==================== seq_div
File: src/rtl/seq_div.sv
// Sequential restoring divider: (M_bits+N_bits)-bit dividend / N_bits-bit divisor, one quotient bit per clock.
// Busy for M_bits cycles after Start; SEQ_DIV_ERR_EN adds an Err port and a one-cycle overflow short-cut.
module seq_div #(
  parameter int M_bits = 12,
  parameter int N_bits = 8
) (
  input  logic                     Clk,
  input  logic                     Rst_n,
  input  logic                     Start,
  input  logic [M_bits+N_bits-1:0] Dvd,
  input  logic [N_bits-1:0]        Dvr,
  output logic [M_bits-1:0]        Quot,
  output logic [N_bits-1:0]        Rem,
  output logic                     Busy,
  output logic                     Done
`ifdef SEQ_DIV_ERR_EN
  , output logic                   Err
`endif
);

  localparam int CW = $clog2(M_bits + 1);

  typedef enum logic {IDLE, RUN} state_t;

  state_t              state_q, state_d;
  logic [CW-1:0]       cnt_q, cnt_d;
  logic [N_bits:0]     p_q, p_d;
  logic [M_bits-1:0]   q_q, q_d;
  logic [N_bits-1:0]   dvr_q, dvr_d;
  logic [M_bits-1:0]   quot_q, quot_d;
  logic [N_bits-1:0]   rem_q, rem_d;
  logic                done_q, done_d;
`ifdef SEQ_DIV_ERR_EN
  logic                err_q, err_d;
`endif

  logic [N_bits:0]     shifted;
  logic [N_bits+1:0]   trial;

  // One extra bit on the trial subtraction so its msb is the borrow.
  assign shifted = {p_q[N_bits-1:0], q_q[M_bits-1]};
  assign trial   = {1'b0, shifted} - {2'b00, dvr_q};

  always_comb begin
    state_d = state_q;
    cnt_d   = cnt_q;
    p_d     = p_q;
    q_d     = q_q;
    dvr_d   = dvr_q;
    quot_d  = quot_q;
    rem_d   = rem_q;
    done_d  = 1'b0;
`ifdef SEQ_DIV_ERR_EN
    err_d   = err_q;
`endif
    case (state_q)
      IDLE: begin
        if (Start) begin
          dvr_d   = Dvr;
          p_d     = {1'b0, Dvd[M_bits+N_bits-1:M_bits]};
          q_d     = Dvd[M_bits-1:0];
          cnt_d   = CW'(M_bits);
          state_d = RUN;
`ifdef SEQ_DIV_ERR_EN
          // hi >= Dvr also covers Dvr == 0: the quotient cannot fit in M_bits.
          if (Dvd[M_bits+N_bits-1:M_bits] >= Dvr) begin
            state_d = IDLE;
            cnt_d   = '0;
            quot_d  = '1;
            rem_d   = '0;
            err_d   = 1'b1;
            done_d  = 1'b1;
          end
`endif
        end
      end
      RUN: begin
        if (!trial[N_bits+1]) begin
          p_d = trial[N_bits:0];
          q_d = {q_q[M_bits-2:0], 1'b1};
        end else begin
          p_d = shifted;
          q_d = {q_q[M_bits-2:0], 1'b0};
        end
        cnt_d = cnt_q - CW'(1);
        if (cnt_q == CW'(1)) begin
          state_d = IDLE;
          quot_d  = q_d;
          rem_d   = p_d[N_bits-1:0];
          done_d  = 1'b1;
`ifdef SEQ_DIV_ERR_EN
          err_d   = 1'b0;
`endif
        end
      end
      default: state_d = IDLE;
    endcase
  end

  always_ff @(posedge Clk or negedge Rst_n) begin
    if (!Rst_n) begin
      state_q <= IDLE;
      cnt_q   <= '0;
      p_q     <= '0;
      q_q     <= '0;
      dvr_q   <= '0;
      quot_q  <= '0;
      rem_q   <= '0;
      done_q  <= 1'b0;
`ifdef SEQ_DIV_ERR_EN
      err_q   <= 1'b0;
`endif
    end else begin
      state_q <= state_d;
      cnt_q   <= cnt_d;
      p_q     <= p_d;
      q_q     <= q_d;
      dvr_q   <= dvr_d;
      quot_q  <= quot_d;
      rem_q   <= rem_d;
      done_q  <= done_d;
`ifdef SEQ_DIV_ERR_EN
      err_q   <= err_d;
`endif
    end
  end

  assign Quot = quot_q;
  assign Rem  = rem_q;
  assign Busy = (state_q == RUN);
  assign Done = done_q;
`ifdef SEQ_DIV_ERR_EN
  assign Err  = err_q;
`endif

endmodule

File: config.mk
export PLATFORM = sky130hd
export DESIGN_NAME = seq_div
export DESIGN_NICKNAME = d
export VERILOG_FILES = /design/src/rtl/seq_div.sv
export SDC_FILE = /design/constraint.sdc
export NUM_CORES = 1
export LEC_CHECK = 0
export ABC_AREA = 1
export CORE_MARGIN = 2
export CORE_UTILIZATION = 50
export DETAILED_ROUTE_END_ITERATION = 16
export PLACE_DENSITY_LB_ADDON = 0.08
export SLEW_MARGIN = 20
export SYNTH_ARGS = -nofsm -noshare
export SYNTH_HDL_FRONTEND = slang
export SYNTH_SLANG_ARGS = --single-unit
File: constraint.sdc
create_clock -name Clk -period 1.9 [get_ports Clk]
set_input_delay 0.57 -clock Clk [delete_from_list [all_inputs] [get_ports Clk]]
set_output_delay 0.57 -clock Clk [all_outputs]
set_load 0.02 [all_outputs]
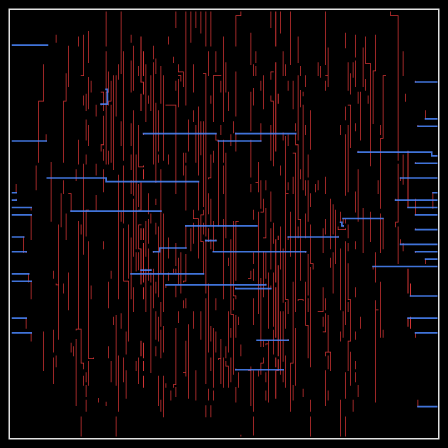
Figure 1: seq_div, wiring by layer.
Two of the layers only.
Red is M2, wire length 2780 um. Blue is M3, wire length 329 um.

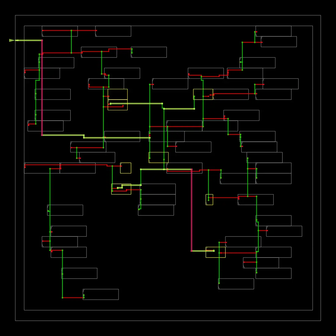
Figure 2: seq_div, clock wiring as the flow saved it.
clock sinks: 54
Flop Count: 54
total CTS buffers: 5
clkbuf count: 6

==> flow_summary.toml <==
# synthesis and place-and-route metrics
[clock_network]
postCtsSetupRepairBufs = 0

[logic_synthesis]
top_cell = "nand2_1"
yosys_warnings = 0
ys_top_logic_family = "simple AND/OR/NAND/NOR gates"
yosys-top-cells-area = "dfrtp_1 48%, nand2_1 17%, inv_1 5.1%, ha_1 4.5%, nand3_1 3.0%"
top_cell_area_share = 0.4817
flop_cell = "dfrtp_1"

[floorplanning]
rows = 27
die_h_um = 78.90

[power]
p_clk_uw = 661

[layout]
seq_area_um2 = 1351
n_all_inverters = 43
comb_cells = 226

[worst_setup_path]
crit_arrival_ns = 1.28

[placement]
dpl_cell_area_um2 = 3455
place_inst = 461

[outcome]
status = "complete, no violations"

[drt]
drt_iter0_drc = 127

[global_route]
grt_max_degree = 55

==================== lsu_memop_unit
Figure 3. Wiring heat map (lsu_memop_unit).
The die is cut into 23 by 38 equal tiles; dark purple is low, yellow is high, scaled to the fullest tile. Values are wire area over tile area, all layers added.
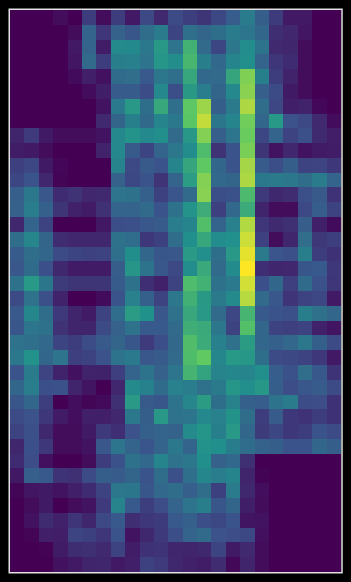
Figure 4. Sequential cells grouped by signal name (lsu_memop_unit).
Scale bar: 20 um. Other sequential cells in the stronger gray, the rest of the logic in the fainter gray.
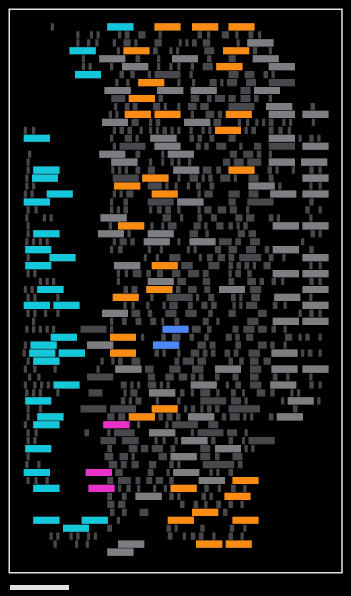
$ cat src/rtl/lsu_memop_unit_pkg.sv
// lsu_memop_unit_pkg: memop codes, FSM states, access sizes and lane helpers
// shared by the load/store unit and its lane aligner.
package lsu_memop_unit_pkg;

    localparam logic [2:0] MOP_B  = 3'b000;
    localparam logic [2:0] MOP_H  = 3'b001;
    localparam logic [2:0] MOP_W  = 3'b010;
    localparam logic [2:0] MOP_BU = 3'b100;
    localparam logic [2:0] MOP_HU = 3'b101;

    typedef enum logic [2:0] {S_IDLE, S_READ, S_WAIT, S_WRITE, S_RESP} lsu_state_e;
    typedef enum logic [1:0] {SZ_B, SZ_H, SZ_W} lsu_size_e;

    localparam logic [31:0] LANE_B_MASK = 32'h0000_00FF;
    localparam logic [31:0] LANE_H_MASK = 32'h0000_FFFF;

    // Stores ignore memop[2]; unknown load codes fall back to a signed byte.
    function automatic lsu_size_e op_size(input logic store, input logic [2:0] op);
        if (store)
            return op[1:0] == MOP_W[1:0] ? SZ_W : op[1:0] == MOP_H[1:0] ? SZ_H : SZ_B;
        return op == MOP_W ? SZ_W : (op == MOP_H || op == MOP_HU) ? SZ_H : SZ_B;
    endfunction

    function automatic logic op_unsigned(input logic [2:0] op);
        return op == MOP_BU || op == MOP_HU;
    endfunction

endpackage

$ cat src/rtl/lsu_lane_align.sv
// lsu_lane_align: little-endian load extract/extend and store merge for one
// 32-bit word; purely combinational.
module lsu_lane_align
    import lsu_memop_unit_pkg::*;
(
    input  lsu_size_e   size,
    input  logic        uns,
    input  logic [1:0]  lo,
    input  logic [31:0] word,
    input  logic [31:0] wdata,
    output logic [31:0] load_data,
    output logic [31:0] merged
);
    logic [7:0]  lb;
    logic [15:0] lh;
    logic [31:0] bmask, hmask;

    always_comb begin
        lb = 8'(word >> {lo, 3'b000});
        lh = 16'(word >> {lo[1], 4'b0000});
        bmask = LANE_B_MASK << {lo, 3'b000};
        hmask = LANE_H_MASK << {lo[1], 4'b0000};
        load_data = size == SZ_W ? word :
                    size == SZ_H ? {{16{~uns & lh[15]}}, lh} : {{24{~uns & lb[7]}}, lb};
        merged = size == SZ_W ? wdata :
                 size == SZ_H ? (word & ~hmask) | ({2{wdata[15:0]}} & hmask) :
                                (word & ~bmask) | ({4{wdata[7:0]}} & bmask);
    end

endmodule

$ cat src/rtl/lsu_memop_unit.sv
// lsu_memop_unit: multi-cycle load/store unit for a word-wide SRAM without byte enables.
// Define LSU_MISALIGN_TRAP_EN to trap misaligned half/word accesses on err instead of masking low address bits.
module lsu_memop_unit
    import lsu_memop_unit_pkg::*;
#(
    parameter int ADDR_W   = 32,
    parameter int READ_LAT = 1
) (
    input  logic              clk,
    input  logic              rst_n,
    input  logic              req,
    output logic              ready,
    input  logic              memwr,
    input  logic              memrd,
    input  logic [2:0]        memop,
    input  logic [ADDR_W-1:0] addr,
    input  logic [31:0]       wdata,
    output logic              done,
    output logic [31:0]       rdata,
    output logic              err,
    output logic              mem_re,
    output logic              mem_we,
    output logic [ADDR_W-3:0] mem_addr,
    output logic [31:0]       mem_wdata,
    input  logic [31:0]       mem_rdata
);
    localparam int CW = READ_LAT > 1 ? $clog2(READ_LAT) : 1;

    lsu_state_e    state;
    lsu_size_e     size, a_size;
    logic          a_uns, a_store, mis, err_q;
    logic [1:0]    lo;
    logic [31:0]   a_wdata, load_data, merged;
    logic [CW-1:0] wcnt;

    assign size  = op_size(memwr, memop);
    assign ready = state == S_IDLE;
    assign err   = err_q;

`ifdef LSU_MISALIGN_TRAP_EN
    assign mis = (memwr | memrd) & ((size == SZ_H & addr[0]) | (size == SZ_W & addr[1:0] != 2'b00));
`else
    assign mis = 1'b0;
`endif

    lsu_lane_align u_align (
        .size      (a_size),
        .uns       (a_uns),
        .lo        (lo),
        .word      (mem_rdata),
        .wdata     (a_wdata),
        .load_data (load_data),
        .merged    (merged)
    );

    always_ff @(posedge clk or negedge rst_n) begin
        if (!rst_n) begin
            state     <= S_IDLE;
            a_size    <= SZ_B;
            a_uns     <= 1'b0;
            a_store   <= 1'b0;
            lo        <= 2'b00;
            a_wdata   <= '0;
            wcnt      <= '0;
            done      <= 1'b0;
            err_q     <= 1'b0;
            rdata     <= '0;
            mem_re    <= 1'b0;
            mem_we    <= 1'b0;
            mem_addr  <= '0;
            mem_wdata <= '0;
        end else begin
            mem_re <= 1'b0;
            mem_we <= 1'b0;
            done   <= 1'b0;
            case (state)
                S_IDLE: if (req) begin
                    a_size   <= size;
                    a_uns    <= op_unsigned(memop);
                    a_store  <= memwr;
                    lo       <= addr[1:0];
                    a_wdata  <= wdata;
                    mem_addr <= addr[ADDR_W-1:2];
                    err_q    <= mis;
                    if (mis || !(memwr || memrd)) begin
                        state <= S_RESP;
                        done  <= 1'b1;
                    end else if (memwr && size == SZ_W) begin
                        state     <= S_WRITE;
                        mem_we    <= 1'b1;
                        mem_wdata <= wdata;
                    end else begin
                        state  <= S_READ;
                        mem_re <= 1'b1;
                    end
                end
                S_READ: begin
                    state <= S_WAIT;
                    wcnt  <= '0;
                end
                // The last WAIT cycle is the one in which mem_rdata is valid.
                S_WAIT: if (wcnt == CW'(READ_LAT - 1)) begin
                    if (a_store) begin
                        state     <= S_WRITE;
                        mem_we    <= 1'b1;
                        mem_wdata <= merged;
                    end else begin
                        state <= S_RESP;
                        done  <= 1'b1;
                        rdata <= load_data;
                    end
                end else begin
                    wcnt <= wcnt + 1'b1;
                end
                S_WRITE: begin
                    state <= S_RESP;
                    done  <= 1'b1;
                end
                default: begin
                    state <= S_IDLE;
                    err_q <= 1'b0;
                end
            endcase
        end
    end

endmodule

$ cat config.mk
export PLATFORM = sky130hd
export DESIGN_NAME = lsu_memop_unit
export DESIGN_NICKNAME = d
export VERILOG_FILES = /design/src/rtl/lsu_memop_unit_pkg.sv /design/src/rtl/lsu_lane_align.sv /design/src/rtl/lsu_memop_unit.sv
export SDC_FILE = /design/constraint.sdc
export NUM_CORES = 1
export LEC_CHECK = 0
export ABC_CLOCK_PERIOD_IN_PS = 2400
export CAP_MARGIN = 15
export CELL_PAD_IN_SITES_DETAIL_PLACEMENT = 1
export CELL_PAD_IN_SITES_GLOBAL_PLACEMENT = 1
export CORE_ASPECT_RATIO = 1.75
export CORE_MARGIN = 4
export CORE_UTILIZATION = 35
export DETAILED_ROUTE_END_ITERATION = 10
export DONT_BUFFER_PORTS = 1
export PLACE_DENSITY = 0.72
export SYNTH_ARGS = -nofsm -noshare
export SYNTH_HDL_FRONTEND = slang
export SYNTH_SLANG_ARGS = --single-unit
$ cat constraint.sdc
create_clock -name clk -period 2.4 [get_ports clk]
set_input_delay 0.48 -clock clk [delete_from_list [all_inputs] [get_ports clk]]
set_output_delay 0.48 -clock clk [all_outputs]
set_load 0.005 [all_outputs]
==> flow_summary.toml <==
# synthesis and place-and-route metrics
[worst_setup_path]
path_depth = 5
r2r_cells = 5
cp_slowest_cell = "nor4b_2"
worstPathMaxFanout = 33
r2r_end = "mem_wdata[12]"
path_delay_family = "simple AND/OR/NAND/NOR gates"
path_buffers = 1
criticalPathCategory = "register to register"

[clock_network]
h-tree-depth = 4
cts_tree = "yes"
clock-sinks = 138

[power]
net-switching-power_uw = 4849
pg_seq_uw = 4660

[placement]
dpl_cell_area_um2 = 7000
place_congestion = 0.8396

[global_route]
grt_max_degree = 139
grt.met3_usage = 0.07093

[outcome]
violations = "negative hold slack"
status = "complete, but fails checks"

[logic_synthesis]
edf_count = 0
ys_sh_mux = 0.03969
top_cell_area_share = 0.5095

[sta]
hold_violations = 138
max_freq_ghz = 0.4797
finClkSkew_ns = 0.01425
timing.hold.ws_ns = -0.2511

[drt]
drcViolationCount = 0
met3_length_um = 1982
drt_iter0_drc = 274

[layout]
comb-cell-share = 0.3981
finalNetCount = 864
final-clk-cell-share = 0.07899
layout.nonclk_buf_frac = 0.02238
area_growth_pct = 12.18
final-comb-area_um2 = 3027
reg.largest.list = "a_wdata: 32 flops, mem_wdata: 32 flops, rdata: 32 flops"
drive_above_1_share = 0.1035
seq_area_um2 = 3453

[job]
maxCapViolCount = 0

[floorplanning]
die_h_um = 192.1
## Picture notes: Figure 3
8.9% of the tiles are over half the peak. The mean over all tiles is 0.18. 14% of the tiles are nearly empty. The fullest tile reaches 0.74. The emptiest ninth of the die: top left.

## Picture notes: Figure 4
Cyan is mem_addr, placed flops 30, where a vertical strip on the left. Blue is a_size, placed flops 2. Orange is mem_wdata, placed flops 32. Magenta is state, placed flops 3.
Another 71 sequential cells are not colored.


==================== sccb_init_sequencer
Figure 5. Placement density heat map (sccb_init_sequencer).
Scale bar: 20 um. The die is cut into 12 by 12 equal tiles; dark purple is low, yellow is high, 0 to 100% covered.
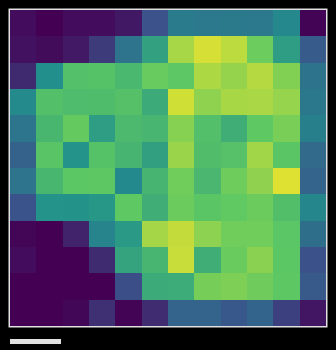
Figure 6. Wiring heat map (sccb_init_sequencer).
The die is cut into 25 by 25 equal tiles; dark purple is low, yellow is high, scaled to the fullest tile. Values are wire area over tile area, all layers added.
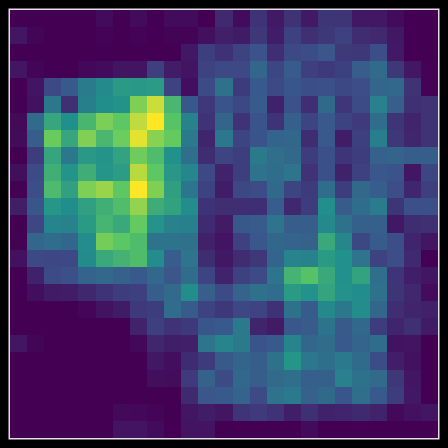
Figure 7. Wiring by layer (sccb_init_sequencer).
Two of the layers only.
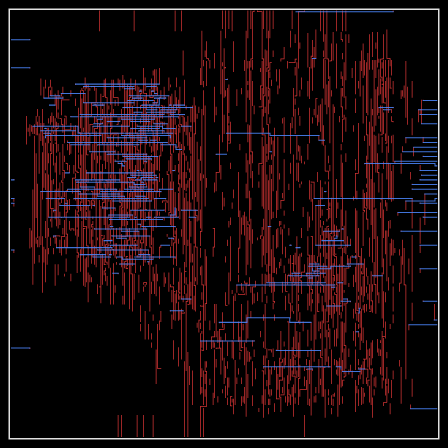
### config.mk
export PLATFORM = sky130hd
export DESIGN_NAME = sccb_init_sequencer
export DESIGN_NICKNAME = d
export VERILOG_FILES = /design/src/rtl/cam_cfg_pkg.sv /design/src/rtl/sccb_init_rom.sv /design/src/rtl/sccb_init_sequencer.sv
export SDC_FILE = /design/constraint.sdc
export NUM_CORES = 1
export LEC_CHECK = 0
export CORE_MARGIN = 4
export CORE_UTILIZATION = 55
export DETAILED_ROUTE_END_ITERATION = 10
export PLACE_DENSITY = 0.79
export SYNTH_ARGS = -nofsm -noshare
export SYNTH_HDL_FRONTEND = slang
export SYNTH_HIERARCHICAL = 1
export SYNTH_SLANG_ARGS = --single-unit
### constraint.sdc
create_clock -name clk -period 7.6 [get_ports clk]
set_input_delay 1.52 -clock clk [delete_from_list [all_inputs] [get_ports clk]]
set_output_delay 1.52 -clock clk [all_outputs]
set_load 0.05 [all_outputs]
### src/rtl/cam_cfg_pkg.sv
// Shared constants and types for the OV7670 SCCB bring-up sequencer.
package cam_cfg_pkg;

  // Phase-enable words understood by the SCCB engine
  localparam logic [3:0] SCCB_WR3 = 4'b0111;  // 3-phase write: id, addr, data
  localparam logic [3:0] SCCB_RD2 = 4'b1011;  // 2-phase write + read cycle

  // Table control codes
  localparam logic [7:0] ADDR_CTRL  = 8'hFF;
  localparam logic [7:0] CODE_DELAY = 8'hF0;
  localparam logic [7:0] CODE_END   = 8'hFF;
  localparam logic [7:0] REG_COM7   = 8'h12;  // soft-reset register, never read back

  // Last timer value at which a WAIT still expects busy to rise (4 cycles: 0..3)
  localparam logic [19:0] BUSY_ARM_LAST = 20'd3;

  typedef enum logic [3:0] {
    ST_IDLE,
    ST_WAIT_RDY,
    ST_SETTLE,
    ST_FETCH,
    ST_DECODE,
    ST_WR_ISSUE,
    ST_WR_WAIT,
    ST_RD_ISSUE,
    ST_RD_WAIT,
    ST_CHECK,
    ST_NEXT,
    ST_DELAY,
    ST_DONE
  } cfg_state_t;

  // Engine data word layout: {8'h00, device id, register address, register data}
  function automatic logic [31:0] sccb_word(input logic [7:0] id,
                                            input logic [7:0] addr,
                                            input logic [7:0] data);
    return {8'h00, id, addr, data};
  endfunction

endpackage

### src/rtl/sccb_init_rom.sv
// OV7670 bring-up table: COM7 soft reset, settle delay, RGB444 VGA set, END.
// Each entry is {addr, data}; one cycle of read latency.
module sccb_init_rom
  import cam_cfg_pkg::*;
(
  input  logic        clk,
  input  logic [7:0]  index,
  output logic [15:0] entry
);

  logic [15:0] entry_next;

  // Table lookup; any index past the table reads as END
  always_comb begin
    entry_next = {ADDR_CTRL, CODE_END};
    case (index)
      8'd0:  entry_next = 16'h1280;  8'd1:  entry_next = {ADDR_CTRL, CODE_DELAY};
      8'd2:  entry_next = 16'h1204;  8'd3:  entry_next = 16'h8C02;
      8'd4:  entry_next = 16'h40D0;  8'd5:  entry_next = 16'h3A04;
      8'd6:  entry_next = 16'h1418;  8'd7:  entry_next = 16'h4FB3;
      8'd8:  entry_next = 16'h50B3;  8'd9:  entry_next = 16'h5100;
      8'd10: entry_next = 16'h523D;  8'd11: entry_next = 16'h53A7;
      8'd12: entry_next = 16'h54E4;  8'd13: entry_next = 16'h589E;
      8'd14: entry_next = 16'h3DC0;  8'd15: entry_next = 16'h1714;
      8'd16: entry_next = 16'h1802;  8'd17: entry_next = 16'h3280;
      8'd18: entry_next = 16'h1903;  8'd19: entry_next = 16'h1A7B;
      8'd20: entry_next = 16'h030A;  8'd21: entry_next = 16'h0F41;
      8'd22: entry_next = 16'h1E00;  8'd23: entry_next = 16'h330B;
      8'd24: entry_next = 16'h3C78;  8'd25: entry_next = 16'h6900;
      8'd26: entry_next = 16'h7400;  8'd27: entry_next = 16'hB084;
      8'd28: entry_next = 16'hB10C;  8'd29: entry_next = 16'hB20E;
      8'd30: entry_next = 16'hB380;  8'd31: entry_next = 16'h703A;
      8'd32: entry_next = 16'h7135;  8'd33: entry_next = 16'h7211;
      8'd34: entry_next = 16'h73F0;  8'd35: entry_next = 16'hA202;
      8'd36: entry_next = 16'h7A20;  8'd37: entry_next = 16'h7B10;
      8'd38: entry_next = 16'h7C1E;  8'd39: entry_next = 16'h7D35;
      8'd40: entry_next = 16'h7E5A;  8'd41: entry_next = 16'h7F69;
      8'd42: entry_next = 16'h8076;  8'd43: entry_next = 16'h8180;
      8'd44: entry_next = 16'h8288;  8'd45: entry_next = 16'h838F;
      8'd46: entry_next = 16'h8496;  8'd47: entry_next = 16'h85A3;
      8'd48: entry_next = 16'h86AF;  8'd49: entry_next = 16'h87C4;
      8'd50: entry_next = 16'h88D7;  8'd51: entry_next = 16'h89E8;
      8'd52: entry_next = 16'h13E0;  8'd53: entry_next = 16'h0000;
      8'd54: entry_next = 16'h1000;  8'd55: entry_next = 16'h0D40;
      8'd56: entry_next = 16'hA505;  8'd57: entry_next = 16'hAB07;
      8'd58: entry_next = 16'h2495;  8'd59: entry_next = 16'h2533;
      8'd60: entry_next = 16'h26E3;  8'd61: entry_next = 16'h9F78;
      8'd62: entry_next = 16'hA068;  8'd63: entry_next = 16'hA103;
      8'd64: entry_next = 16'hA6D8;  8'd65: entry_next = 16'hA7D8;
      8'd66: entry_next = 16'hA8F0;  8'd67: entry_next = 16'hA990;
      8'd68: entry_next = 16'hAA94;  8'd69: entry_next = 16'h13E5;
      8'd70: entry_next = 16'h0E61;  8'd71: entry_next = 16'h1602;
      8'd72: entry_next = 16'h2102;  8'd73: entry_next = 16'h2291;
      8'd74: entry_next = 16'h2907;  8'd75: entry_next = 16'h350B;
      8'd76: entry_next = 16'h371D;  8'd77: entry_next = 16'h3871;
      8'd78: entry_next = 16'h392A;  8'd79: entry_next = {ADDR_CTRL, CODE_END};
      default: entry_next = {ADDR_CTRL, CODE_END};
    endcase
  end

  // Registered read so the table maps onto block RAM / LUT ROM with an output register
  always_ff @(posedge clk) begin
    entry <= entry_next;
  end

endmodule

### src/rtl/sccb_init_sequencer.sv
// Walks the OV7670 init table and drives the SCCB engine Start/WR/Data/Busy handshake,
// optionally reading each register back and counting mismatches.
module sccb_init_sequencer
  import cam_cfg_pkg::*;
#(
  parameter logic [7:0]  DEV_ID      = 8'h42,
  parameter logic [7:0]  NUM_ENTRIES = 8'd80,
  parameter logic [19:0] DELAY_CYC   = 20'd50000,
  parameter logic [19:0] TIMEOUT_CYC = 20'd200000
) (
  input  logic        clk,
  input  logic        rstn,
  input  logic        cam_ready,
  input  logic        cfg_start,
  input  logic        verify_en,
  output logic        sccb_start,
  output logic [3:0]  sccb_wr,
  output logic [31:0] sccb_data,
  input  logic        sccb_busy,
  input  logic [7:0]  sccb_rdata,
  output logic        cfg_busy,
  output logic        cfg_done,
  output logic        cfg_error,
  output logic [7:0]  mismatch_cnt,
  output logic [7:0]  cur_index
);

  cfg_state_t  state_reg;
  logic        auto_run_reg;
  logic        ready_q_reg;
  logic        verify_reg;
  logic        start_reg;
  logic        seen_busy_reg;
  logic [19:0] timer_reg;
  logic [7:0]  addr_reg;
  logic [7:0]  data_reg;
  logic [7:0]  rdata_reg;
  logic [15:0] rom_entry;

  logic ready_rise;
  logic is_ctrl;
  logic is_end;
  logic is_delay;
  logic last_index;
  logic xfer_end;
  logic run_req;

  sccb_init_rom u_rom (
    .clk   (clk),
    .index (cur_index),
    .entry (rom_entry)
  );

  assign ready_rise = cam_ready & ~ready_q_reg;
  assign run_req    = cfg_start | (auto_run_reg & ready_rise);
  assign is_ctrl    = (rom_entry[15:8] == ADDR_CTRL);
  assign is_end     = is_ctrl && (rom_entry[7:0] == CODE_END);
  assign is_delay   = is_ctrl && (rom_entry[7:0] == CODE_DELAY);
  assign last_index = (cur_index == (NUM_ENTRIES - 8'd1));

  // A transaction is over once busy has risen and fallen, or if busy never rose
  // within the first four WAIT cycles (engine finished too fast to observe).
  assign xfer_end = seen_busy_reg ? ~sccb_busy
                                  : (~sccb_busy && (timer_reg == BUSY_ARM_LAST));

  // Gate the request with cam_ready so a camera drop in the issue cycle cannot leak a start
  assign sccb_start = start_reg & cam_ready;

  // Sequencer FSM with all status and engine-facing outputs registered
  always_ff @(posedge clk or negedge rstn) begin
    if (!rstn) begin
      state_reg     <= ST_IDLE;
      auto_run_reg  <= 1'b1;
      ready_q_reg   <= 1'b0;
      verify_reg    <= 1'b0;
      start_reg     <= 1'b0;
      seen_busy_reg <= 1'b0;
      timer_reg     <= 20'd0;
      addr_reg      <= 8'h00;
      data_reg      <= 8'h00;
      rdata_reg     <= 8'h00;
      sccb_wr       <= 4'b0000;
      sccb_data     <= 32'h0;
      cfg_busy      <= 1'b0;
      cfg_done      <= 1'b0;
      cfg_error     <= 1'b0;
      mismatch_cnt  <= 8'h00;
      cur_index     <= 8'h00;
    end else begin
      ready_q_reg <= cam_ready;
      start_reg   <= 1'b0;  // request is a single-cycle pulse unless re-armed below

      if ((state_reg != ST_IDLE) && (state_reg != ST_WAIT_RDY) && !cam_ready) begin
        // Camera fell back into reset: abandon the pass and start over once it returns
        state_reg <= ST_WAIT_RDY;
        cur_index <= 8'h00;
      end else begin
        case (state_reg)
          ST_IDLE: begin
            if (run_req) begin
              state_reg    <= ST_WAIT_RDY;
              auto_run_reg <= 1'b0;
              verify_reg   <= verify_en;
              cfg_busy     <= 1'b1;
              cfg_done     <= 1'b0;
              cfg_error    <= 1'b0;
              mismatch_cnt <= 8'h00;
              cur_index    <= 8'h00;
            end
          end
          ST_WAIT_RDY: begin
            if (cam_ready) begin
              state_reg <= ST_SETTLE;
              timer_reg <= 20'd0;
            end
          end
          ST_SETTLE: begin
            if (timer_reg == DELAY_CYC - 20'd1) state_reg <= ST_FETCH;
            else                                timer_reg <= timer_reg + 20'd1;
          end
          ST_FETCH: state_reg <= ST_DECODE;  // ROM output valid next cycle
          ST_DECODE: begin
            addr_reg <= rom_entry[15:8];
            data_reg <= rom_entry[7:0];
            if (is_end || last_index) begin
              state_reg <= ST_DONE;
            end else if (is_delay) begin
              state_reg <= ST_DELAY;
              timer_reg <= 20'd0;
            end else if (is_ctrl) begin
              state_reg <= ST_NEXT;  // unknown control code: skip it
            end else begin
              state_reg <= ST_WR_ISSUE;
              start_reg <= 1'b1;
              sccb_wr   <= SCCB_WR3;
              sccb_data <= sccb_word(DEV_ID, rom_entry[15:8], rom_entry[7:0]);
            end
          end
          ST_WR_ISSUE, ST_RD_ISSUE: begin
            state_reg     <= (state_reg == ST_WR_ISSUE) ? ST_WR_WAIT : ST_RD_WAIT;
            timer_reg     <= 20'd0;
            seen_busy_reg <= 1'b0;
          end
          ST_WR_WAIT, ST_RD_WAIT: begin
            if (timer_reg == TIMEOUT_CYC) begin
              state_reg <= ST_IDLE;
              cfg_error <= 1'b1;
              cfg_busy  <= 1'b0;
            end else begin
              timer_reg <= timer_reg + 20'd1;
              if (sccb_busy) seen_busy_reg <= 1'b1;
              if (xfer_end) begin
                if (state_reg == ST_RD_WAIT) begin
                  rdata_reg <= sccb_rdata;
                  state_reg <= ST_CHECK;
                end else if (verify_reg && (addr_reg != REG_COM7)) begin
                  state_reg <= ST_RD_ISSUE;
                  start_reg <= 1'b1;
                  sccb_wr   <= SCCB_RD2;
                  sccb_data <= sccb_word(DEV_ID | 8'h01, addr_reg, 8'h00);
                end else begin
                  state_reg <= ST_NEXT;
                end
              end
            end
          end
          ST_CHECK: begin
            if ((rdata_reg != data_reg) && (mismatch_cnt != 8'hFF))
              mismatch_cnt <= mismatch_cnt + 8'd1;
            state_reg <= ST_NEXT;
          end
          ST_DELAY: begin
            if (timer_reg == DELAY_CYC - 20'd1) state_reg <= ST_NEXT;
            else                                timer_reg <= timer_reg + 20'd1;
          end
          ST_NEXT: begin
            cur_index <= cur_index + 8'd1;
            state_reg <= ST_FETCH;
          end
          ST_DONE: begin
            cfg_done  <= 1'b1;
            cfg_busy  <= 1'b0;
            state_reg <= ST_IDLE;
          end
          default: state_reg <= ST_IDLE;
        endcase
      end
    end
  end

endmodule

==> flow_summary.toml <==
# synthesis and place-and-route metrics
[layout]
comb-cell-share = 0.5358
final-clk-cell-share = 0.03504
drive_above_1_share = 0.08824
buffers_excl_clock = 64
final_common_cell = "dfrtp_1"
n_all_inverters = 22

[logic_synthesis]
ys_top_logic_family = "AND-OR/OR-AND gates"
flop_cell = "dfrtp_1"
yosysCellCount = 868
yosys-top-cells-area = "dfrtp_1 30%, o21ai_0 5.8%, dfxtp_1 4.3%, ha_1 4.0%, mux2_2 3.8%"
top_cell = "dfrtp_1"

[worst_setup_path]
path_delay_family = "buffers and inverters"
reg2reg_slack_ns = 4.21
endpoint = "sccb_start"
critPathLaunchType = "input pin"

[power]
net-switching-power_uw = 739.7
p_comb_frac = 0.367

[clock_network]
cts_resized = 0
h-tree-depth = 3

[floorplanning]
rows = 42
die_h_um = 124.6

[worst_hold_path]
min_path_type = "register to register"

[outcome]
status = "complete, no violations"

[drt]
wl_per_cell_um = 18.30
## Picture notes: Figure 5
The fullest tile reaches 95%. The emptiest ninth of the die: bottom left. 9.7% of the tiles are nearly empty. The mean over all tiles is 52%.

## Picture notes: Figure 6
20% of the tiles are nearly empty. 12% of the tiles are over half the peak. The fullest tile reaches 0.88.

## Picture notes: Figure 7
Blue is M3, wire length 1440 um. Red is M2, wire length 8640 um.


==================== id_ex_stage_flat
Figure 8. Wiring heat map (id_ex_stage_flat).
The die is cut into 30 by 31 equal tiles; dark purple is low, yellow is high, scaled to the fullest tile. Values are wire area over tile area, all layers added.
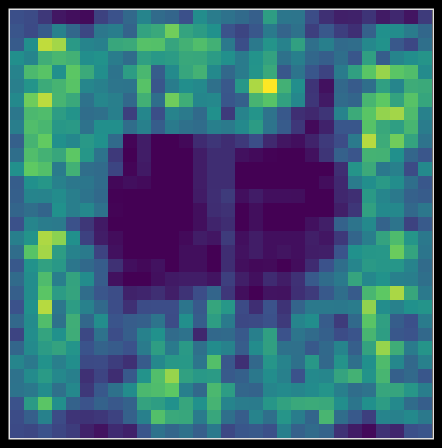
==> src/rtl/pipeline_pkg.sv <==
// Shared definitions for the RV32I pipeline.
//   ctrl_t    : decode control bundle carried from D into E
//   CTRL_NOP  : all-zero control bundle used for bubbles and reset
//   RES_*     : ResultSrc encodings (ALU result, memory load data, PC+4)
package pipeline_pkg;

    typedef struct packed {
        logic       RegWrite;
        logic [1:0] ResultSrc;
        logic       MemWrite;
        logic       Jump;
        logic       Branch;
        logic [2:0] ALUControl;
        logic       ALUSrc;
        logic       JalrmuxSel;
    } ctrl_t;

    localparam ctrl_t      CTRL_NOP = '0;

    localparam logic [1:0] RES_ALU  = 2'b00;
    localparam logic [1:0] RES_MEM  = 2'b01;
    localparam logic [1:0] RES_PC4  = 2'b10;

endpackage

==> src/rtl/id_ex_stage_if.sv <==
// Decode -> Execute bus.
//   *_d : decode-slot instruction (control bundle, operands, PC info, indices, valid)
//   *_e : execute-slot copy registered by id_ex_stage
// Modports:
//   master : decode side, drives *_d and observes *_e
//   slave  : the ID/EX register, consumes *_d and drives *_e
interface id_ex_stage_if #(
    parameter int DATA_WIDTH = 32,
    parameter int RADDR_W    = 5
) ();
    import pipeline_pkg::*;

    ctrl_t                  ctrl_d;
    logic [DATA_WIDTH-1:0]  rd1_d;
    logic [DATA_WIDTH-1:0]  rd2_d;
    logic [DATA_WIDTH-1:0]  pc_d;
    logic [DATA_WIDTH-1:0]  pcplus4_d;
    logic [DATA_WIDTH-1:0]  immext_d;
    logic [2:0]             funct3_d;
    logic [RADDR_W-1:0]     rs1_d;
    logic [RADDR_W-1:0]     rs2_d;
    logic [RADDR_W-1:0]     rd_d;
    logic                   valid_d;

    ctrl_t                  ctrl_e;
    logic [DATA_WIDTH-1:0]  rd1_e;
    logic [DATA_WIDTH-1:0]  rd2_e;
    logic [DATA_WIDTH-1:0]  pc_e;
    logic [DATA_WIDTH-1:0]  pcplus4_e;
    logic [DATA_WIDTH-1:0]  immext_e;
    logic [2:0]             funct3_e;
    logic [RADDR_W-1:0]     rs1_e;
    logic [RADDR_W-1:0]     rs2_e;
    logic [RADDR_W-1:0]     rd_e;
    logic                   valid_e;

    modport master (
        output ctrl_d, rd1_d, rd2_d, pc_d, pcplus4_d, immext_d, funct3_d,
               rs1_d, rs2_d, rd_d, valid_d,
        input  ctrl_e, rd1_e, rd2_e, pc_e, pcplus4_e, immext_e, funct3_e,
               rs1_e, rs2_e, rd_e, valid_e
    );

    modport slave (
        input  ctrl_d, rd1_d, rd2_d, pc_d, pcplus4_d, immext_d, funct3_d,
               rs1_d, rs2_d, rd_d, valid_d,
        output ctrl_e, rd1_e, rd2_e, pc_e, pcplus4_e, immext_e, funct3_e,
               rs1_e, rs2_e, rd_e, valid_e
    );

endinterface

==> src/rtl/hazard_detect.sv <==
// Combinational load-use / control-hazard logic for the D/E boundary.
// Inputs : ctrl_e, rd_e (instruction in E), rs1_d, rs2_d, valid_d (instruction in D),
//          pcsrc_e (taken branch/jump in E), stall_e (external E hold)
// Outputs: lw_stall (load-use detected), stall_f/stall_d (hold PC and IF/ID),
//          flush_d (clear IF/ID), flush_e (insert bubble into E)
module hazard_detect
    import pipeline_pkg::*;
#(
    parameter int RADDR_W = 5
) (
    input  ctrl_t              ctrl_e,
    input  logic [RADDR_W-1:0] rd_e,
    input  logic [RADDR_W-1:0] rs1_d,
    input  logic [RADDR_W-1:0] rs2_d,
    input  logic               valid_d,
    input  logic               pcsrc_e,
    input  logic               stall_e,
    output logic               lw_stall,
    output logic               stall_f,
    output logic               stall_d,
    output logic               flush_d,
    output logic               flush_e
);

    logic load_in_e;
    logic unused_ctrl;

    // Stores also select RES_MEM but never write a register, so RegWrite
    // is what separates a load from a store here.
    assign load_in_e = ctrl_e.RegWrite && (ctrl_e.ResultSrc == RES_MEM);

    // x0 is never a real dependency.
    assign lw_stall  = load_in_e && (rd_e != '0) && valid_d &&
                       ((rd_e == rs1_d) || (rd_e == rs2_d));

    assign stall_f   = lw_stall | stall_e;
    assign stall_d   = lw_stall | stall_e;
    assign flush_d   = pcsrc_e & ~stall_e;
    assign flush_e   = (lw_stall | pcsrc_e) & ~stall_e;

    assign unused_ctrl = ^{ctrl_e.MemWrite, ctrl_e.Jump, ctrl_e.Branch,
                           ctrl_e.ALUControl, ctrl_e.ALUSrc, ctrl_e.JalrmuxSel};

endmodule

==> src/rtl/id_ex_stage.sv <==
// ID/EX pipeline register with integrated hazard control.
// Optional feature macro: ID_EX_PERF_CNT_EN (adds bubble_cnt / flush_cnt).
// Ports:
//   clk        : rising-edge clock
//   rst        : asynchronous, active-low reset
//   bus        : id_ex_stage_if.slave -- *_d in, registered *_e out
//   pcsrc_e    : taken branch/jump resolved in E
//   stall_e    : external E hold (data memory wait)
//   stall_f    : hold PC
//   stall_d    : hold IF/ID
//   flush_d    : clear IF/ID
//   bubble_cnt : load-use bubbles inserted   (ID_EX_PERF_CNT_EN only)
//   flush_cnt  : taken-branch flushes        (ID_EX_PERF_CNT_EN only)
module id_ex_stage
    import pipeline_pkg::*;
#(
    parameter int DATA_WIDTH = 32,
    parameter int RADDR_W    = 5
`ifdef ID_EX_PERF_CNT_EN
    ,
    parameter int CNT_W      = 32
`endif
) (
    input  logic           clk,
    input  logic           rst,
    id_ex_stage_if.slave   bus,
    input  logic           pcsrc_e,
    input  logic           stall_e,
    output logic           stall_f,
    output logic           stall_d,
    output logic           flush_d
`ifdef ID_EX_PERF_CNT_EN
    ,
    output logic [CNT_W-1:0] bubble_cnt,
    output logic [CNT_W-1:0] flush_cnt
`endif
);

    logic                  lw_stall;
    logic                  flush_e;

    ctrl_t                 ctrl_p1;
    logic [DATA_WIDTH-1:0] rd1_p1;
    logic [DATA_WIDTH-1:0] rd2_p1;
    logic [DATA_WIDTH-1:0] pc_p1;
    logic [DATA_WIDTH-1:0] pcplus4_p1;
    logic [DATA_WIDTH-1:0] immext_p1;
    logic [2:0]            funct3_p1;
    logic [RADDR_W-1:0]    rs1_p1;
    logic [RADDR_W-1:0]    rs2_p1;
    logic [RADDR_W-1:0]    rd_p1;
    logic                  vld_p1;

    hazard_detect #(.RADDR_W(RADDR_W)) u_hazard (
        .ctrl_e   (ctrl_p1),
        .rd_e     (rd_p1),
        .rs1_d    (bus.rs1_d),
        .rs2_d    (bus.rs2_d),
        .valid_d  (bus.valid_d),
        .pcsrc_e  (pcsrc_e),
        .stall_e  (stall_e),
        .lw_stall (lw_stall),
        .stall_f  (stall_f),
        .stall_d  (stall_d),
        .flush_d  (flush_d),
        .flush_e  (flush_e)
    );

    // ---- D -> E boundary: hold on stall_e, bubble on flush_e, else capture.
    // Bubbles zero every field so rd_e=0 and nothing forwards from them.
    always_ff @(posedge clk or negedge rst) begin
        if (!rst) begin
            ctrl_p1    <= CTRL_NOP;
            rd1_p1     <= '0;
            rd2_p1     <= '0;
            pc_p1      <= '0;
            pcplus4_p1 <= '0;
            immext_p1  <= '0;
            funct3_p1  <= '0;
            rs1_p1     <= '0;
            rs2_p1     <= '0;
            rd_p1      <= '0;
            vld_p1     <= 1'b0;
        end else if (!stall_e) begin
            if (flush_e) begin
                ctrl_p1    <= CTRL_NOP;
                rd1_p1     <= '0;
                rd2_p1     <= '0;
                pc_p1      <= '0;
                pcplus4_p1 <= '0;
                immext_p1  <= '0;
                funct3_p1  <= '0;
                rs1_p1     <= '0;
                rs2_p1     <= '0;
                rd_p1      <= '0;
                vld_p1     <= 1'b0;
            end else begin
                ctrl_p1    <= bus.ctrl_d;
                rd1_p1     <= bus.rd1_d;
                rd2_p1     <= bus.rd2_d;
                pc_p1      <= bus.pc_d;
                pcplus4_p1 <= bus.pcplus4_d;
                immext_p1  <= bus.immext_d;
                funct3_p1  <= bus.funct3_d;
                rs1_p1     <= bus.rs1_d;
                rs2_p1     <= bus.rs2_d;
                rd_p1      <= bus.rd_d;
                vld_p1     <= bus.valid_d;
            end
        end
    end

    assign bus.ctrl_e    = ctrl_p1;
    assign bus.rd1_e     = rd1_p1;
    assign bus.rd2_e     = rd2_p1;
    assign bus.pc_e      = pc_p1;
    assign bus.pcplus4_e = pcplus4_p1;
    assign bus.immext_e  = immext_p1;
    assign bus.funct3_e  = funct3_p1;
    assign bus.rs1_e     = rs1_p1;
    assign bus.rs2_e     = rs2_p1;
    assign bus.rd_e      = rd_p1;
    assign bus.valid_e   = vld_p1;

`ifdef ID_EX_PERF_CNT_EN
    // Counters wrap naturally; both freeze while stall_e holds the stage.
    always_ff @(posedge clk or negedge rst) begin
        if (!rst) begin
            bubble_cnt <= '0;
            flush_cnt  <= '0;
        end else begin
            if (lw_stall && !stall_e) bubble_cnt <= bubble_cnt + 1'b1;
            if (pcsrc_e && !stall_e)  flush_cnt  <= flush_cnt + 1'b1;
        end
    end
`else
    logic unused_lw_stall;
    assign unused_lw_stall = lw_stall;
`endif

endmodule

==> src/flat_wrapper.sv <==
// flat-port wrapper written by rule: the top's interface ports become plain ports
module id_ex_stage_flat import pipeline_pkg::*;
#(
    parameter int DATA_WIDTH = 32,
    parameter int RADDR_W    = 5

)
  (clk, rst, pcsrc_e, stall_e, stall_f, stall_d, flush_d, bus_ctrl_d, bus_rd1_d, bus_rd2_d, bus_pc_d, bus_pcplus4_d, bus_immext_d, bus_funct3_d, bus_rs1_d, bus_rs2_d, bus_rd_d, bus_valid_d, bus_ctrl_e, bus_rd1_e, bus_rd2_e, bus_pc_e, bus_pcplus4_e, bus_immext_e, bus_funct3_e, bus_rs1_e, bus_rs2_e, bus_rd_e, bus_valid_e);
  id_ex_stage_if #(.DATA_WIDTH(DATA_WIDTH), .RADDR_W(RADDR_W)) bus_i ();
  input  logic clk;
  input  logic rst;
  input  logic pcsrc_e;
  input  logic stall_e;
  output logic stall_f;
  output logic stall_d;
  output logic flush_d;
  input wire logic [$bits(bus_i.ctrl_d)-1:0] bus_ctrl_d;
  input wire logic [$bits(bus_i.rd1_d)-1:0] bus_rd1_d;
  input wire logic [$bits(bus_i.rd2_d)-1:0] bus_rd2_d;
  input wire logic [$bits(bus_i.pc_d)-1:0] bus_pc_d;
  input wire logic [$bits(bus_i.pcplus4_d)-1:0] bus_pcplus4_d;
  input wire logic [$bits(bus_i.immext_d)-1:0] bus_immext_d;
  input wire logic [$bits(bus_i.funct3_d)-1:0] bus_funct3_d;
  input wire logic [$bits(bus_i.rs1_d)-1:0] bus_rs1_d;
  input wire logic [$bits(bus_i.rs2_d)-1:0] bus_rs2_d;
  input wire logic [$bits(bus_i.rd_d)-1:0] bus_rd_d;
  input wire logic [$bits(bus_i.valid_d)-1:0] bus_valid_d;
  output wire logic [$bits(bus_i.ctrl_e)-1:0] bus_ctrl_e;
  output wire logic [$bits(bus_i.rd1_e)-1:0] bus_rd1_e;
  output wire logic [$bits(bus_i.rd2_e)-1:0] bus_rd2_e;
  output wire logic [$bits(bus_i.pc_e)-1:0] bus_pc_e;
  output wire logic [$bits(bus_i.pcplus4_e)-1:0] bus_pcplus4_e;
  output wire logic [$bits(bus_i.immext_e)-1:0] bus_immext_e;
  output wire logic [$bits(bus_i.funct3_e)-1:0] bus_funct3_e;
  output wire logic [$bits(bus_i.rs1_e)-1:0] bus_rs1_e;
  output wire logic [$bits(bus_i.rs2_e)-1:0] bus_rs2_e;
  output wire logic [$bits(bus_i.rd_e)-1:0] bus_rd_e;
  output wire logic [$bits(bus_i.valid_e)-1:0] bus_valid_e;
  assign bus_i.ctrl_d = bus_ctrl_d;
  assign bus_i.rd1_d = bus_rd1_d;
  assign bus_i.rd2_d = bus_rd2_d;
  assign bus_i.pc_d = bus_pc_d;
  assign bus_i.pcplus4_d = bus_pcplus4_d;
  assign bus_i.immext_d = bus_immext_d;
  assign bus_i.funct3_d = bus_funct3_d;
  assign bus_i.rs1_d = bus_rs1_d;
  assign bus_i.rs2_d = bus_rs2_d;
  assign bus_i.rd_d = bus_rd_d;
  assign bus_i.valid_d = bus_valid_d;
  assign bus_ctrl_e = bus_i.ctrl_e;
  assign bus_rd1_e = bus_i.rd1_e;
  assign bus_rd2_e = bus_i.rd2_e;
  assign bus_pc_e = bus_i.pc_e;
  assign bus_pcplus4_e = bus_i.pcplus4_e;
  assign bus_immext_e = bus_i.immext_e;
  assign bus_funct3_e = bus_i.funct3_e;
  assign bus_rs1_e = bus_i.rs1_e;
  assign bus_rs2_e = bus_i.rs2_e;
  assign bus_rd_e = bus_i.rd_e;
  assign bus_valid_e = bus_i.valid_e;
  id_ex_stage #(.DATA_WIDTH(DATA_WIDTH), .RADDR_W(RADDR_W)) u_core (.clk(clk), .rst(rst), .bus(bus_i), .pcsrc_e(pcsrc_e), .stall_e(stall_e), .stall_f(stall_f), .stall_d(stall_d), .flush_d(flush_d));
endmodule
==> config.mk <==
export PLATFORM = sky130hd
export DESIGN_NAME = id_ex_stage_flat
export DESIGN_NICKNAME = d
export VERILOG_FILES = /design/src/rtl/pipeline_pkg.sv /design/src/rtl/id_ex_stage_if.sv /design/src/rtl/hazard_detect.sv /design/src/rtl/id_ex_stage.sv /design/src/flat_wrapper.sv
export SDC_FILE = /design/constraint.sdc
export NUM_CORES = 1
export LEC_CHECK = 0
export ABC_AREA = 1
export CAP_MARGIN = 20
export CORE_AREA = 2 2 149 151
export CTS_BUF_LIST = sky130_fd_sc_hd__clkbuf_4
export DETAILED_ROUTE_END_ITERATION = 7
export DIE_AREA = 0 0 151 153
export PLACE_DENSITY = 0.9
export SYNTH_ARGS = -nofsm -noshare
export SYNTH_HDL_FRONTEND = slang
export SYNTH_SLANG_ARGS = --single-unit
==> constraint.sdc <==
create_clock -name clk -period 1.65 [get_ports clk]
set_input_delay 0.165 -clock clk [delete_from_list [all_inputs] [get_ports clk]]
set_output_delay 0.165 -clock clk [all_outputs]
set_load 0.03 [all_outputs]
==> flow_summary.toml <==
# synthesis and place-and-route metrics
[sta]
setup_viol = 147
worst_pin_slew_ns = 0.7806
period_used_share = 1.251
fin_setup_tns_ns = -25.45
maxSlewHeadroom = 0.4779
setup_ws_ns = -0.4147

[logic_synthesis]
top_cell_area_share = 0.4999
yosys-top-cells-area = "dfrtp_1 50%, nand2_1 16%, nand3_1 10%, inv_1 7.9%, nor2_1 7.8%"
ys_sh_mux = 0
syn_inst = 1275
flop_cell = "dfrtp_1"
synth-async-reset-ratio = 1.000

[global_route]
grt_pass1_wl_um = 46910
grt.met3_usage = 0.07672
grt_max_degree = 98
track_usage = 0.2534

[worst_setup_path]
critPathCaptureType = "output port"
worstPathMaxFanout = 7
timing.rr.start = "u_core.bus.rd_e[0]"
startpoint = "u_core.bus.rd_e[0]"
cpMostUsedCell = "nand2_1"
r2r_cells = 14
path_depth = 10

[drt]
wirelength_met1_um = 11740
drt_iter0_drc = 487

[outcome]
status = "complete, but fails checks"
violations = "negative setup slack"

[floorplanning]
rows = 54

[layout]
comb-cell-share = 0.2538
final_common_cell = "nand2_1"
buffers_excl_clock = 458
finalNetCount = 1861
utilization = 0.6706
n_all_inverters = 199

[placement]
dpl_cell_area_um2 = 13590
place_hpwl_um = 20670

[power]
seqPwrFrac = 0.493
p_clk_uw = 2460

[clock_network]
clockRootBuffer = "clkbuf_4"
clk_pin_slew_worst_paths_ns = 0.18

[worst_hold_path]
hold_depth = 4
Notes on Figure 8 above:
24% of the tiles are over half the peak. The fullest tile reaches 0.65. 8.1% of the tiles are nearly empty. The emptiest ninth of the die: middle.


==================== jmp_sequencer
Figure 9. Clock wiring as the flow saved it (jmp_sequencer).
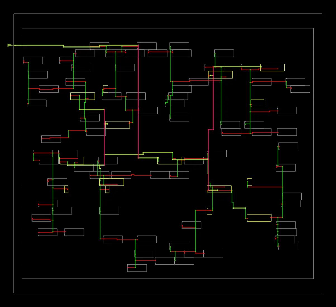
Figure 10. Wiring heat map (jmp_sequencer).
The die is cut into 23 by 21 equal tiles; dark purple is low, yellow is high, scaled to the fullest tile. Values are wire area over tile area, all layers added.
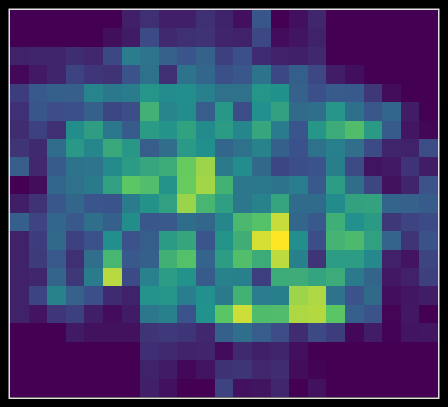
**src/rtl/jmp_sequencer.sv**
```systemverilog
// Conditional-jump sequencer: fetches a two-byte operand (high byte first), evaluates the
// condition on flags captured at start, then issues one PC-load pulse or an err pulse on fetch timeout.
module jmp_sequencer #(
  parameter int ADDR_W  = 16,
  parameter int TIMEOUT = 15
) (
  input  logic              clk,
  input  logic              rst,
  input  logic              start,
  input  logic [3:0]        cond_sel,
  input  logic              rel,
  input  logic              zflag,
  input  logic              oflag,
  input  logic              cflag,
  input  logic              sflag,
  input  logic [ADDR_W-1:0] pc,
  output logic              mem_req,
  output logic [ADDR_W-1:0] mem_addr,
  input  logic              mem_ack,
  input  logic [7:0]        mem_rdata,
  output logic              busy,
  output logic              pc_we,
  output logic [ADDR_W-1:0] pc_next,
  output logic              taken,
  output logic              err
);

  localparam int CNT_W = (TIMEOUT > 0) ? $clog2(TIMEOUT + 1) : 1;

  typedef enum logic [1:0] {IDLE, FETCH_HI, FETCH_LO, EVAL} state_t;

  state_t            state_q;
  logic [3:0]        sel_q;
  logic              rel_q, z_q, o_q, c_q, s_q;
  logic [ADDR_W-1:0] base_q;
  logic [7:0]        hi_q;
  logic [CNT_W-1:0]  cnt_q;
  logic              mem_req_q, pc_we_q, taken_q, err_q;
  logic [ADDR_W-1:0] mem_addr_q, pc_next_q;

  logic              cond_d;
  logic              timeout_hit_d;
  logic [15:0]       operand_d;
  logic [ADDR_W-1:0] fall_d, target_d;

  function automatic logic cond_eval(input logic [3:0] sel, input logic z, o, c, s);
    logic lt;
    lt = o ^ s;
    case (sel)
      4'd0:    return 1'b1;
      4'd1:    return z;
      4'd2:    return !z;
      4'd3:    return c;
      4'd4:    return c | z;
      4'd5:    return !(c | z);
      4'd6:    return !c;
      4'd7:    return lt;
      4'd8:    return lt | z;
      4'd9:    return !lt & !z;
      4'd10:   return !lt;
      default: return 1'b0;
    endcase
  endfunction

  // The low byte is consumed straight off mem_rdata in its ack cycle, so the
  // result registers load in that same cycle and EVAL presents them.
  assign cond_d        = cond_eval(sel_q, z_q, o_q, c_q, s_q);
  assign operand_d     = {hi_q, mem_rdata};
  assign fall_d        = base_q + ADDR_W'(2);
  assign target_d      = rel_q ? fall_d + ADDR_W'(operand_d) : ADDR_W'(operand_d);
  assign timeout_hit_d = (TIMEOUT != 0) && (cnt_q == CNT_W'(TIMEOUT));

  always_ff @(posedge clk) begin
    if (!rst) begin
      state_q    <= IDLE;
      sel_q      <= '0;
      rel_q      <= 1'b0;
      z_q        <= 1'b0;
      o_q        <= 1'b0;
      c_q        <= 1'b0;
      s_q        <= 1'b0;
      base_q     <= '0;
      hi_q       <= '0;
      cnt_q      <= '0;
      mem_req_q  <= 1'b0;
      mem_addr_q <= '0;
      pc_we_q    <= 1'b0;
      pc_next_q  <= '0;
      taken_q    <= 1'b0;
      err_q      <= 1'b0;
    end else begin
      pc_we_q   <= 1'b0;
      pc_next_q <= '0;
      taken_q   <= 1'b0;
      err_q     <= 1'b0;
      case (state_q)
        IDLE: begin
          if (start) begin
            sel_q      <= cond_sel;
            rel_q      <= rel;
            z_q        <= zflag;
            o_q        <= oflag;
            c_q        <= cflag;
            s_q        <= sflag;
            base_q     <= pc;
            cnt_q      <= '0;
            mem_req_q  <= 1'b1;
            mem_addr_q <= pc;
            state_q    <= FETCH_HI;
          end
        end
        FETCH_HI, FETCH_LO: begin
          if (mem_ack) begin
            cnt_q <= '0;
            if (state_q == FETCH_HI) begin
              hi_q       <= mem_rdata;
              mem_addr_q <= base_q + ADDR_W'(1);
              state_q    <= FETCH_LO;
            end else begin
              mem_req_q  <= 1'b0;
              mem_addr_q <= '0;
              pc_we_q    <= 1'b1;
              taken_q    <= cond_d;
              pc_next_q  <= cond_d ? target_d : fall_d;
              state_q    <= EVAL;
            end
          end else if (timeout_hit_d) begin
            cnt_q      <= '0;
            mem_req_q  <= 1'b0;
            mem_addr_q <= '0;
            err_q      <= 1'b1;
            state_q    <= IDLE;
          end else begin
            cnt_q <= cnt_q + CNT_W'(1);
          end
        end
        EVAL:    state_q <= IDLE;
        default: state_q <= IDLE;
      endcase
    end
  end

  assign mem_req  = mem_req_q;
  assign mem_addr = mem_addr_q;
  assign busy     = (state_q != IDLE);
  assign pc_we    = pc_we_q;
  assign pc_next  = pc_next_q;
  assign taken    = taken_q;
  assign err      = err_q;

endmodule

```
**config.mk**
```make
export PLATFORM = sky130hd
export DESIGN_NAME = jmp_sequencer
export DESIGN_NICKNAME = d
export VERILOG_FILES = /design/src/rtl/jmp_sequencer.sv
export SDC_FILE = /design/constraint.sdc
export NUM_CORES = 1
export LEC_CHECK = 0
export CAP_MARGIN = 20
export CORE_ASPECT_RATIO = 0.9
export CORE_MARGIN = 3
export CORE_UTILIZATION = 40
export CTS_CLUSTER_DIAMETER = 200
export DETAILED_ROUTE_END_ITERATION = 8
export PLACE_DENSITY = 0.67
export SLEW_MARGIN = 20
export SYNTH_ARGS = -nofsm -noshare
export SYNTH_HDL_FRONTEND = slang
export SYNTH_SLANG_ARGS = --single-unit
```
**constraint.sdc**
```tcl
create_clock -name clk -period 6.7 [get_ports clk]
set_input_delay 1.005 -clock clk [delete_from_list [all_inputs] [get_ports clk]]
set_output_delay 1.005 -clock clk [all_outputs]
set_load 0.1 [all_outputs]
```
==> flow_summary.toml <==
# synthesis and place-and-route metrics
[logic_synthesis]
flop_cell = "dfxtp_1"
synth-async-reset-ratio = 0
floorplan.nets = 604
top_cell_area_share = 0.3368
syn_inst = 541
edf_count = 0
ys_ff = 75

[floorplanning]
die_h_um = 106.2
die_area_um2 = 12450
rows = 35

[outcome]
status = "complete, no violations"

[layout]
final_common_cell = "nand2_1"
largestClassByArea = "combinational gates"
comb_cells = 409
utilization = 0.5237
finalNetCount = 660

[worst_setup_path]
critPathCaptureType = "register"
cp_slowest_cell = "dfxtp_1"
slowest_delay_ns = 0.48
criticalPathCategory = "register to register"
r2r_cells = 13

[sta]
setup_ws_ns = 3.154
rsz0062_at_grt = "false"

[global_route]
use_met2 = 0.2916

[power]
internal-power_uw = 1150
seqPwrFrac = 0.277

[drt]
drt_pre_antenna_iters = 5
avgViaCountPerCell = 5.360

[placement]
dpl_cell_area_um2 = 5265
## Picture notes: Figure 9
clock sinks: 75
total CTS buffers: 9
Flop Count: 75
Late-Pin Clk Latency: 0.33 ns
Post-Route Skew: 0.004416 ns

## Picture notes: Figure 10
The fullest tile reaches 0.54. The emptiest ninth of the die: bottom left. The mean over all tiles is 0.14. The densest ninth of the die: middle. 18% of the tiles are over half the peak. 18% of the tiles are nearly empty.


==================== ula_seq
## src/rtl/ula_pkg.sv

```systemverilog
// ula_pkg: shared widths, ALU func codes, LDI opcode and sequencer state encoding
package ula_pkg;
  localparam int DW = 4;
  localparam int AW = 2;
  localparam int FW = 3;
  localparam logic [FW-1:0] OP_ADD   = 3'b000;
  localparam logic [FW-1:0] OP_SUB   = 3'b001;
  localparam logic [FW-1:0] OP_MAIOR = 3'b010;
  localparam logic [FW-1:0] OP_MENOR = 3'b011;
  localparam logic [FW-1:0] OP_IGUAL = 3'b100;
  localparam logic [FW-1:0] OP_XOR   = 3'b101;
  localparam logic [FW-1:0] OP_AND   = 3'b110;
  localparam logic [FW-1:0] OP_LDI   = 3'b111;
  typedef enum logic [1:0] {IDLE, EXEC, DONE} state_t;
endpackage

```

## src/rtl/ula_seq_ula.sv

```systemverilog
// ULA: 4-bit combinational ALU
//   func [2:0] in  operation select (ADD, SUB, MAIOR, MENOR, IGUAL, XOR, AND)
//   A, B [3:0] in  operands
//   Z    [3:0] out result; compares are unsigned and zero-extended, code 111 yields 0
module ULA
  import ula_pkg::*;
(
  input  logic [FW-1:0] func,
  input  logic [DW-1:0] A,
  input  logic [DW-1:0] B,
  output logic [DW-1:0] Z
);
  always_comb begin
    Z = '0;
    case (func)
      OP_ADD:   Z = A + B;
      OP_SUB:   Z = A - B;
      OP_MAIOR: Z = {3'b000, A > B};
      OP_MENOR: Z = {3'b000, A < B};
      OP_IGUAL: Z = {3'b000, A == B};
      OP_XOR:   Z = A ^ B;
      OP_AND:   Z = A & B;
      default:  Z = '0;
    endcase
  end
endmodule

```

## src/rtl/ula_seq.sv

```systemverilog
// ula_seq: sequencer feeding register-to-register instructions through the ULA
//   clk, rst_n           clock, async active-low reset
//   in_valid/in_ready    instruction handshake; in_op, in_rd, in_ra, in_rb, in_imm instruction fields
//   res_valid/res_ready  result handshake; res_data, res_zero result and its zero flag
//   retired              completed-instruction count (wraps)
//   dbg_addr, dbg_data   combinational register-file peek
module ula_seq
  import ula_pkg::*;
(
  input  logic          clk,
  input  logic          rst_n,
  input  logic          in_valid,
  output logic          in_ready,
  input  logic [FW-1:0] in_op,
  input  logic [AW-1:0] in_rd,
  input  logic [AW-1:0] in_ra,
  input  logic [AW-1:0] in_rb,
  input  logic [DW-1:0] in_imm,
  output logic          res_valid,
  input  logic          res_ready,
  output logic [DW-1:0] res_data,
  output logic          res_zero,
  output logic [7:0]    retired,
  input  logic [AW-1:0] dbg_addr,
  output logic [DW-1:0] dbg_data
);
  state_t state_q, state_d;
  logic [FW-1:0] op_q;
  logic [AW-1:0] rd_q;
  logic [DW-1:0] a_q, b_q, imm_q, z, res_d;
  logic [DW-1:0] rf_q [4];
  logic [DW-1:0] res_data_q;
  logic res_zero_q;
  logic [7:0] retired_q;

  ULA u_ula (.func(op_q), .A(a_q), .B(b_q), .Z(z));

  // LDI bypasses the ALU entirely
  assign res_d = op_q == OP_LDI ? imm_q : z;

  always_comb begin
    state_d = state_q;
    case (state_q)
      IDLE:    state_d = in_valid ? EXEC : IDLE;
      EXEC:    state_d = DONE;
      DONE:    state_d = res_ready ? IDLE : DONE;
      default: state_d = IDLE;
    endcase
  end

  always_ff @(posedge clk or negedge rst_n) begin
    if (!rst_n) begin
      state_q    <= IDLE;
      op_q       <= '0;
      rd_q       <= '0;
      a_q        <= '0;
      b_q        <= '0;
      imm_q      <= '0;
      res_data_q <= '0;
      res_zero_q <= 1'b0;
      retired_q  <= '0;
      for (int i = 0; i < 4; i++) rf_q[i] <= '0;
    end else begin
      state_q <= state_d;
      // operands are captured here, so rd aliasing ra/rb still sees old values
      if (state_q == IDLE && in_valid) begin
        op_q  <= in_op;
        rd_q  <= in_rd;
        a_q   <= rf_q[in_ra];
        b_q   <= rf_q[in_rb];
        imm_q <= in_imm;
      end
      if (state_q == EXEC) begin
        res_data_q <= res_d;
        res_zero_q <= res_d == '0;
        rf_q[rd_q] <= res_d;
      end
      if (state_q == DONE && res_ready) retired_q <= retired_q + 8'd1;
    end
  end

  assign in_ready  = state_q == IDLE;
  assign res_valid = state_q == DONE;
  assign res_data  = res_data_q;
  assign res_zero  = res_zero_q;
  assign retired   = retired_q;
  assign dbg_data  = rf_q[dbg_addr];
endmodule

```

## config.mk

```make
export PLATFORM = sky130hd
export DESIGN_NAME = ula_seq
export DESIGN_NICKNAME = d
export VERILOG_FILES = /design/src/rtl/ula_pkg.sv /design/src/rtl/ula_seq_ula.sv /design/src/rtl/ula_seq.sv
export SDC_FILE = /design/constraint.sdc
export NUM_CORES = 1
export LEC_CHECK = 0
export CAP_MARGIN = 20
export CORE_MARGIN = 3
export CORE_UTILIZATION = 63
export CTS_CLUSTER_SIZE = 20
export DETAILED_ROUTE_END_ITERATION = 12
export DONT_BUFFER_PORTS = 1
export PLACE_DENSITY_LB_ADDON = 0.3
export RECOVER_POWER = 25
export SYNTH_ARGS = -nofsm -noshare
export SYNTH_HDL_FRONTEND = slang
export SYNTH_SLANG_ARGS = --single-unit
export TNS_END_PERCENT = 1
```

## constraint.sdc

```tcl
create_clock -name clk -period 2.3 [get_ports clk]
set_input_delay 0.46 -clock clk [delete_from_list [all_inputs] [get_ports clk]]
set_output_delay 0.46 -clock clk [all_outputs]
set_load 0.02 [all_outputs]
```

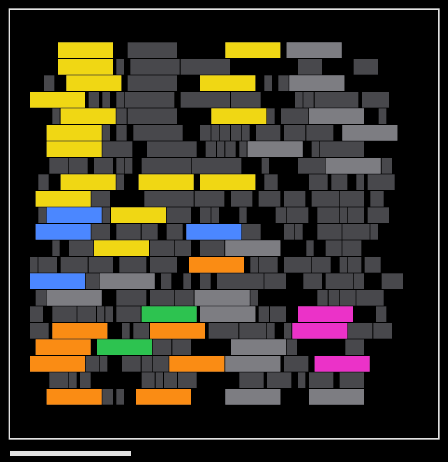
Figure 11: ula_seq, sequential cells grouped by signal name.
Scale bar: 20 um. Other sequential cells in the stronger gray, the rest of the logic in the fainter gray.
Green is rd_q, placed flops 2. Blue is res_data, placed flops 4, where left middle. Orange is retired, placed flops 8. Magenta is op_q, placed flops 3. Yellow is rf_q, placed flops 16.

==> flow_summary.toml <==
# synthesis and place-and-route metrics
[floorplanning]
tap_cells = 48
io_pins = 38

[worst_setup_path]
timing.rr.start = "a_q[1]"
crit_arrival_ns = 2.41
r2r_end = "rf_q[3]"
worstPathCellList = "ha_1, nor2b_1, o211a_1, o31a_1, o41a_4, o21ai_2"
slowest_delay_ns = 0.47
critPathRequiredTime_ns = 2.51

[power]
power_leader = "combinational cells"
comb-power_uw = 1990
clockPowerShare = 0.109

[layout]
drive_above_1_share = 0.2466
seq_area_um2 = 1201
nClkBuffers = 6
largest_reg_flops = 16
final_common_cell = "dfrtp_1"
flops = 48

[logic_synthesis]
ys_top_logic_family = "multiplexers"
top_cell = "dfrtp_1"
aoi_share = 0.1115
ys_seq_frac = 0.4576
yosys.area.top_type = "dfrtp_1"
yosysCellCount = 220

[drt]
postRouteAntennaNets = 0
drt_wl_total_um = 5353
wl_per_cell_um = 19.75
drt_iter0_drc = 114

[global_route]
grt_remaining_overflow = 0
grt_pass1_vias = 1860
antenna_found_initial = 0
top_usage_layer = "met2"
gr-usage-met1 = 0.2953

[clock_network]
cts_tree = "yes"

[job]
maxCapViolCount = 0

[placement]
place_congestion = 0.8974

[worst_hold_path]
min_path_type = "input pin to register"

[sta]
fin_setup_tns_ns = 0
max_freq_ghz = 0.4547

[outcome]
status = "complete, no violations"
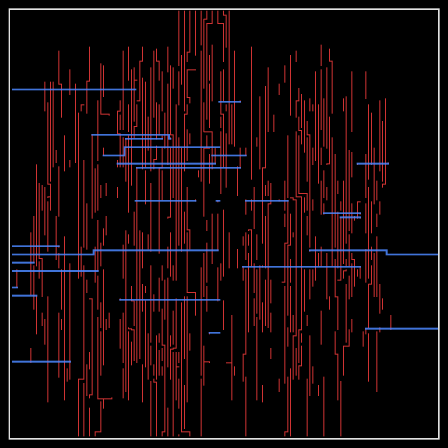
Figure 12: ula_seq, wiring by layer.
Two of the layers only.
Red is M2, wire length 2890 um. Blue is M3, wire length 278 um.


==================== pc_sequencer
File: config.mk
export PLATFORM = sky130hd
export DESIGN_NAME = pc_sequencer
export DESIGN_NICKNAME = d
export VERILOG_FILES = /design/src/rtl/pc_pkg.sv /design/src/rtl/pc_next.sv /design/src/rtl/pc_sequencer.sv
export SDC_FILE = /design/constraint.sdc
export NUM_CORES = 1
export LEC_CHECK = 0
export ABC_AREA = 1
export CAP_MARGIN = 20
export CORE_ASPECT_RATIO = 0.75
export CORE_UTILIZATION = 30
export DETAILED_ROUTE_END_ITERATION = 10
export PLACE_DENSITY = 0.67
export SYNTH_ARGS = -nofsm -noshare
export SYNTH_HDL_FRONTEND = slang
export SYNTH_SLANG_ARGS = --single-unit
File: constraint.sdc
create_clock -name Clk -period 3.24 [get_ports Clk]
set_input_delay 0.972 -clock Clk [delete_from_list [all_inputs] [get_ports Clk]]
set_output_delay 0.972 -clock Clk [all_outputs]
set_load 0.1 [all_outputs]
File: src/rtl/pc_pkg.sv
// rtl/pc_pkg.sv - shared defaults and state encoding for the program-counter sequencer
package pc_pkg;

   // Default program-counter / jump-target width and first fetch address after Start.
   localparam int PC_W_DEF       = 12;
   localparam int START_ADDR_DEF = 0;

   typedef enum logic [1:0] {
      IDLE = 2'd0,
      RUN  = 2'd1,
      DONE = 2'd2
   } pc_state_e;

endpackage

File: src/rtl/pc_next.sv
// rtl/pc_next.sv - combinational next-ProgCtr selection while the sequencer is running
//
// Purpose: picks the next fetch address from the prioritised RUN-state controls.
// Optional feature macro: CALL_RET_EN (adds call/return through a one-deep link register).
// Ports:
//   pc_i        current ProgCtr
//   jump_i      target from the external jump lookup table
//   stall_i     hold everything this cycle
//   halt_i      halt instruction (PC holds; the state change is done by the caller)
//   branch_en_i decoded branch instruction
//   cond_i      ALU condition flag
//   call_en_i   call instruction            (CALL_RET_EN only)
//   ret_en_i    return instruction          (CALL_RET_EN only)
//   link_i      current link register value (CALL_RET_EN only)
//   link_nxt_o  next link register value    (CALL_RET_EN only)
//   pc_nxt_o    next ProgCtr
module pc_next #(
   parameter int PC_W = 12
) (
   input  logic [PC_W-1:0] pc_i,
   input  logic [PC_W-1:0] jump_i,
   input  logic            stall_i,
   input  logic            halt_i,
   input  logic            branch_en_i,
   input  logic            cond_i,
`ifdef CALL_RET_EN
   input  logic            call_en_i,
   input  logic            ret_en_i,
   input  logic [PC_W-1:0] link_i,
   output logic [PC_W-1:0] link_nxt_o,
`endif
   output logic [PC_W-1:0] pc_nxt_o
);

   logic [PC_W-1:0] pc_inc;

   // Plain binary add: all-ones naturally wraps to zero.
   assign pc_inc = pc_i + PC_W'(1);

   always_comb begin
      pc_nxt_o = pc_i;
`ifdef CALL_RET_EN
      link_nxt_o = link_i;
`endif
      if (stall_i || halt_i) begin
         pc_nxt_o = pc_i;
      end
`ifdef CALL_RET_EN
      else if (call_en_i) begin
         link_nxt_o = pc_inc;
         pc_nxt_o   = jump_i;
      end
      else if (ret_en_i) begin
         pc_nxt_o = link_i;
      end
`endif
      else if (branch_en_i && cond_i) begin
         pc_nxt_o = jump_i;
      end
      else begin
         pc_nxt_o = pc_inc;
      end
   end

endmodule

File: src/rtl/pc_sequencer.sv
// rtl/pc_sequencer.sv - IDLE/RUN/DONE program-counter sequencer with jump-table branching
//
// Purpose: generates the fetch address for a small microcoded engine.
// Optional feature macro: CALL_RET_EN (call/return via a one-deep link register).
// Ports:
//   Clk       clock, rising-edge state updates
//   Reset     asynchronous active-high reset
//   Start     one-cycle pulse, starts (or restarts from DONE) execution
//   Halt      halt instruction
//   Stall     freeze the sequencer for the cycle
//   BranchEn  branch instruction; taken when Cond is also high
//   Cond      ALU condition flag
//   JptrIn    jump-table index from the instruction
//   Jump      target returned by the jump lookup table
//   CallEn    call instruction   (ignored unless CALL_RET_EN)
//   RetEn     return instruction (ignored unless CALL_RET_EN)
//   Jptr      index to the jump lookup table (combinational copy of JptrIn)
//   ProgCtr   current fetch address
//   Done      registered, high while halted
module pc_sequencer
   import pc_pkg::*;
#(
   parameter int              PC_W       = PC_W_DEF,
   parameter logic [PC_W-1:0] START_ADDR = PC_W'(START_ADDR_DEF)
) (
   input  logic            Clk,
   input  logic            Reset,
   input  logic            Start,
   input  logic            Halt,
   input  logic            Stall,
   input  logic            BranchEn,
   input  logic            Cond,
   input  logic [4:0]      JptrIn,
   input  logic [PC_W-1:0] Jump,
   input  logic            CallEn,
   input  logic            RetEn,
   output logic [4:0]      Jptr,
   output logic [PC_W-1:0] ProgCtr,
   output logic            Done
);

   pc_state_e       state_q, state_d;
   logic [PC_W-1:0] pc_q, pc_d;
   logic            done_q, done_d;
   logic [PC_W-1:0] pc_run;

`ifdef CALL_RET_EN
   logic [PC_W-1:0] link_q, link_d, link_run;
`else
   logic            unused_call_ret;
   assign unused_call_ret = CallEn ^ RetEn;
`endif

   // The lookup table is external and combinational, so its target is usable this cycle.
   assign Jptr    = JptrIn;
   assign ProgCtr = pc_q;
   assign Done    = done_q;

   pc_next #(
      .PC_W        (PC_W)
   ) u_pc_next (
      .pc_i        (pc_q),
      .jump_i      (Jump),
      .stall_i     (Stall),
      .halt_i      (Halt),
      .branch_en_i (BranchEn),
      .cond_i      (Cond),
`ifdef CALL_RET_EN
      .call_en_i   (CallEn),
      .ret_en_i    (RetEn),
      .link_i      (link_q),
      .link_nxt_o  (link_run),
`endif
      .pc_nxt_o    (pc_run)
   );

   always_comb begin
      state_d = state_q;
      pc_d    = pc_q;
      done_d  = done_q;
`ifdef CALL_RET_EN
      link_d  = link_q;
`endif
      case (state_q)
         IDLE: begin
            if (Start) begin
               pc_d    = START_ADDR;
               state_d = RUN;
            end
         end
         RUN: begin
            pc_d = pc_run;
`ifdef CALL_RET_EN
            link_d = link_run;
`endif
            if (!Stall && Halt) begin
               state_d = DONE;
               done_d  = 1'b1;
            end
         end
         DONE: begin
            if (Start) begin
               pc_d    = START_ADDR;
               done_d  = 1'b0;
               state_d = RUN;
            end
         end
         default: begin
            state_d = IDLE;
            pc_d    = START_ADDR;
            done_d  = 1'b0;
         end
      endcase
   end

   always_ff @(posedge Clk or posedge Reset) begin
      if (Reset) begin
         state_q <= IDLE;
         pc_q    <= START_ADDR;
         done_q  <= 1'b0;
`ifdef CALL_RET_EN
         link_q  <= '0;
`endif
      end else begin
         state_q <= state_d;
         pc_q    <= pc_d;
         done_q  <= done_d;
`ifdef CALL_RET_EN
         link_q  <= link_d;
`endif
      end
   end

endmodule

==> flow_summary.toml <==
# synthesis and place-and-route metrics
[layout]
stdcell_count = 217
comb-cell-share = 0.4026
sh_seq_area = 0.2745
area_growth_pct = 30.12
buffers_excl_clock = 32

[global_route]
grt_remaining_overflow = 0
grt_pass1_vias = 853

[logic_synthesis]
syn_area_um2 = 1051
xor_share = 0.03333
aoi_share = 0.1095
avgSynthCellArea_um2 = 7.054
top_cells_by_count = "42 x nand2_1, 27 x nor2_1, 16 x inv_1"
ys_sh_simple = 0.3690
synth-async-reset-ratio = 1.000
yosys-top-cells-area = "dfrtp_1 36%, nand2_1 15%, nor2_1 9.6%, o21ai_0 5.7%, inv_1 5.7%"
ys_ff = 15
adder_share = 0.01190

[power]
power_uw = 996.6
net-switching-power_uw = 548.6
power_density_nw_per_um2 = 728.7

[placement]
place_hpwl_um = 1703

[worst_setup_path]
startpoint = "BranchEn"
endpoint = "ProgCtr[7]"
criticalPathCategory = "input pin to register"
critPathRequiredTime_ns = 3.38

[sta]
period_used_share = 0.6535
finClkSkew_ns = 0.0005187
hold_violations = 0
setup_viol = 0

[floorplanning]
rows = 18

[clock_network]
cts_buffers = 3
postCtsSetupRepairBufs = 0
ctsHoldBuffers = 0
max-clock-path-buffers = 2

[drt]
postRouteAntennaNets = 0
drcViolationCount = 0

[outcome]
status = "complete, no violations"
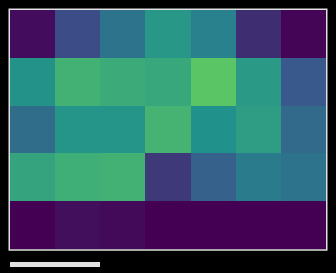
Figure 13: pc_sequencer, placement density heat map.
Scale bar: 20 um. The die is cut into 7 by 5 equal tiles; dark purple is low, yellow is high, 0 to 100% covered.
The mean over all tiles is 35%. 17% of the tiles are nearly empty. The fullest tile reaches 73%.


==================== ps2_scan_fifo
$ cat config.mk
export PLATFORM = sky130hd
export DESIGN_NAME = ps2_scan_fifo
export DESIGN_NICKNAME = d
export VERILOG_FILES = /design/src/rtl/ps2_scan_fifo.sv
export SDC_FILE = /design/constraint.sdc
export NUM_CORES = 1
export LEC_CHECK = 0
export CORE_UTILIZATION = 30
export DETAILED_ROUTE_END_ITERATION = 8
export PLACE_DENSITY = 0.55
export SLEW_MARGIN = 10
export SYNTH_ARGS = -nofsm -noshare
export SYNTH_HDL_FRONTEND = slang
export SYNTH_SLANG_ARGS = --single-unit
export TNS_END_PERCENT = 100
$ cat constraint.sdc
create_clock -name clk -period 7.8 [get_ports clk]
set_clock_uncertainty 0.1 [all_clocks]
set_input_delay 1.17 -clock clk [delete_from_list [all_inputs] [get_ports clk]]
set_output_delay 1.17 -clock clk [all_outputs]
set_load 0.005 [all_outputs]
$ cat src/rtl/ps2_scan_fifo.sv
// PS/2 scancode buffer: level done/ack capture from the receiver into a FIFO,
// read by the Z80 through data/status ports, with an optional level interrupt.
module ps2_scan_fifo #(
  parameter int DEPTH = 16,
  parameter int AW    = 4
) (
  input  logic       clk,
  input  logic       n_res,
  input  logic       ps2_done,
  input  logic [7:0] ps2_out,
  output logic       ps2_ack,
  input  logic       rd_data,
  input  logic       rd_stat,
  input  logic       wr_ctrl,
  input  logic [7:0] din,
  output logic [7:0] dout,
  output logic       irq
);

  localparam logic [AW:0] FULL_CNT = (AW+1)'(DEPTH);
  localparam logic [AW:0] HALF_CNT = (AW+1)'(DEPTH / 2);

  typedef enum logic {
    S_IDLE = 1'b0,
    S_ACK  = 1'b1
  } hs_state_e;

  hs_state_e state_q, state_d;
  logic      capture;

  logic [7:0]  mem [DEPTH];
  logic [AW-1:0] wp_q, wp_d;
  logic [AW-1:0] rp_q, rp_d;
  logic [AW:0]   count_q, count_d;
  logic          ovf_q, ovf_d;
  logic          irq_en_q, irq_en_d;
  logic          irq_q;

  logic empty, full, flush, pop, push, ovf_set;
  logic [7:0] status;

  // One capture per done pulse: ACK is held until the receiver drops done.
  always_comb begin
    state_d = state_q;
    capture = 1'b0;
    case (state_q)
      S_IDLE: begin
        if (ps2_done) begin
          capture = 1'b1;
          state_d = S_ACK;
        end
      end
      S_ACK: begin
        if (!ps2_done) state_d = S_IDLE;
      end
      default: state_d = S_IDLE;
    endcase
  end

  always_ff @(posedge clk or negedge n_res) begin
    if (!n_res) state_q <= S_IDLE;
    else        state_q <= state_d;
  end

  assign ps2_ack = (state_q == S_ACK);

  assign empty = (count_q == '0);
  assign full  = (count_q == FULL_CNT);
  assign flush = wr_ctrl & din[0];
  // Status read takes priority over a data read when both strobes are high.
  assign pop     = rd_data & ~rd_stat & ~empty & ~flush;
  assign push    = capture & ~flush & (~full | pop);
  assign ovf_set = capture & ~flush & full & ~pop;

  always_comb begin
    wp_d     = wp_q;
    rp_d     = rp_q;
    count_d  = count_q;
    ovf_d    = ovf_q;
    irq_en_d = irq_en_q;
    if (pop)  rp_d = rp_q + AW'(1);
    if (push) wp_d = wp_q + AW'(1);
    if (push && !pop)      count_d = count_q + (AW+1)'(1);
    else if (pop && !push) count_d = count_q - (AW+1)'(1);
    if (ovf_set)      ovf_d = 1'b1;
    else if (rd_stat) ovf_d = 1'b0;
    if (wr_ctrl) irq_en_d = din[7];
    if (flush) begin
      wp_d    = '0;
      rp_d    = '0;
      count_d = '0;
      ovf_d   = 1'b0;
    end
  end

  always_ff @(posedge clk or negedge n_res) begin
    if (!n_res) begin
      wp_q     <= '0;
      rp_q     <= '0;
      count_q  <= '0;
      ovf_q    <= 1'b0;
      irq_en_q <= 1'b0;
      irq_q    <= 1'b0;
    end else begin
      wp_q     <= wp_d;
      rp_q     <= rp_d;
      count_q  <= count_d;
      ovf_q    <= ovf_d;
      irq_en_q <= irq_en_d;
      irq_q    <= irq_en_q & ~empty;
    end
  end

  // Storage is not reset; only entries behind valid pointers are ever read.
  always_ff @(posedge clk) begin
    if (push) mem[wp_q] <= ps2_out;
  end

  assign status = {irq_en_q, 2'b00, (count_q >= HALF_CNT), full, ovf_q, 1'b0, ~empty};

  always_comb begin
    dout = 8'h00;
    if (rd_stat)                dout = status;
    else if (rd_data && !empty) dout = mem[rp_q];
  end

  assign irq = irq_q;

endmodule
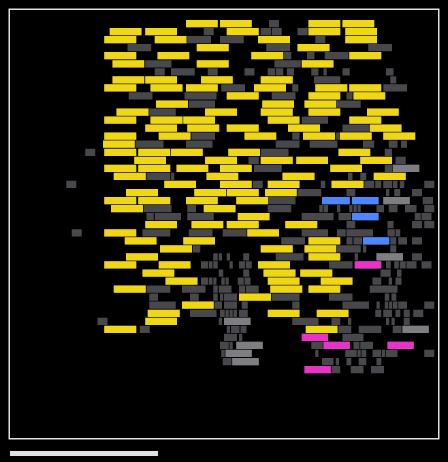
Figure 14: ps2_scan_fifo, sequential cells grouped by signal name.
Scale bar: 50 um. Other sequential cells in the stronger gray, the rest of the logic in the fainter gray.
Yellow is mem, placed flops 128. Blue is rp_q, placed flops 4, where right middle. Magenta is count_q, placed flops 5, where bottom right.

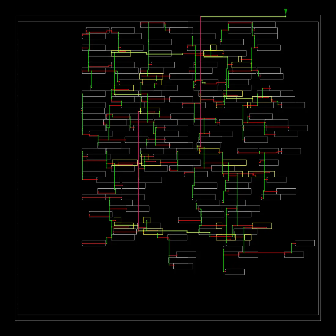
Figure 15: ps2_scan_fifo, clock wiring as the flow saved it.
clock sinks: 145
clk pwr: 778 uW
total CTS buffers: 17

==> flow_summary.toml <==
# synthesis and place-and-route metrics
[logic_synthesis]
avgSynthCellArea_um2 = 18.28
flop_cell = "edfxtp_1"
top_cell = "edfxtp_1"
yosys.area.top_type = "edfxtp_1"

[worst_setup_path]
r2r_cells = 10
criticalPathCategory = "input pin to output port"
critPathCaptureType = "output port"

[layout]
largest_reg_flops = 128
final-comb-area_um2 = 1714
comb_cells = 163
utilization = 0.3661

[global_route]
grt_remaining_overflow = 0
grt_max_degree = 33
antenna_found_initial = 0

[power]
p_comb_frac = 0.205
net-switching-power_uw = 565.2

[clock_network]
ctsHoldBuffers = 0
cts_tree = "yes"

[floorplanning]
die_area_um2 = 20920

[sta]
timing.hold.ws_ns = 0.4105
slew_violations = 0

[worst_hold_path]
holdCritStartpoint = "irq_en_q"

[job]
warnings = 36

[placement]
port_buffers = 25
dpl_cell_area_um2 = 6653

[outcome]
status = "complete, no violations"

==================== writeback_stage
`src/rtl/writeback_stage_pkg.sv`:
```
// Shared write-back definitions: load type encodings and the hard-wired zero register.
package writeback_stage_pkg;

  typedef enum logic [2:0] {
    LOAD_W  = 3'd0,
    LOAD_H  = 3'd1,
    LOAD_HU = 3'd2,
    LOAD_B  = 3'd3,
    LOAD_BU = 3'd4
  } load_type_e;

  localparam int unsigned REG_ZERO = 0;

endpackage

```
`src/rtl/writeback_stage_load_aligner.sv`:
```
// Little-endian load extraction: picks the addressed byte/halfword and sign- or zero-extends it.
module load_aligner
  import writeback_stage_pkg::*;
(
  input  logic [2:0]  load_type,
  input  logic [1:0]  byte_offset,
  input  logic [31:0] raw_word,
  output logic [31:0] aligned
);

  logic [15:0] half_sel;
  logic [7:0]  byte_sel;

  always_comb begin
    half_sel = byte_offset[1] ? raw_word[31:16] : raw_word[15:0];

    case (byte_offset)
      2'd0:    byte_sel = raw_word[7:0];
      2'd1:    byte_sel = raw_word[15:8];
      2'd2:    byte_sel = raw_word[23:16];
      default: byte_sel = raw_word[31:24];
    endcase

    // Unknown encodings fall through to a full-word pass-through.
    case (load_type)
      LOAD_H:  aligned = {{16{half_sel[15]}}, half_sel};
      LOAD_HU: aligned = {16'h0000, half_sel};
      LOAD_B:  aligned = {{24{byte_sel[7]}}, byte_sel};
      LOAD_BU: aligned = {24'h00_0000, byte_sel};
      default: aligned = raw_word;
    endcase
  end

endmodule

```
`src/rtl/writeback_stage.sv`:
```
// MEM/WB pipeline register, load alignment, write-back select and retired-instruction counter.
module writeback_stage
  import writeback_stage_pkg::*;
#(
  parameter int unsigned DATA_WIDTH   = 32,
  parameter int unsigned ADDRESS_SIZE = 5,
  parameter int unsigned COUNT_WIDTH  = 32
) (
  input  logic                    system_clock,
  input  logic                    system_reset_n,
  input  logic                    stall,
  input  logic                    flush,
  input  logic                    mem_valid,
  input  logic                    mem_reg_write,
  input  logic                    mem_mem_to_reg,
  input  logic [2:0]              mem_load_type,
  input  logic [1:0]              mem_byte_offset,
  input  logic [ADDRESS_SIZE-1:0] mem_write_address,
  input  logic [DATA_WIDTH-1:0]   mem_alu_result,
  input  logic [DATA_WIDTH-1:0]   mem_load_data,
  output logic                    write_enable,
  output logic [ADDRESS_SIZE-1:0] write_address,
  output logic [DATA_WIDTH-1:0]   write_data,
  output logic [COUNT_WIDTH-1:0]  retired_count
);

  logic                    valid_q;
  logic                    reg_write_q;
  logic                    mem_to_reg_q;
  logic [2:0]              load_type_q;
  logic [1:0]              byte_offset_q;
  logic [ADDRESS_SIZE-1:0] write_address_q;
  logic [DATA_WIDTH-1:0]   alu_result_q;
  logic [DATA_WIDTH-1:0]   load_data_q;
  logic [COUNT_WIDTH-1:0]  retired_count_q;
  logic [DATA_WIDTH-1:0]   aligned_load;
  logic                    hold;
  logic                    retire;

  // Flush overrides stall, so a flushed occupant leaves the stage and is retired.
  assign hold   = stall & ~flush;
  assign retire = valid_q & ~hold;

  always_ff @(posedge system_clock) begin
    if (!system_reset_n) begin
      valid_q         <= 1'b0;
      reg_write_q     <= 1'b0;
      mem_to_reg_q    <= 1'b0;
      load_type_q     <= '0;
      byte_offset_q   <= '0;
      write_address_q <= '0;
      alu_result_q    <= '0;
      load_data_q     <= '0;
      retired_count_q <= '0;
    end else begin
      if (retire) begin
        retired_count_q <= retired_count_q + COUNT_WIDTH'(1);
      end
      if (flush) begin
        valid_q <= 1'b0;
      end else if (!stall) begin
        valid_q         <= mem_valid;
        reg_write_q     <= mem_reg_write;
        mem_to_reg_q    <= mem_mem_to_reg;
        load_type_q     <= mem_load_type;
        byte_offset_q   <= mem_byte_offset;
        write_address_q <= mem_write_address;
        alu_result_q    <= mem_alu_result;
        load_data_q     <= mem_load_data;
      end
    end
  end

  load_aligner u_load_aligner (
    .load_type   (load_type_q),
    .byte_offset (byte_offset_q),
    .raw_word    (load_data_q),
    .aligned     (aligned_load)
  );

  assign write_enable  = valid_q & reg_write_q & (write_address_q != ADDRESS_SIZE'(REG_ZERO));
  assign write_address = write_address_q;
  assign write_data    = mem_to_reg_q ? aligned_load : alu_result_q;
  assign retired_count = retired_count_q;

endmodule

```
`config.mk`:
```
export PLATFORM = sky130hd
export DESIGN_NAME = writeback_stage
export DESIGN_NICKNAME = d
export VERILOG_FILES = /design/src/rtl/writeback_stage_pkg.sv /design/src/rtl/writeback_stage_load_aligner.sv /design/src/rtl/writeback_stage.sv
export SDC_FILE = /design/constraint.sdc
export NUM_CORES = 1
export LEC_CHECK = 0
export CORE_ASPECT_RATIO = 1.25
export CORE_MARGIN = 2
export CORE_UTILIZATION = 35
export CTS_CLUSTER_DIAMETER = 150
export DETAILED_ROUTE_END_ITERATION = 6
export SLEW_MARGIN = 40
export SYNTH_ARGS = -nofsm -noshare
export SYNTH_HDL_FRONTEND = slang
export SYNTH_SLANG_ARGS = --single-unit
```
`constraint.sdc`:
```
create_clock -name system_clock -period 4.3 [get_ports system_clock]
set_clock_uncertainty 0.2 [all_clocks]
set_input_delay 0.645 -clock system_clock [delete_from_list [all_inputs] [get_ports system_clock]]
set_output_delay 0.645 -clock system_clock [all_outputs]
set_load 0.005 [all_outputs]
```
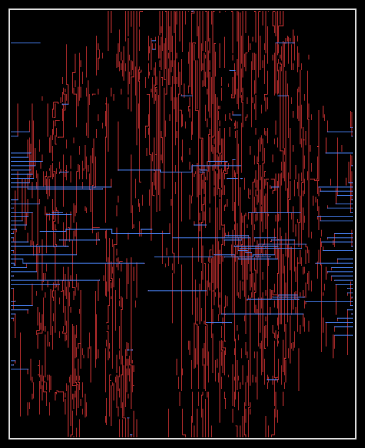
Figure 16: writeback_stage, wiring by layer.
Two of the layers only.
Blue is M3, wire length 969 um. Red is M2, wire length 7720 um.

==> flow_summary.toml <==
# synthesis and place-and-route metrics
[placement]
dp_slack_ns = 0.7606
place_congestion = 0.8499
place_inst = 914

[clock_network]
postCtsSetupRepairBufs = 0

[global_route]
top_usage_layer = "met2"
grt.met3_usage = 0.04619
track_usage = 0.2017
grt_pass1_vias = 4720
gr-usage-met1 = 0.2444

[sta]
setup_viol = 0
worst_pin_slew_ns = 0.7972

[drt]
via_count = 4922
drt_pre_antenna_iters = 6
avgViaCountPerCell = 5.281
met3_length_um = 969
wl_met2_um = 7720

[outcome]
status = "complete, no violations"

[logic_synthesis]
yosys_warnings = 0
syn_area_um2 = 4981
synth_cell_types = 40
ys_sh_simple = 0.2231
xor_share = 0.03693
yosys-top-cells-area = "dfxtp_1 44%, nand2_1 13%, a21oi_1 9.6%, mux4_2 3.6%, a221o_1 3.2%"
floorplan.nets = 709
ys_seq_frac = 0.4381
aoi_share = 0.1942

[worst_hold_path]
hold_depth = 2
min_path_type = "register to register"

[layout]
lay_top_cells = "168 x nand2_1, 150 x clkdlybuf4s50_1, 109 x dfxtp_1"
seq_area_um2 = 2182
sh_seq_area = 0.3148
stdcell_area_um2 = 6932
layout.nonclk_buf_frac = 0.2285

[worst_setup_path]
startpoint = "mem_to_reg_q"
criticalPathCategory = "register to output port"
reg2reg_slack_ns = 1.60
path_depth = 5
r2r_cells = 6

[power]
clockPowerShare = 0.388
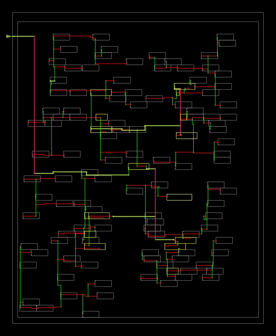
Figure 17: writeback_stage, clock wiring as the flow saved it.
Flop Count: 109
total CTS buffers: 9
clock sinks: 109
Late-Pin Clk Latency: 0.35 ns


==================== chain_frame_fifo
Figure 18. Wiring heat map (chain_frame_fifo).
The die is cut into 25 by 25 equal tiles; dark purple is low, yellow is high, scaled to the fullest tile. Values are wire area over tile area, all layers added.
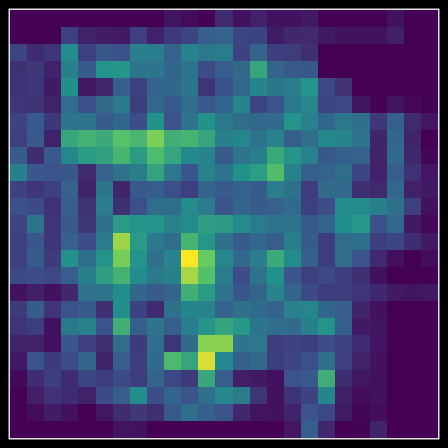
Figure 19. Sequential cells grouped by signal name (chain_frame_fifo).
Scale bar: 50 um. Other sequential cells in the stronger gray, the rest of the logic in the fainter gray.
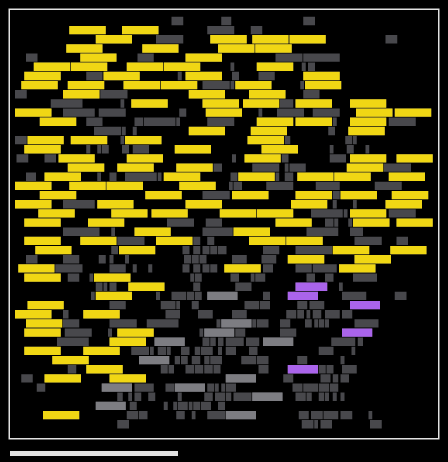
`config.mk`:
```
export PLATFORM = sky130hd
export DESIGN_NAME = chain_frame_fifo
export DESIGN_NICKNAME = d
export VERILOG_FILES = /design/src/rtl/chain_frame_fifo.sv
export SDC_FILE = /design/constraint.sdc
export NUM_CORES = 1
export LEC_CHECK = 0
export ABC_CLOCK_PERIOD_IN_PS = 3250
export CORE_UTILIZATION = 40
export CTS_BUF_LIST = sky130_fd_sc_hd__clkbuf_8
export CTS_CLUSTER_SIZE = 8
export DETAILED_ROUTE_END_ITERATION = 12
export HOLD_SLACK_MARGIN = 0.08
export PLACE_DENSITY_LB_ADDON = 0.08
export REMOVE_ABC_BUFFERS = 1
export SLEW_MARGIN = 40
export SYNTH_ARGS = -nofsm -noshare
export SYNTH_HDL_FRONTEND = slang
export SYNTH_SLANG_ARGS = --single-unit
export TNS_END_PERCENT = 30
```
`constraint.sdc`:
```
create_clock -name clock -period 3.25 [get_ports clock]
set_clock_uncertainty 0.2 [all_clocks]
set_input_delay 0.65 -clock clock [delete_from_list [all_inputs] [get_ports clock]]
set_output_delay 0.65 -clock clock [all_outputs]
set_load 0.02 [all_outputs]
```
`src/rtl/chain_frame_fifo.sv`:
```
// chain_frame_fifo
//
// Frame-level store-and-forward buffer behind the correlator daisy-chain.
// The chain never stalls, so every word is either stored or dropped. Words
// only become visible to the AXI4-Stream master side once their frame's
// tlast word has been stored. A frame that does not fit is discarded whole.
//
// Optional feature: define CHAIN_FIFO_DROP_COUNT_EN to add drop_count_o, a
// 16-bit saturating count of discarded frames.
//
// Ports
//   clock        : single clock, rising edge
//   reset        : asynchronous, active-high
//   s_tvalid_i   : chain word valid (no ready, source never stalls)
//   s_tlast_i    : last word of a chain frame
//   s_tdata_i    : chain word [WIDTH]
//   m_tvalid_o   : output word valid (committed data available)
//   m_tready_i   : downstream ready
//   m_tlast_o    : last word of the output frame
//   m_tdata_o    : output word [WIDTH]
//   overflow_o   : one-cycle pulse per discarded frame
//   drop_count_o : (CHAIN_FIFO_DROP_COUNT_EN only) saturating drop count
//   level_o      : committed words not yet read [ABITS+1]
module chain_frame_fifo #(
    parameter int WIDTH = 7,
    parameter int DEPTH = 16,
    localparam int ABITS = $clog2(DEPTH)
) (
    input  logic             clock,
    input  logic             reset,
    input  logic             s_tvalid_i,
    input  logic             s_tlast_i,
    input  logic [WIDTH-1:0] s_tdata_i,
    output logic             m_tvalid_o,
    input  logic             m_tready_i,
    output logic             m_tlast_o,
    output logic [WIDTH-1:0] m_tdata_o,
    output logic             overflow_o,
`ifdef CHAIN_FIFO_DROP_COUNT_EN
    output logic [15:0]      drop_count_o,
`endif
    output logic [ABITS:0]   level_o
);

    typedef logic [ABITS:0] ptr_t;
    typedef enum logic {ACCEPT, DROP} state_t;

    localparam ptr_t DEPTH_P = ptr_t'(DEPTH);

    // Stored word is {tlast, data}; contents are never reset.
    logic [WIDTH:0] mem [DEPTH];

    state_t state, state_nxt;
    ptr_t   wr_ptr, wr_nxt;
    ptr_t   cmt_ptr, cmt_nxt;
    ptr_t   rd_ptr;
    ptr_t   used;
    logic   full;
    logic   we;
    logic   ovf_nxt;
    logic   rd_en;

    // Full counts tentative words too, and uses the registered read pointer,
    // so a same-cycle read never rescues a write into a full buffer.
    assign used = wr_ptr - rd_ptr;
    assign full = (used == DEPTH_P);

    // ---- write side: next-state / control ----
    always_comb begin
        state_nxt = state;
        wr_nxt    = wr_ptr;
        cmt_nxt   = cmt_ptr;
        we        = 1'b0;
        ovf_nxt   = 1'b0;
        unique case (state)
            ACCEPT: begin
                if (s_tvalid_i) begin
                    if (!full) begin
                        we     = 1'b1;
                        wr_nxt = wr_ptr + ptr_t'(1);
                        if (s_tlast_i)
                            cmt_nxt = wr_ptr + ptr_t'(1);
                    end else begin
                        // Rewind the partial frame; if this was its last
                        // word there is nothing left to skip.
                        wr_nxt  = cmt_ptr;
                        ovf_nxt = 1'b1;
                        if (!s_tlast_i)
                            state_nxt = DROP;
                    end
                end
            end
            DROP: begin
                if (s_tvalid_i && s_tlast_i)
                    state_nxt = ACCEPT;
            end
            default: state_nxt = ACCEPT;
        endcase
    end

    // ---- write side: registers ----
    always_ff @(posedge clock or posedge reset) begin
        if (reset) begin
            state      <= ACCEPT;
            wr_ptr     <= '0;
            cmt_ptr    <= '0;
            overflow_o <= 1'b0;
        end else begin
            state      <= state_nxt;
            wr_ptr     <= wr_nxt;
            cmt_ptr    <= cmt_nxt;
            overflow_o <= ovf_nxt;
        end
    end

    always_ff @(posedge clock) begin
        if (we)
            mem[wr_ptr[ABITS-1:0]] <= {s_tlast_i, s_tdata_i};
    end

    // ---- read side ----
    assign m_tvalid_o               = (rd_ptr != cmt_ptr);
    assign rd_en                    = m_tvalid_o && m_tready_i;
    assign {m_tlast_o, m_tdata_o}   = mem[rd_ptr[ABITS-1:0]];
    assign level_o                  = cmt_ptr - rd_ptr;

    always_ff @(posedge clock or posedge reset) begin
        if (reset)
            rd_ptr <= '0;
        else if (rd_en)
            rd_ptr <= rd_ptr + ptr_t'(1);
    end

`ifdef CHAIN_FIFO_DROP_COUNT_EN
    function automatic logic [15:0] sat_inc16(input logic [15:0] v);
        return (v == 16'hFFFF) ? v : v + 16'd1;
    endfunction

    always_ff @(posedge clock or posedge reset) begin
        if (reset)
            drop_count_o <= '0;
        else if (overflow_o)
            drop_count_o <= sat_inc16(drop_count_o);
    end
`endif

endmodule

```
==> flow_summary.toml <==
# synthesis and place-and-route metrics
[sta]
hold_violations = 0
fin_crit_ns = 3.201
fin_setup_tns_ns = 0

[floorplanning]
rows = 45
die_area_um2 = 16130

[clock_network]
clk-insertion-delay-late_ns = 0.44

[worst_setup_path]
path_buffers = 3
slowest_delay_ns = 0.49

[logic_synthesis]
top_cells_by_count = "128 x edfxtp_1, 44 x nand2_1, 23 x and3_1, 23 x mux4_2, 17 x dfrtp_1"
ys_seq_frac = 0.6829

[drt]
met3_length_um = 644
postRouteAntennaNets = 0

[global_route]
antenna_found_initial = 0

[power]
seqPwrFrac = 0.351

[layout]
comb-cell-share = 0.2495
final-comb-area_um2 = 1821
largest_reg_flops = 128

[outcome]
status = "complete, no violations"
About Figure 18:
10% of the tiles are over half the peak. 15% of the tiles are nearly empty. The fullest tile reaches 0.54.

About Figure 19:
Purple is rd_ptr, placed flops 5. Yellow is mem, placed flops 128.
Another 12 sequential cells are not colored.


==================== pipe_stage_skid_flat
`config.mk`:
```
export PLATFORM = sky130hd
export DESIGN_NAME = pipe_stage_skid_flat
export DESIGN_NICKNAME = d
export VERILOG_FILES = /design/src/rtl/pipe_stage_skid_pkg.sv /design/src/rtl/pipe_stage_skid_if.sv /design/src/rtl/pipe_stage_skid_entry_reg.sv /design/src/rtl/pipe_stage_skid.sv /design/src/flat_wrapper.sv
export SDC_FILE = /design/constraint.sdc
export NUM_CORES = 1
export LEC_CHECK = 0
export CORE_ASPECT_RATIO = 0.5
export CORE_MARGIN = 3
export CORE_UTILIZATION = 53
export DETAILED_ROUTE_END_ITERATION = 12
export PLACE_DENSITY = 0.9
export SLEW_MARGIN = 20
export SYNTH_ARGS = -nofsm -noshare
export SYNTH_HDL_FRONTEND = slang
export SYNTH_SLANG_ARGS = --single-unit
```
`constraint.sdc`:
```
create_clock -name clk -period 4.4 [get_ports clk]
set_input_delay 0.88 -clock clk [delete_from_list [all_inputs] [get_ports clk]]
set_output_delay 0.88 -clock clk [all_outputs]
set_load 0.05 [all_outputs]
```
`src/rtl/pipe_stage_skid_pkg.sv`:
```
// Shared definitions for the pipeline-stage register.
//   CTRL_W            default control-vector width
//   CTRL_*            bit positions of control bits that must never fire from a bubble
//   DEFAULT_KILL_MASK control bits forced to zero while the stage is empty
//   state_t           occupancy state; the encoding equals the entry count
package pipe_stage_skid_pkg;

  localparam int CTRL_W       = 24;
  localparam int CTRL_REGWEN  = 1;
  localparam int CTRL_MEMW    = 2;
  localparam int CTRL_MEMREAD = 3;

  localparam logic [CTRL_W-1:0] DEFAULT_KILL_MASK =
    (CTRL_W'(1) << CTRL_REGWEN) | (CTRL_W'(1) << CTRL_MEMW) | (CTRL_W'(1) << CTRL_MEMREAD);

  typedef enum logic [1:0] {
    ST_EMPTY = 2'd0,
    ST_ONE   = 2'd1,
    ST_FULL  = 2'd2
  } state_t;

endpackage

```
`src/rtl/pipe_stage_skid_if.sv`:
```
// Valid/ready handshake bundle carrying payload, control vector and hold tag.
//   valid  producer has an entry
//   ready  consumer accepts the entry this cycle
//   data   opaque payload
//   ctrl   control vector
//   hold   multi-cycle entry tag
// master = producer side, slave = consumer side.
interface pipe_stage_skid_if #(
  parameter int DATA_W = 192,
  parameter int CTRL_W = 24
);
  logic              valid;
  logic              ready;
  logic [DATA_W-1:0] data;
  logic [CTRL_W-1:0] ctrl;
  logic              hold;

  modport master (output valid, output data, output ctrl, output hold, input ready);
  modport slave  (input valid, input data, input ctrl, input hold, output ready);
endinterface

```
`src/rtl/pipe_stage_skid_entry_reg.sv`:
```
// One stored entry {valid, hold, ctrl, data}.
//   clk, reset     clock and synchronous active-high reset (clears everything)
//   load           capture d_* and mark the entry valid
//   clear          drop the entry; payload and ctrl keep their last value
//   d_hold/ctrl/data  value captured on load
//   valid/hold/ctrl/data  stored entry
module pipe_stage_skid_entry_reg #(
  parameter int DATA_W = 192,
  parameter int CTRL_W = 24
) (
  input  logic              clk,
  input  logic              reset,
  input  logic              load,
  input  logic              clear,
  input  logic              d_hold,
  input  logic [CTRL_W-1:0] d_ctrl,
  input  logic [DATA_W-1:0] d_data,
  output logic              valid,
  output logic              hold,
  output logic [CTRL_W-1:0] ctrl,
  output logic [DATA_W-1:0] data
);

  // load wins over clear so a same-cycle pop/push keeps the new entry
  always_ff @(posedge clk) begin
    if (reset) begin
      valid <= 1'b0;
      hold  <= 1'b0;
      ctrl  <= '0;
      data  <= '0;
    end else if (load) begin
      valid <= 1'b1;
      hold  <= d_hold;
      ctrl  <= d_ctrl;
      data  <= d_data;
    end else if (clear) begin
      valid <= 1'b0;
      hold  <= 1'b0;
    end
  end

endmodule

```
`src/rtl/pipe_stage_skid.sv`:
```
// Pipeline-stage register with valid/ready handshake and optional two-entry skid buffer.
//   clk    rising-edge clock
//   reset  synchronous active-high reset
//   flush  discard all held entries; a same-cycle input entry is dropped
//   up     upstream handshake (slave): valid/data/ctrl/hold in, ready out
//   dn     downstream handshake (master): head entry out, ready in
//   count  occupancy 0..2
// SKID=1: ready toward upstream is a flop, so there is no combinational path
// from dn.ready to up.ready; a second entry parks in the skid register.
// SKID=0: single entry, up.ready = !dn.valid | dn.ready.
module pipe_stage_skid #(
  parameter int DATA_W = 192,
  parameter int CTRL_W = pipe_stage_skid_pkg::CTRL_W,
  parameter logic [CTRL_W-1:0] KILL_MASK = CTRL_W'(pipe_stage_skid_pkg::DEFAULT_KILL_MASK),
  parameter int SKID = 1
) (
  input  logic              clk,
  input  logic              reset,
  input  logic              flush,
  pipe_stage_skid_if.slave  up,
  pipe_stage_skid_if.master dn,
  output logic [1:0]        count
);
  import pipe_stage_skid_pkg::*;

  state_t            state, state_nxt;
  logic              in_xfer, out_xfer, in_ready_int;
  logic              head_load, head_clear;
  logic              head_src_hold;
  logic [CTRL_W-1:0] head_src_ctrl;
  logic [DATA_W-1:0] head_src_data;
  logic              head_valid, head_hold;
  logic [CTRL_W-1:0] head_ctrl;
  logic [DATA_W-1:0] head_data;

  // Empty stage must not assert side-effecting control bits.
  function automatic logic [CTRL_W-1:0] bubble_ctrl(input logic [CTRL_W-1:0] ctrl,
                                                    input logic valid);
    return valid ? ctrl : (ctrl & ~KILL_MASK);
  endfunction

  assign in_xfer  = up.valid & in_ready_int;
  assign out_xfer = head_valid & dn.ready;

  always_ff @(posedge clk) begin
    if (reset) state <= ST_EMPTY;
    else       state <= state_nxt;
  end

  always_comb begin
    state_nxt = state;
    if (flush) begin
      state_nxt = ST_EMPTY;
    end else begin
      case (state)
        ST_EMPTY: if (in_xfer) state_nxt = ST_ONE;
        ST_ONE: begin
          if (in_xfer && !out_xfer && SKID != 0) state_nxt = ST_FULL;
          else if (!in_xfer && out_xfer)         state_nxt = ST_EMPTY;
        end
        ST_FULL:  if (out_xfer) state_nxt = ST_ONE;
        default:  state_nxt = ST_EMPTY;
      endcase
    end
  end

  pipe_stage_skid_entry_reg #(.DATA_W(DATA_W), .CTRL_W(CTRL_W)) u_head (
    .clk    (clk),
    .reset  (reset),
    .load   (head_load),
    .clear  (head_clear),
    .d_hold (head_src_hold),
    .d_ctrl (head_src_ctrl),
    .d_data (head_src_data),
    .valid  (head_valid),
    .hold   (head_hold),
    .ctrl   (head_ctrl),
    .data   (head_data)
  );

  if (SKID != 0) begin : g_skid
    logic              skid_valid, skid_hold, skid_load, skid_clear, in_ready_q;
    logic [CTRL_W-1:0] skid_ctrl;
    logic [DATA_W-1:0] skid_data;

    pipe_stage_skid_entry_reg #(.DATA_W(DATA_W), .CTRL_W(CTRL_W)) u_skid (
      .clk    (clk),
      .reset  (reset),
      .load   (skid_load),
      .clear  (skid_clear),
      .d_hold (up.hold),
      .d_ctrl (up.ctrl),
      .d_data (up.data),
      .valid  (skid_valid),
      .hold   (skid_hold),
      .ctrl   (skid_ctrl),
      .data   (skid_data)
    );

    always_comb begin
      head_load     = 1'b0;
      head_clear    = flush;
      skid_load     = 1'b0;
      skid_clear    = flush;
      head_src_hold = up.hold;
      head_src_ctrl = up.ctrl;
      head_src_data = up.data;
      if (!flush) begin
        case (state)
          ST_EMPTY: head_load = in_xfer;
          ST_ONE: begin
            head_load  = in_xfer & out_xfer;
            head_clear = out_xfer & ~in_xfer;
            skid_load  = in_xfer & ~out_xfer;
          end
          ST_FULL: begin
            // skid entry advances to the head
            head_load     = out_xfer & skid_valid;
            skid_clear    = out_xfer;
            head_src_hold = skid_hold;
            head_src_ctrl = skid_ctrl;
            head_src_data = skid_data;
          end
          default: ;
        endcase
      end
    end

    always_ff @(posedge clk) begin
      if (reset) in_ready_q <= 1'b1;
      else       in_ready_q <= (state_nxt != ST_FULL);
    end

    assign in_ready_int = in_ready_q;
  end else begin : g_single
    assign in_ready_int  = ~head_valid | dn.ready;
    assign head_load     = ~flush & in_xfer;
    assign head_clear    = flush | (out_xfer & ~in_xfer);
    assign head_src_hold = up.hold;
    assign head_src_ctrl = up.ctrl;
    assign head_src_data = up.data;
  end

  always_comb begin
    dn.valid = head_valid;
    dn.hold  = head_valid & head_hold;
    dn.ctrl  = bubble_ctrl(head_ctrl, head_valid);
    dn.data  = head_data;
    up.ready = in_ready_int;
    count    = state;
  end

endmodule

```
`src/flat_wrapper.sv`:
```
// flat-port wrapper written by rule: the top's interface ports become plain ports
module pipe_stage_skid_flat import pipe_stage_skid_pkg::*;
#(
  parameter int DATA_W = 192,
  parameter int CTRL_W = pipe_stage_skid_pkg::CTRL_W,
  parameter logic [CTRL_W-1:0] KILL_MASK = CTRL_W'(pipe_stage_skid_pkg::DEFAULT_KILL_MASK),
  parameter int SKID = 1
)
  (clk, reset, flush, count, up_valid, up_data, up_ctrl, up_hold, up_ready, dn_valid, dn_data, dn_ctrl, dn_hold, dn_ready);
  pipe_stage_skid_if #(.DATA_W(DATA_W), .CTRL_W(CTRL_W)) up_i ();
  pipe_stage_skid_if #(.DATA_W(DATA_W), .CTRL_W(CTRL_W)) dn_i ();
  input  logic clk;
  input  logic reset;
  input  logic flush;
  output logic [1:0] count;
  input wire logic [$bits(up_i.valid)-1:0] up_valid;
  input wire logic [$bits(up_i.data)-1:0] up_data;
  input wire logic [$bits(up_i.ctrl)-1:0] up_ctrl;
  input wire logic [$bits(up_i.hold)-1:0] up_hold;
  output wire logic [$bits(up_i.ready)-1:0] up_ready;
  output wire logic [$bits(dn_i.valid)-1:0] dn_valid;
  output wire logic [$bits(dn_i.data)-1:0] dn_data;
  output wire logic [$bits(dn_i.ctrl)-1:0] dn_ctrl;
  output wire logic [$bits(dn_i.hold)-1:0] dn_hold;
  input wire logic [$bits(dn_i.ready)-1:0] dn_ready;
  assign up_i.valid = up_valid;
  assign up_i.data = up_data;
  assign up_i.ctrl = up_ctrl;
  assign up_i.hold = up_hold;
  assign up_ready = up_i.ready;
  assign dn_valid = dn_i.valid;
  assign dn_data = dn_i.data;
  assign dn_ctrl = dn_i.ctrl;
  assign dn_hold = dn_i.hold;
  assign dn_i.ready = dn_ready;
  pipe_stage_skid #(.DATA_W(DATA_W), .CTRL_W(CTRL_W), .KILL_MASK(KILL_MASK), .SKID(SKID)) u_core (.clk(clk), .reset(reset), .flush(flush), .up(up_i), .dn(dn_i), .count(count));
endmodule
```
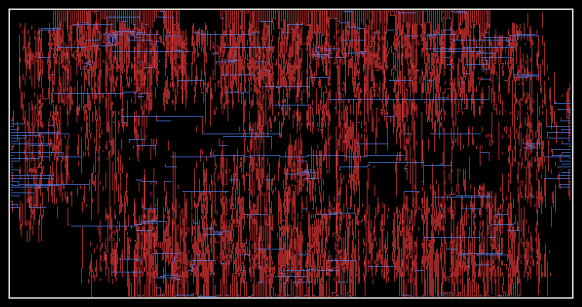
Figure 20: pipe_stage_skid_flat, wiring by layer.
Two of the layers only.
Blue is M3, wire length 2430 um. Red is M2, wire length 26.6 mm.

==> flow_summary.toml <==
# synthesis and place-and-route metrics
[outcome]
status = "complete, no violations"

[layout]
stdcell_area_um2 = 23400
sh_seq_area = 0.3756
largestClassByArea = "sequential cells"
layout.nonclk_buf_frac = 0.2020
n_all_inverters = 3
drive_above_1_share = 0.03886

[clock_network]
ctsHoldBuffers = 0
cts_tree = "yes"

[power]
comb-power_uw = 1620
net-switching-power_uw = 2595
cellLeakagePower_uw = 0.009282
internal-power_uw = 6917
clockPowerShare = 0.383
pg_seq_uw = 4250

[drt]
met3_length_um = 2431
drt_wl_total_um = 52160
drcViolationCount = 0
avgViaCountPerCell = 5.783
drt_pre_antenna_iters = 6

[logic_synthesis]
ys_sh_simple = 0.1611
xor_share = 0
ys_ff = 439
yosys-top-cells-area = "dfxtp_1 49%, mux2i_1 12%, nand2_1 9.2%, a211oi_1 9.1%, a21oi_1 6.2%"
top_cell = "dfxtp_1"
yosysCellCount = 2002
ys_sh_mux = 0.1220

[global_route]
grt_pass1_vias = 15000
use_met2 = 0.4848

[sta]
fin_crit_ns = 2.909
slew_violations = 0

[worst_setup_path]
timing.rr.start = "u_core.count[0]"
path_delay_family = "buffers and inverters"
critPathLaunchType = "register"
cp_slowest_cell = "clkdlybuf4s50_1"
path_depth = 2
critPathRequiredTime_ns = 3.52
criticalPathCategory = "register to output port"

[placement]
place_congestion = 0.8283
dp_slack_ns = 1.097

[floorplanning]
io_pins = 443

[worst_hold_path]
min_path_type = "register to register"
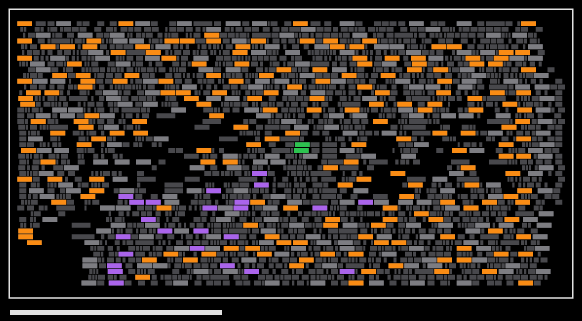
Figure 21: pipe_stage_skid_flat, sequential cells grouped by signal name.
Scale bar: 100 um. Other sequential cells in the stronger gray, the rest of the logic in the fainter gray.
Purple is u_core.u_head.ctrl, placed flops 24. Orange is u_core.g_skid.u_skid.data, placed flops 192, where spread over the die. Green is u_core.count, placed flops 2.
Another 221 sequential cells are not colored.


==================== encoder_menu_ctrl
Figure 22. Placement density heat map (encoder_menu_ctrl).
Scale bar: 50 um. The die is cut into 13 by 13 equal tiles; dark purple is low, yellow is high, 0 to 100% covered.
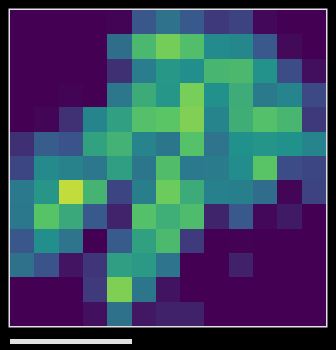
Figure 23. Clock wiring as the flow saved it (encoder_menu_ctrl).
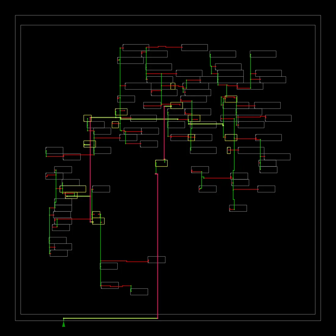
<file path="src/rtl/enc_menu_pkg.sv">
// Shared types and constants for the encoder menu controller.
package enc_menu_pkg;

  // Menu FSM states
  typedef enum logic [1:0] {
    BROWSE = 2'd0,
    EDIT   = 2'd1,
    COMMIT = 2'd2
  } menu_state_t;

  // Encoder position and push-button hold counter widths
  localparam int ENC_W = 4;
  localparam int PB_W  = 12;

  // Encoder position seen out of reset
  localparam logic [ENC_W-1:0] ENC_RST_POS = 4'h8;

endpackage

</file>
<file path="src/rtl/encoder_menu_ctrl_pb_event_detect.sv">
// Push-button event detector: turns the hold counter into a single-cycle
// long-press pulse and a short-press pulse on release. Presses shorter than
// SHORT_MIN are ignored; a release that follows a long event is swallowed.
module pb_event_detect
  import enc_menu_pkg::*;
#(
  parameter int SHORT_MIN  = 20,
  parameter int LONG_PRESS = 1000
) (
  input  logic            clk,
  input  logic            rstn,
  input  logic [PB_W-1:0] i_pb_cnt,
  output logic            o_short_evt,
  output logic            o_long_evt
);

  localparam logic [PB_W-1:0] SHORT_MIN_C = PB_W'(SHORT_MIN);
  localparam logic [PB_W-1:0] LONG_C      = PB_W'(LONG_PRESS);

  logic [PB_W-1:0] r_pb_last;
  logic            r_long_fired;
  logic            w_released;

  assign w_released  = (i_pb_cnt == '0);
  assign o_long_evt  = (i_pb_cnt == LONG_C) && !r_long_fired;
  assign o_short_evt = w_released && (r_pb_last >= SHORT_MIN_C) &&
                       (r_pb_last < LONG_C) && !r_long_fired;

  // Track the previous hold count and remember that a long event already fired
  always_ff @(posedge clk) begin
    if (!rstn) begin
      r_pb_last    <= '0;
      r_long_fired <= 1'b0;
    end else begin
      r_pb_last <= i_pb_cnt;
      if (w_released)
        r_long_fired <= 1'b0;
      else if (o_long_evt)
        r_long_fired <= 1'b1;
    end
  end

endmodule

</file>
<file path="src/rtl/encoder_menu_ctrl.sv">
// Encoder menu controller: browses a bank of parameters with the encoder,
// edits the selected one, and commits it over a valid/ready write port while
// keeping a local shadow copy of every parameter.
// Build option: define ENC_MENU_WRAP_EN to make the selection and the edited
// value wrap around instead of saturating.
module encoder_menu_ctrl
  import enc_menu_pkg::*;
#(
  parameter int N_PARAMS   = 4,
  parameter int PW         = 8,
  parameter int SHORT_MIN  = 20,
  parameter int LONG_PRESS = 1000,
  parameter int PARAM_RST  = 0,
  localparam int SW = (N_PARAMS > 1) ? $clog2(N_PARAMS) : 1
) (
  input  logic                   clk,
  input  logic                   rstn,
  input  logic [ENC_W-1:0]       i_enc_counter,
  input  logic [PB_W-1:0]        i_pb_cnt,
  output logic [SW-1:0]          o_sel_idx,
  output logic                   o_edit_active,
  output logic [PW-1:0]          o_edit_value,
  output logic                   o_cfg_valid,
  output logic [SW-1:0]          o_cfg_addr,
  output logic [PW-1:0]          o_cfg_data,
  input  logic                   i_cfg_ready,
  output logic [N_PARAMS*PW-1:0] o_params
);

  localparam int               SSW         = SW + 6;
  localparam logic [PW-1:0]    PARAM_RST_C = PW'(PARAM_RST);
  localparam logic signed [SSW-1:0] SEL_MAX = SSW'(N_PARAMS - 1);

  logic [ENC_W-1:0]        r_enc_last;
  logic signed [ENC_W-1:0] w_delta;
  logic                    w_short;
  logic                    w_long;
  logic                    w_commit_fire;

  menu_state_t   r_state;
  logic [SW-1:0] r_sel_idx;
  logic          r_edit_active;
  logic [PW-1:0] r_edit_value;
  logic          r_cfg_valid;
  logic [SW-1:0] r_cfg_addr;
  logic [PW-1:0] r_cfg_data;
  logic [PW-1:0] r_params [N_PARAMS];

  logic signed [SSW-1:0] w_sel_sum;
  logic [SW-1:0]         w_sel_next;
  logic [PW-1:0]         w_edit_next;

  // Press-event detection
  pb_event_detect #(
    .SHORT_MIN  (SHORT_MIN),
    .LONG_PRESS (LONG_PRESS)
  ) u_pb (
    .clk         (clk),
    .rstn        (rstn),
    .i_pb_cnt    (i_pb_cnt),
    .o_short_evt (w_short),
    .o_long_evt  (w_long)
  );

  // Modulo-16 difference reinterpreted as signed gives -8..+7 steps
  assign w_delta       = $signed(i_enc_counter - r_enc_last);
  assign w_sel_sum     = $signed({{(SSW-SW){1'b0}}, r_sel_idx}) + SSW'(w_delta);
  assign w_commit_fire = (r_state == COMMIT) && r_cfg_valid && i_cfg_ready;

`ifdef ENC_MENU_WRAP_EN
  localparam logic signed [SSW-1:0] SEL_N = SSW'(N_PARAMS);
  logic signed [SSW-1:0] w_sel_acc;

  // Wrap the selection by repeated compare-and-adjust (works for any N_PARAMS)
  always_comb begin
    w_sel_acc = w_sel_sum;
    for (int k = 0; k < 2 * ENC_W; k++) begin
      if (w_sel_acc[SSW-1])
        w_sel_acc = w_sel_acc + SEL_N;
      else if (w_sel_acc >= SEL_N)
        w_sel_acc = w_sel_acc - SEL_N;
    end
    w_sel_next = w_sel_acc[SW-1:0];
  end

  // Edited value wraps naturally modulo 2^PW
  always_comb begin
    w_edit_next = r_edit_value + PW'(w_delta);
  end
`else
  localparam int ESW = PW + 6;
  logic signed [ESW-1:0] w_edit_sum;

  assign w_edit_sum = $signed({6'b0, r_edit_value}) + ESW'(w_delta);

  // Saturate the selection to 0..N_PARAMS-1
  always_comb begin
    w_sel_next = w_sel_sum[SW-1:0];
    if (w_sel_sum[SSW-1])
      w_sel_next = '0;
    else if (w_sel_sum > SEL_MAX)
      w_sel_next = SEL_MAX[SW-1:0];
  end

  // Saturate the edited value to 0..2^PW-1
  always_comb begin
    w_edit_next = w_edit_sum[PW-1:0];
    if (w_edit_sum[ESW-1])
      w_edit_next = '0;
    else if (|w_edit_sum[ESW-2:PW])
      w_edit_next = '1;
  end
`endif

  // Previous encoder position, tracked in every state
  always_ff @(posedge clk) begin
    if (!rstn)
      r_enc_last <= ENC_RST_POS;
    else
      r_enc_last <= i_enc_counter;
  end

  // Menu FSM with registered outputs; press events take priority over encoder steps
  always_ff @(posedge clk) begin
    if (!rstn) begin
      r_state       <= BROWSE;
      r_sel_idx     <= '0;
      r_edit_active <= 1'b0;
      r_edit_value  <= '0;
      r_cfg_valid   <= 1'b0;
      r_cfg_addr    <= '0;
      r_cfg_data    <= '0;
    end else begin
      case (r_state)
        BROWSE: begin
          if (w_short) begin
            r_edit_value  <= r_params[r_sel_idx];
            r_edit_active <= 1'b1;
            r_state       <= EDIT;
          end else if (!w_long && (w_delta != '0)) begin
            r_sel_idx <= w_sel_next;
          end
        end
        EDIT: begin
          if (w_short) begin
            r_cfg_valid <= 1'b1;
            r_cfg_addr  <= r_sel_idx;
            r_cfg_data  <= r_edit_value;
            r_state     <= COMMIT;
          end else if (w_long) begin
            r_edit_active <= 1'b0;
            r_state       <= BROWSE;
          end else if (w_delta != '0) begin
            r_edit_value <= w_edit_next;
          end
        end
        COMMIT: begin
          if (r_cfg_valid && i_cfg_ready) begin
            r_cfg_valid   <= 1'b0;
            r_edit_active <= 1'b0;
            r_state       <= BROWSE;
          end
        end
        default: begin
          r_cfg_valid   <= 1'b0;
          r_edit_active <= 1'b0;
          r_state       <= BROWSE;
        end
      endcase
    end
  end

  // Shadow parameter bank, updated only on a completed write handshake
  always_ff @(posedge clk) begin
    if (!rstn) begin
      for (int i = 0; i < N_PARAMS; i++)
        r_params[i] <= PARAM_RST_C;
    end else if (w_commit_fire) begin
      r_params[r_cfg_addr] <= r_cfg_data;
    end
  end

  for (genvar gi = 0; gi < N_PARAMS; gi++) begin : g_params
    assign o_params[gi*PW +: PW] = r_params[gi];
  end

  assign o_sel_idx     = r_sel_idx;
  assign o_edit_active = r_edit_active;
  assign o_edit_value  = r_edit_value;
  assign o_cfg_valid   = r_cfg_valid;
  assign o_cfg_addr    = r_cfg_addr;
  assign o_cfg_data    = r_cfg_data;

endmodule
</file>
<file path="config.mk">
export PLATFORM = sky130hd
export DESIGN_NAME = encoder_menu_ctrl
export DESIGN_NICKNAME = d
export VERILOG_FILES = /design/src/rtl/enc_menu_pkg.sv /design/src/rtl/encoder_menu_ctrl_pb_event_detect.sv /design/src/rtl/encoder_menu_ctrl.sv
export SDC_FILE = /design/constraint.sdc
export NUM_CORES = 1
export LEC_CHECK = 0
export CORE_MARGIN = 2
export CORE_UTILIZATION = 25
export CTS_BUF_LIST = sky130_fd_sc_hd__clkbuf_8
export CTS_CLUSTER_DIAMETER = 100
export DETAILED_ROUTE_END_ITERATION = 8
export SYNTH_ARGS = -nofsm -noshare
export SYNTH_HDL_FRONTEND = slang
export SYNTH_SLANG_ARGS = --single-unit
</file>
<file path="constraint.sdc">
create_clock -name clk -period 5.7 [get_ports clk]
set_clock_uncertainty 0.2 [all_clocks]
set_input_delay 1.14 -clock clk [delete_from_list [all_inputs] [get_ports clk]]
set_output_delay 1.14 -clock clk [all_outputs]
set_load 0.03 [all_outputs]
</file>
==> flow_summary.toml <==
# synthesis and place-and-route metrics
[outcome]
status = "complete, no violations"

[worst_setup_path]
crit_arrival_ns = 4.80
r2r_cells = 14
reg2reg_slack_ns = 1.85
criticalPathCategory = "input pin to register"

[power]
clockPowerShare = 0.316
p_clk_uw = 404
net-switching-power_uw = 385.1
pg_seq_uw = 598

[global_route]
antenna_found_initial = 0
use_met2 = 0.2108
track_usage = 0.1274

[worst_hold_path]
holdCritStartpoint = "o_cfg_valid"

[drt]
drt_pre_antenna_iters = 4
met3_length_um = 581
wirelength_met1_um = 4515

[clock_network]
cts_resized = 0

[placement]
dp_slack_ns = 0.5943
port_buffers = 72

[layout]
comb-cell-share = 0.4001
seq_area_um2 = 1782
stdcell_area_um2 = 5087

[logic_synthesis]
yosys-top-cells-area = "edfxtp_1 24%, dfxtp_1 21%, and2_1 6.4%, mux4_2 4.6%, ha_1 4.1%"
floorplan.nets = 392

[floorplanning]
fp.dieW_um = 129.3
rows = 45

[sta]
rsz0062_at_grt = "false"

[job]
maxCapViolCount = 0
## Picture notes: Figure 22
The emptiest ninth of the die: bottom right. 31% of the tiles are nearly empty. The fullest tile reaches 91%. The mean over all tiles is 29%.

## Picture notes: Figure 23
total CTS buffers: 9
clkbuf count: 9
Late-Pin Clk Latency: 0.35 ns
clock sinks: 73
Flop Count: 73



## Gallery

Clock wiring as the flow saved it.
(a)
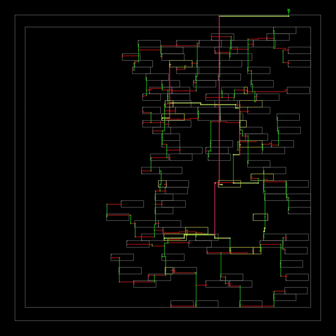
(b)
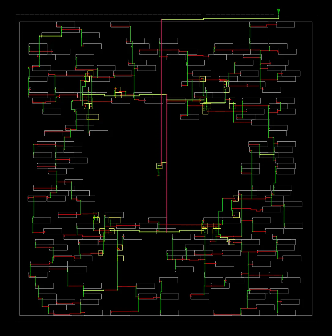
(c)
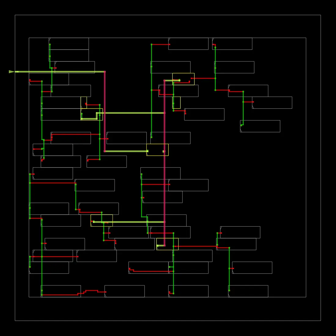
(d)
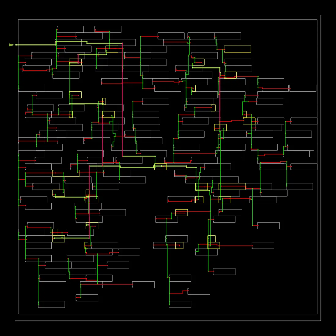
(e)
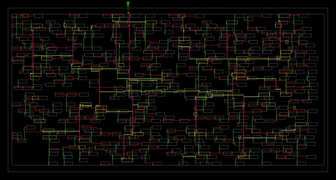
(f)
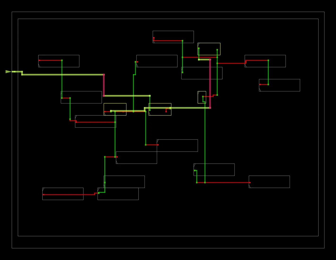
sccb_init_sequencer is (a).
pc_sequencer is (f).
id_ex_stage_flat is (b).
pipe_stage_skid_flat is (e).
chain_frame_fifo is (d).
ula_seq is (c).


==> notes/layouts.md <==
Pictures saved along the way, in no particular order.

Wiring by layer.
Two of the layers only.
image #1
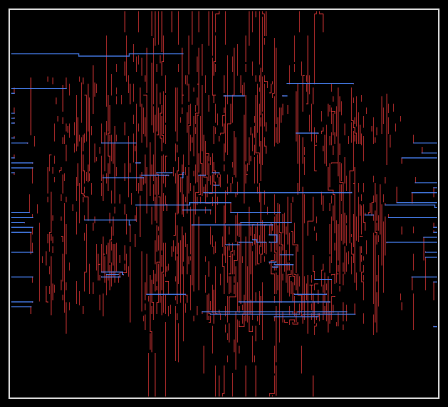
image #2
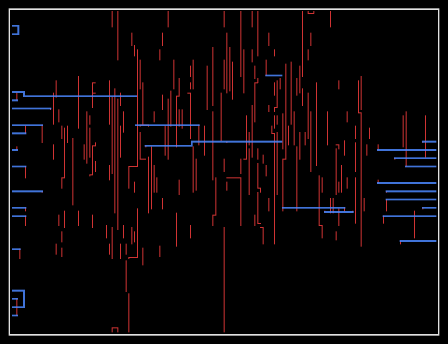
image #3
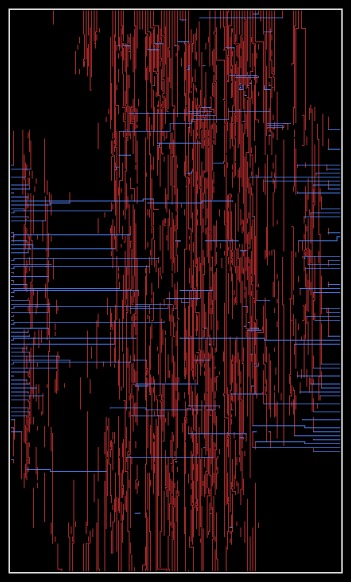
image #4
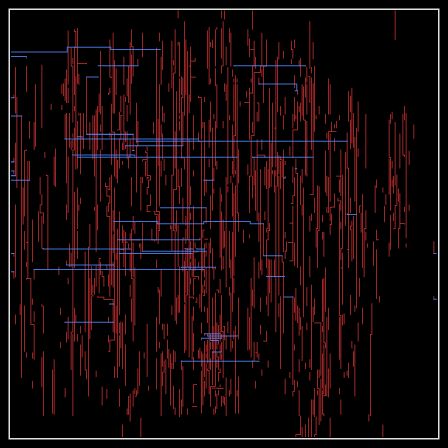
image #5
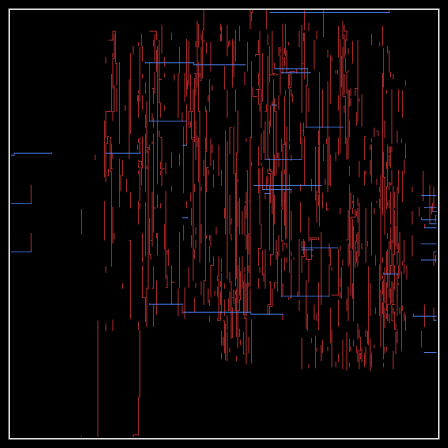
image #6
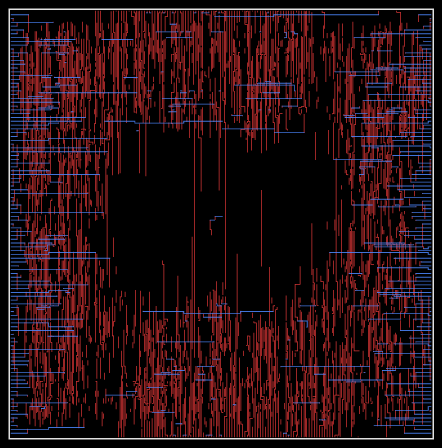
Image #6 comes from id_ex_stage_flat.
Image #3 comes from lsu_memop_unit.
Image #5 comes from ps2_scan_fifo.
Image #2 comes from pc_sequencer.
Image #1 comes from jmp_sequencer.
Image #4 comes from chain_frame_fifo.
Of these, least wire: image #2

Key to image #6:
Red is M2, wire length 15600 um. Blue is M3, wire length 2970 um.

Power and IR drop assume default switching activity.
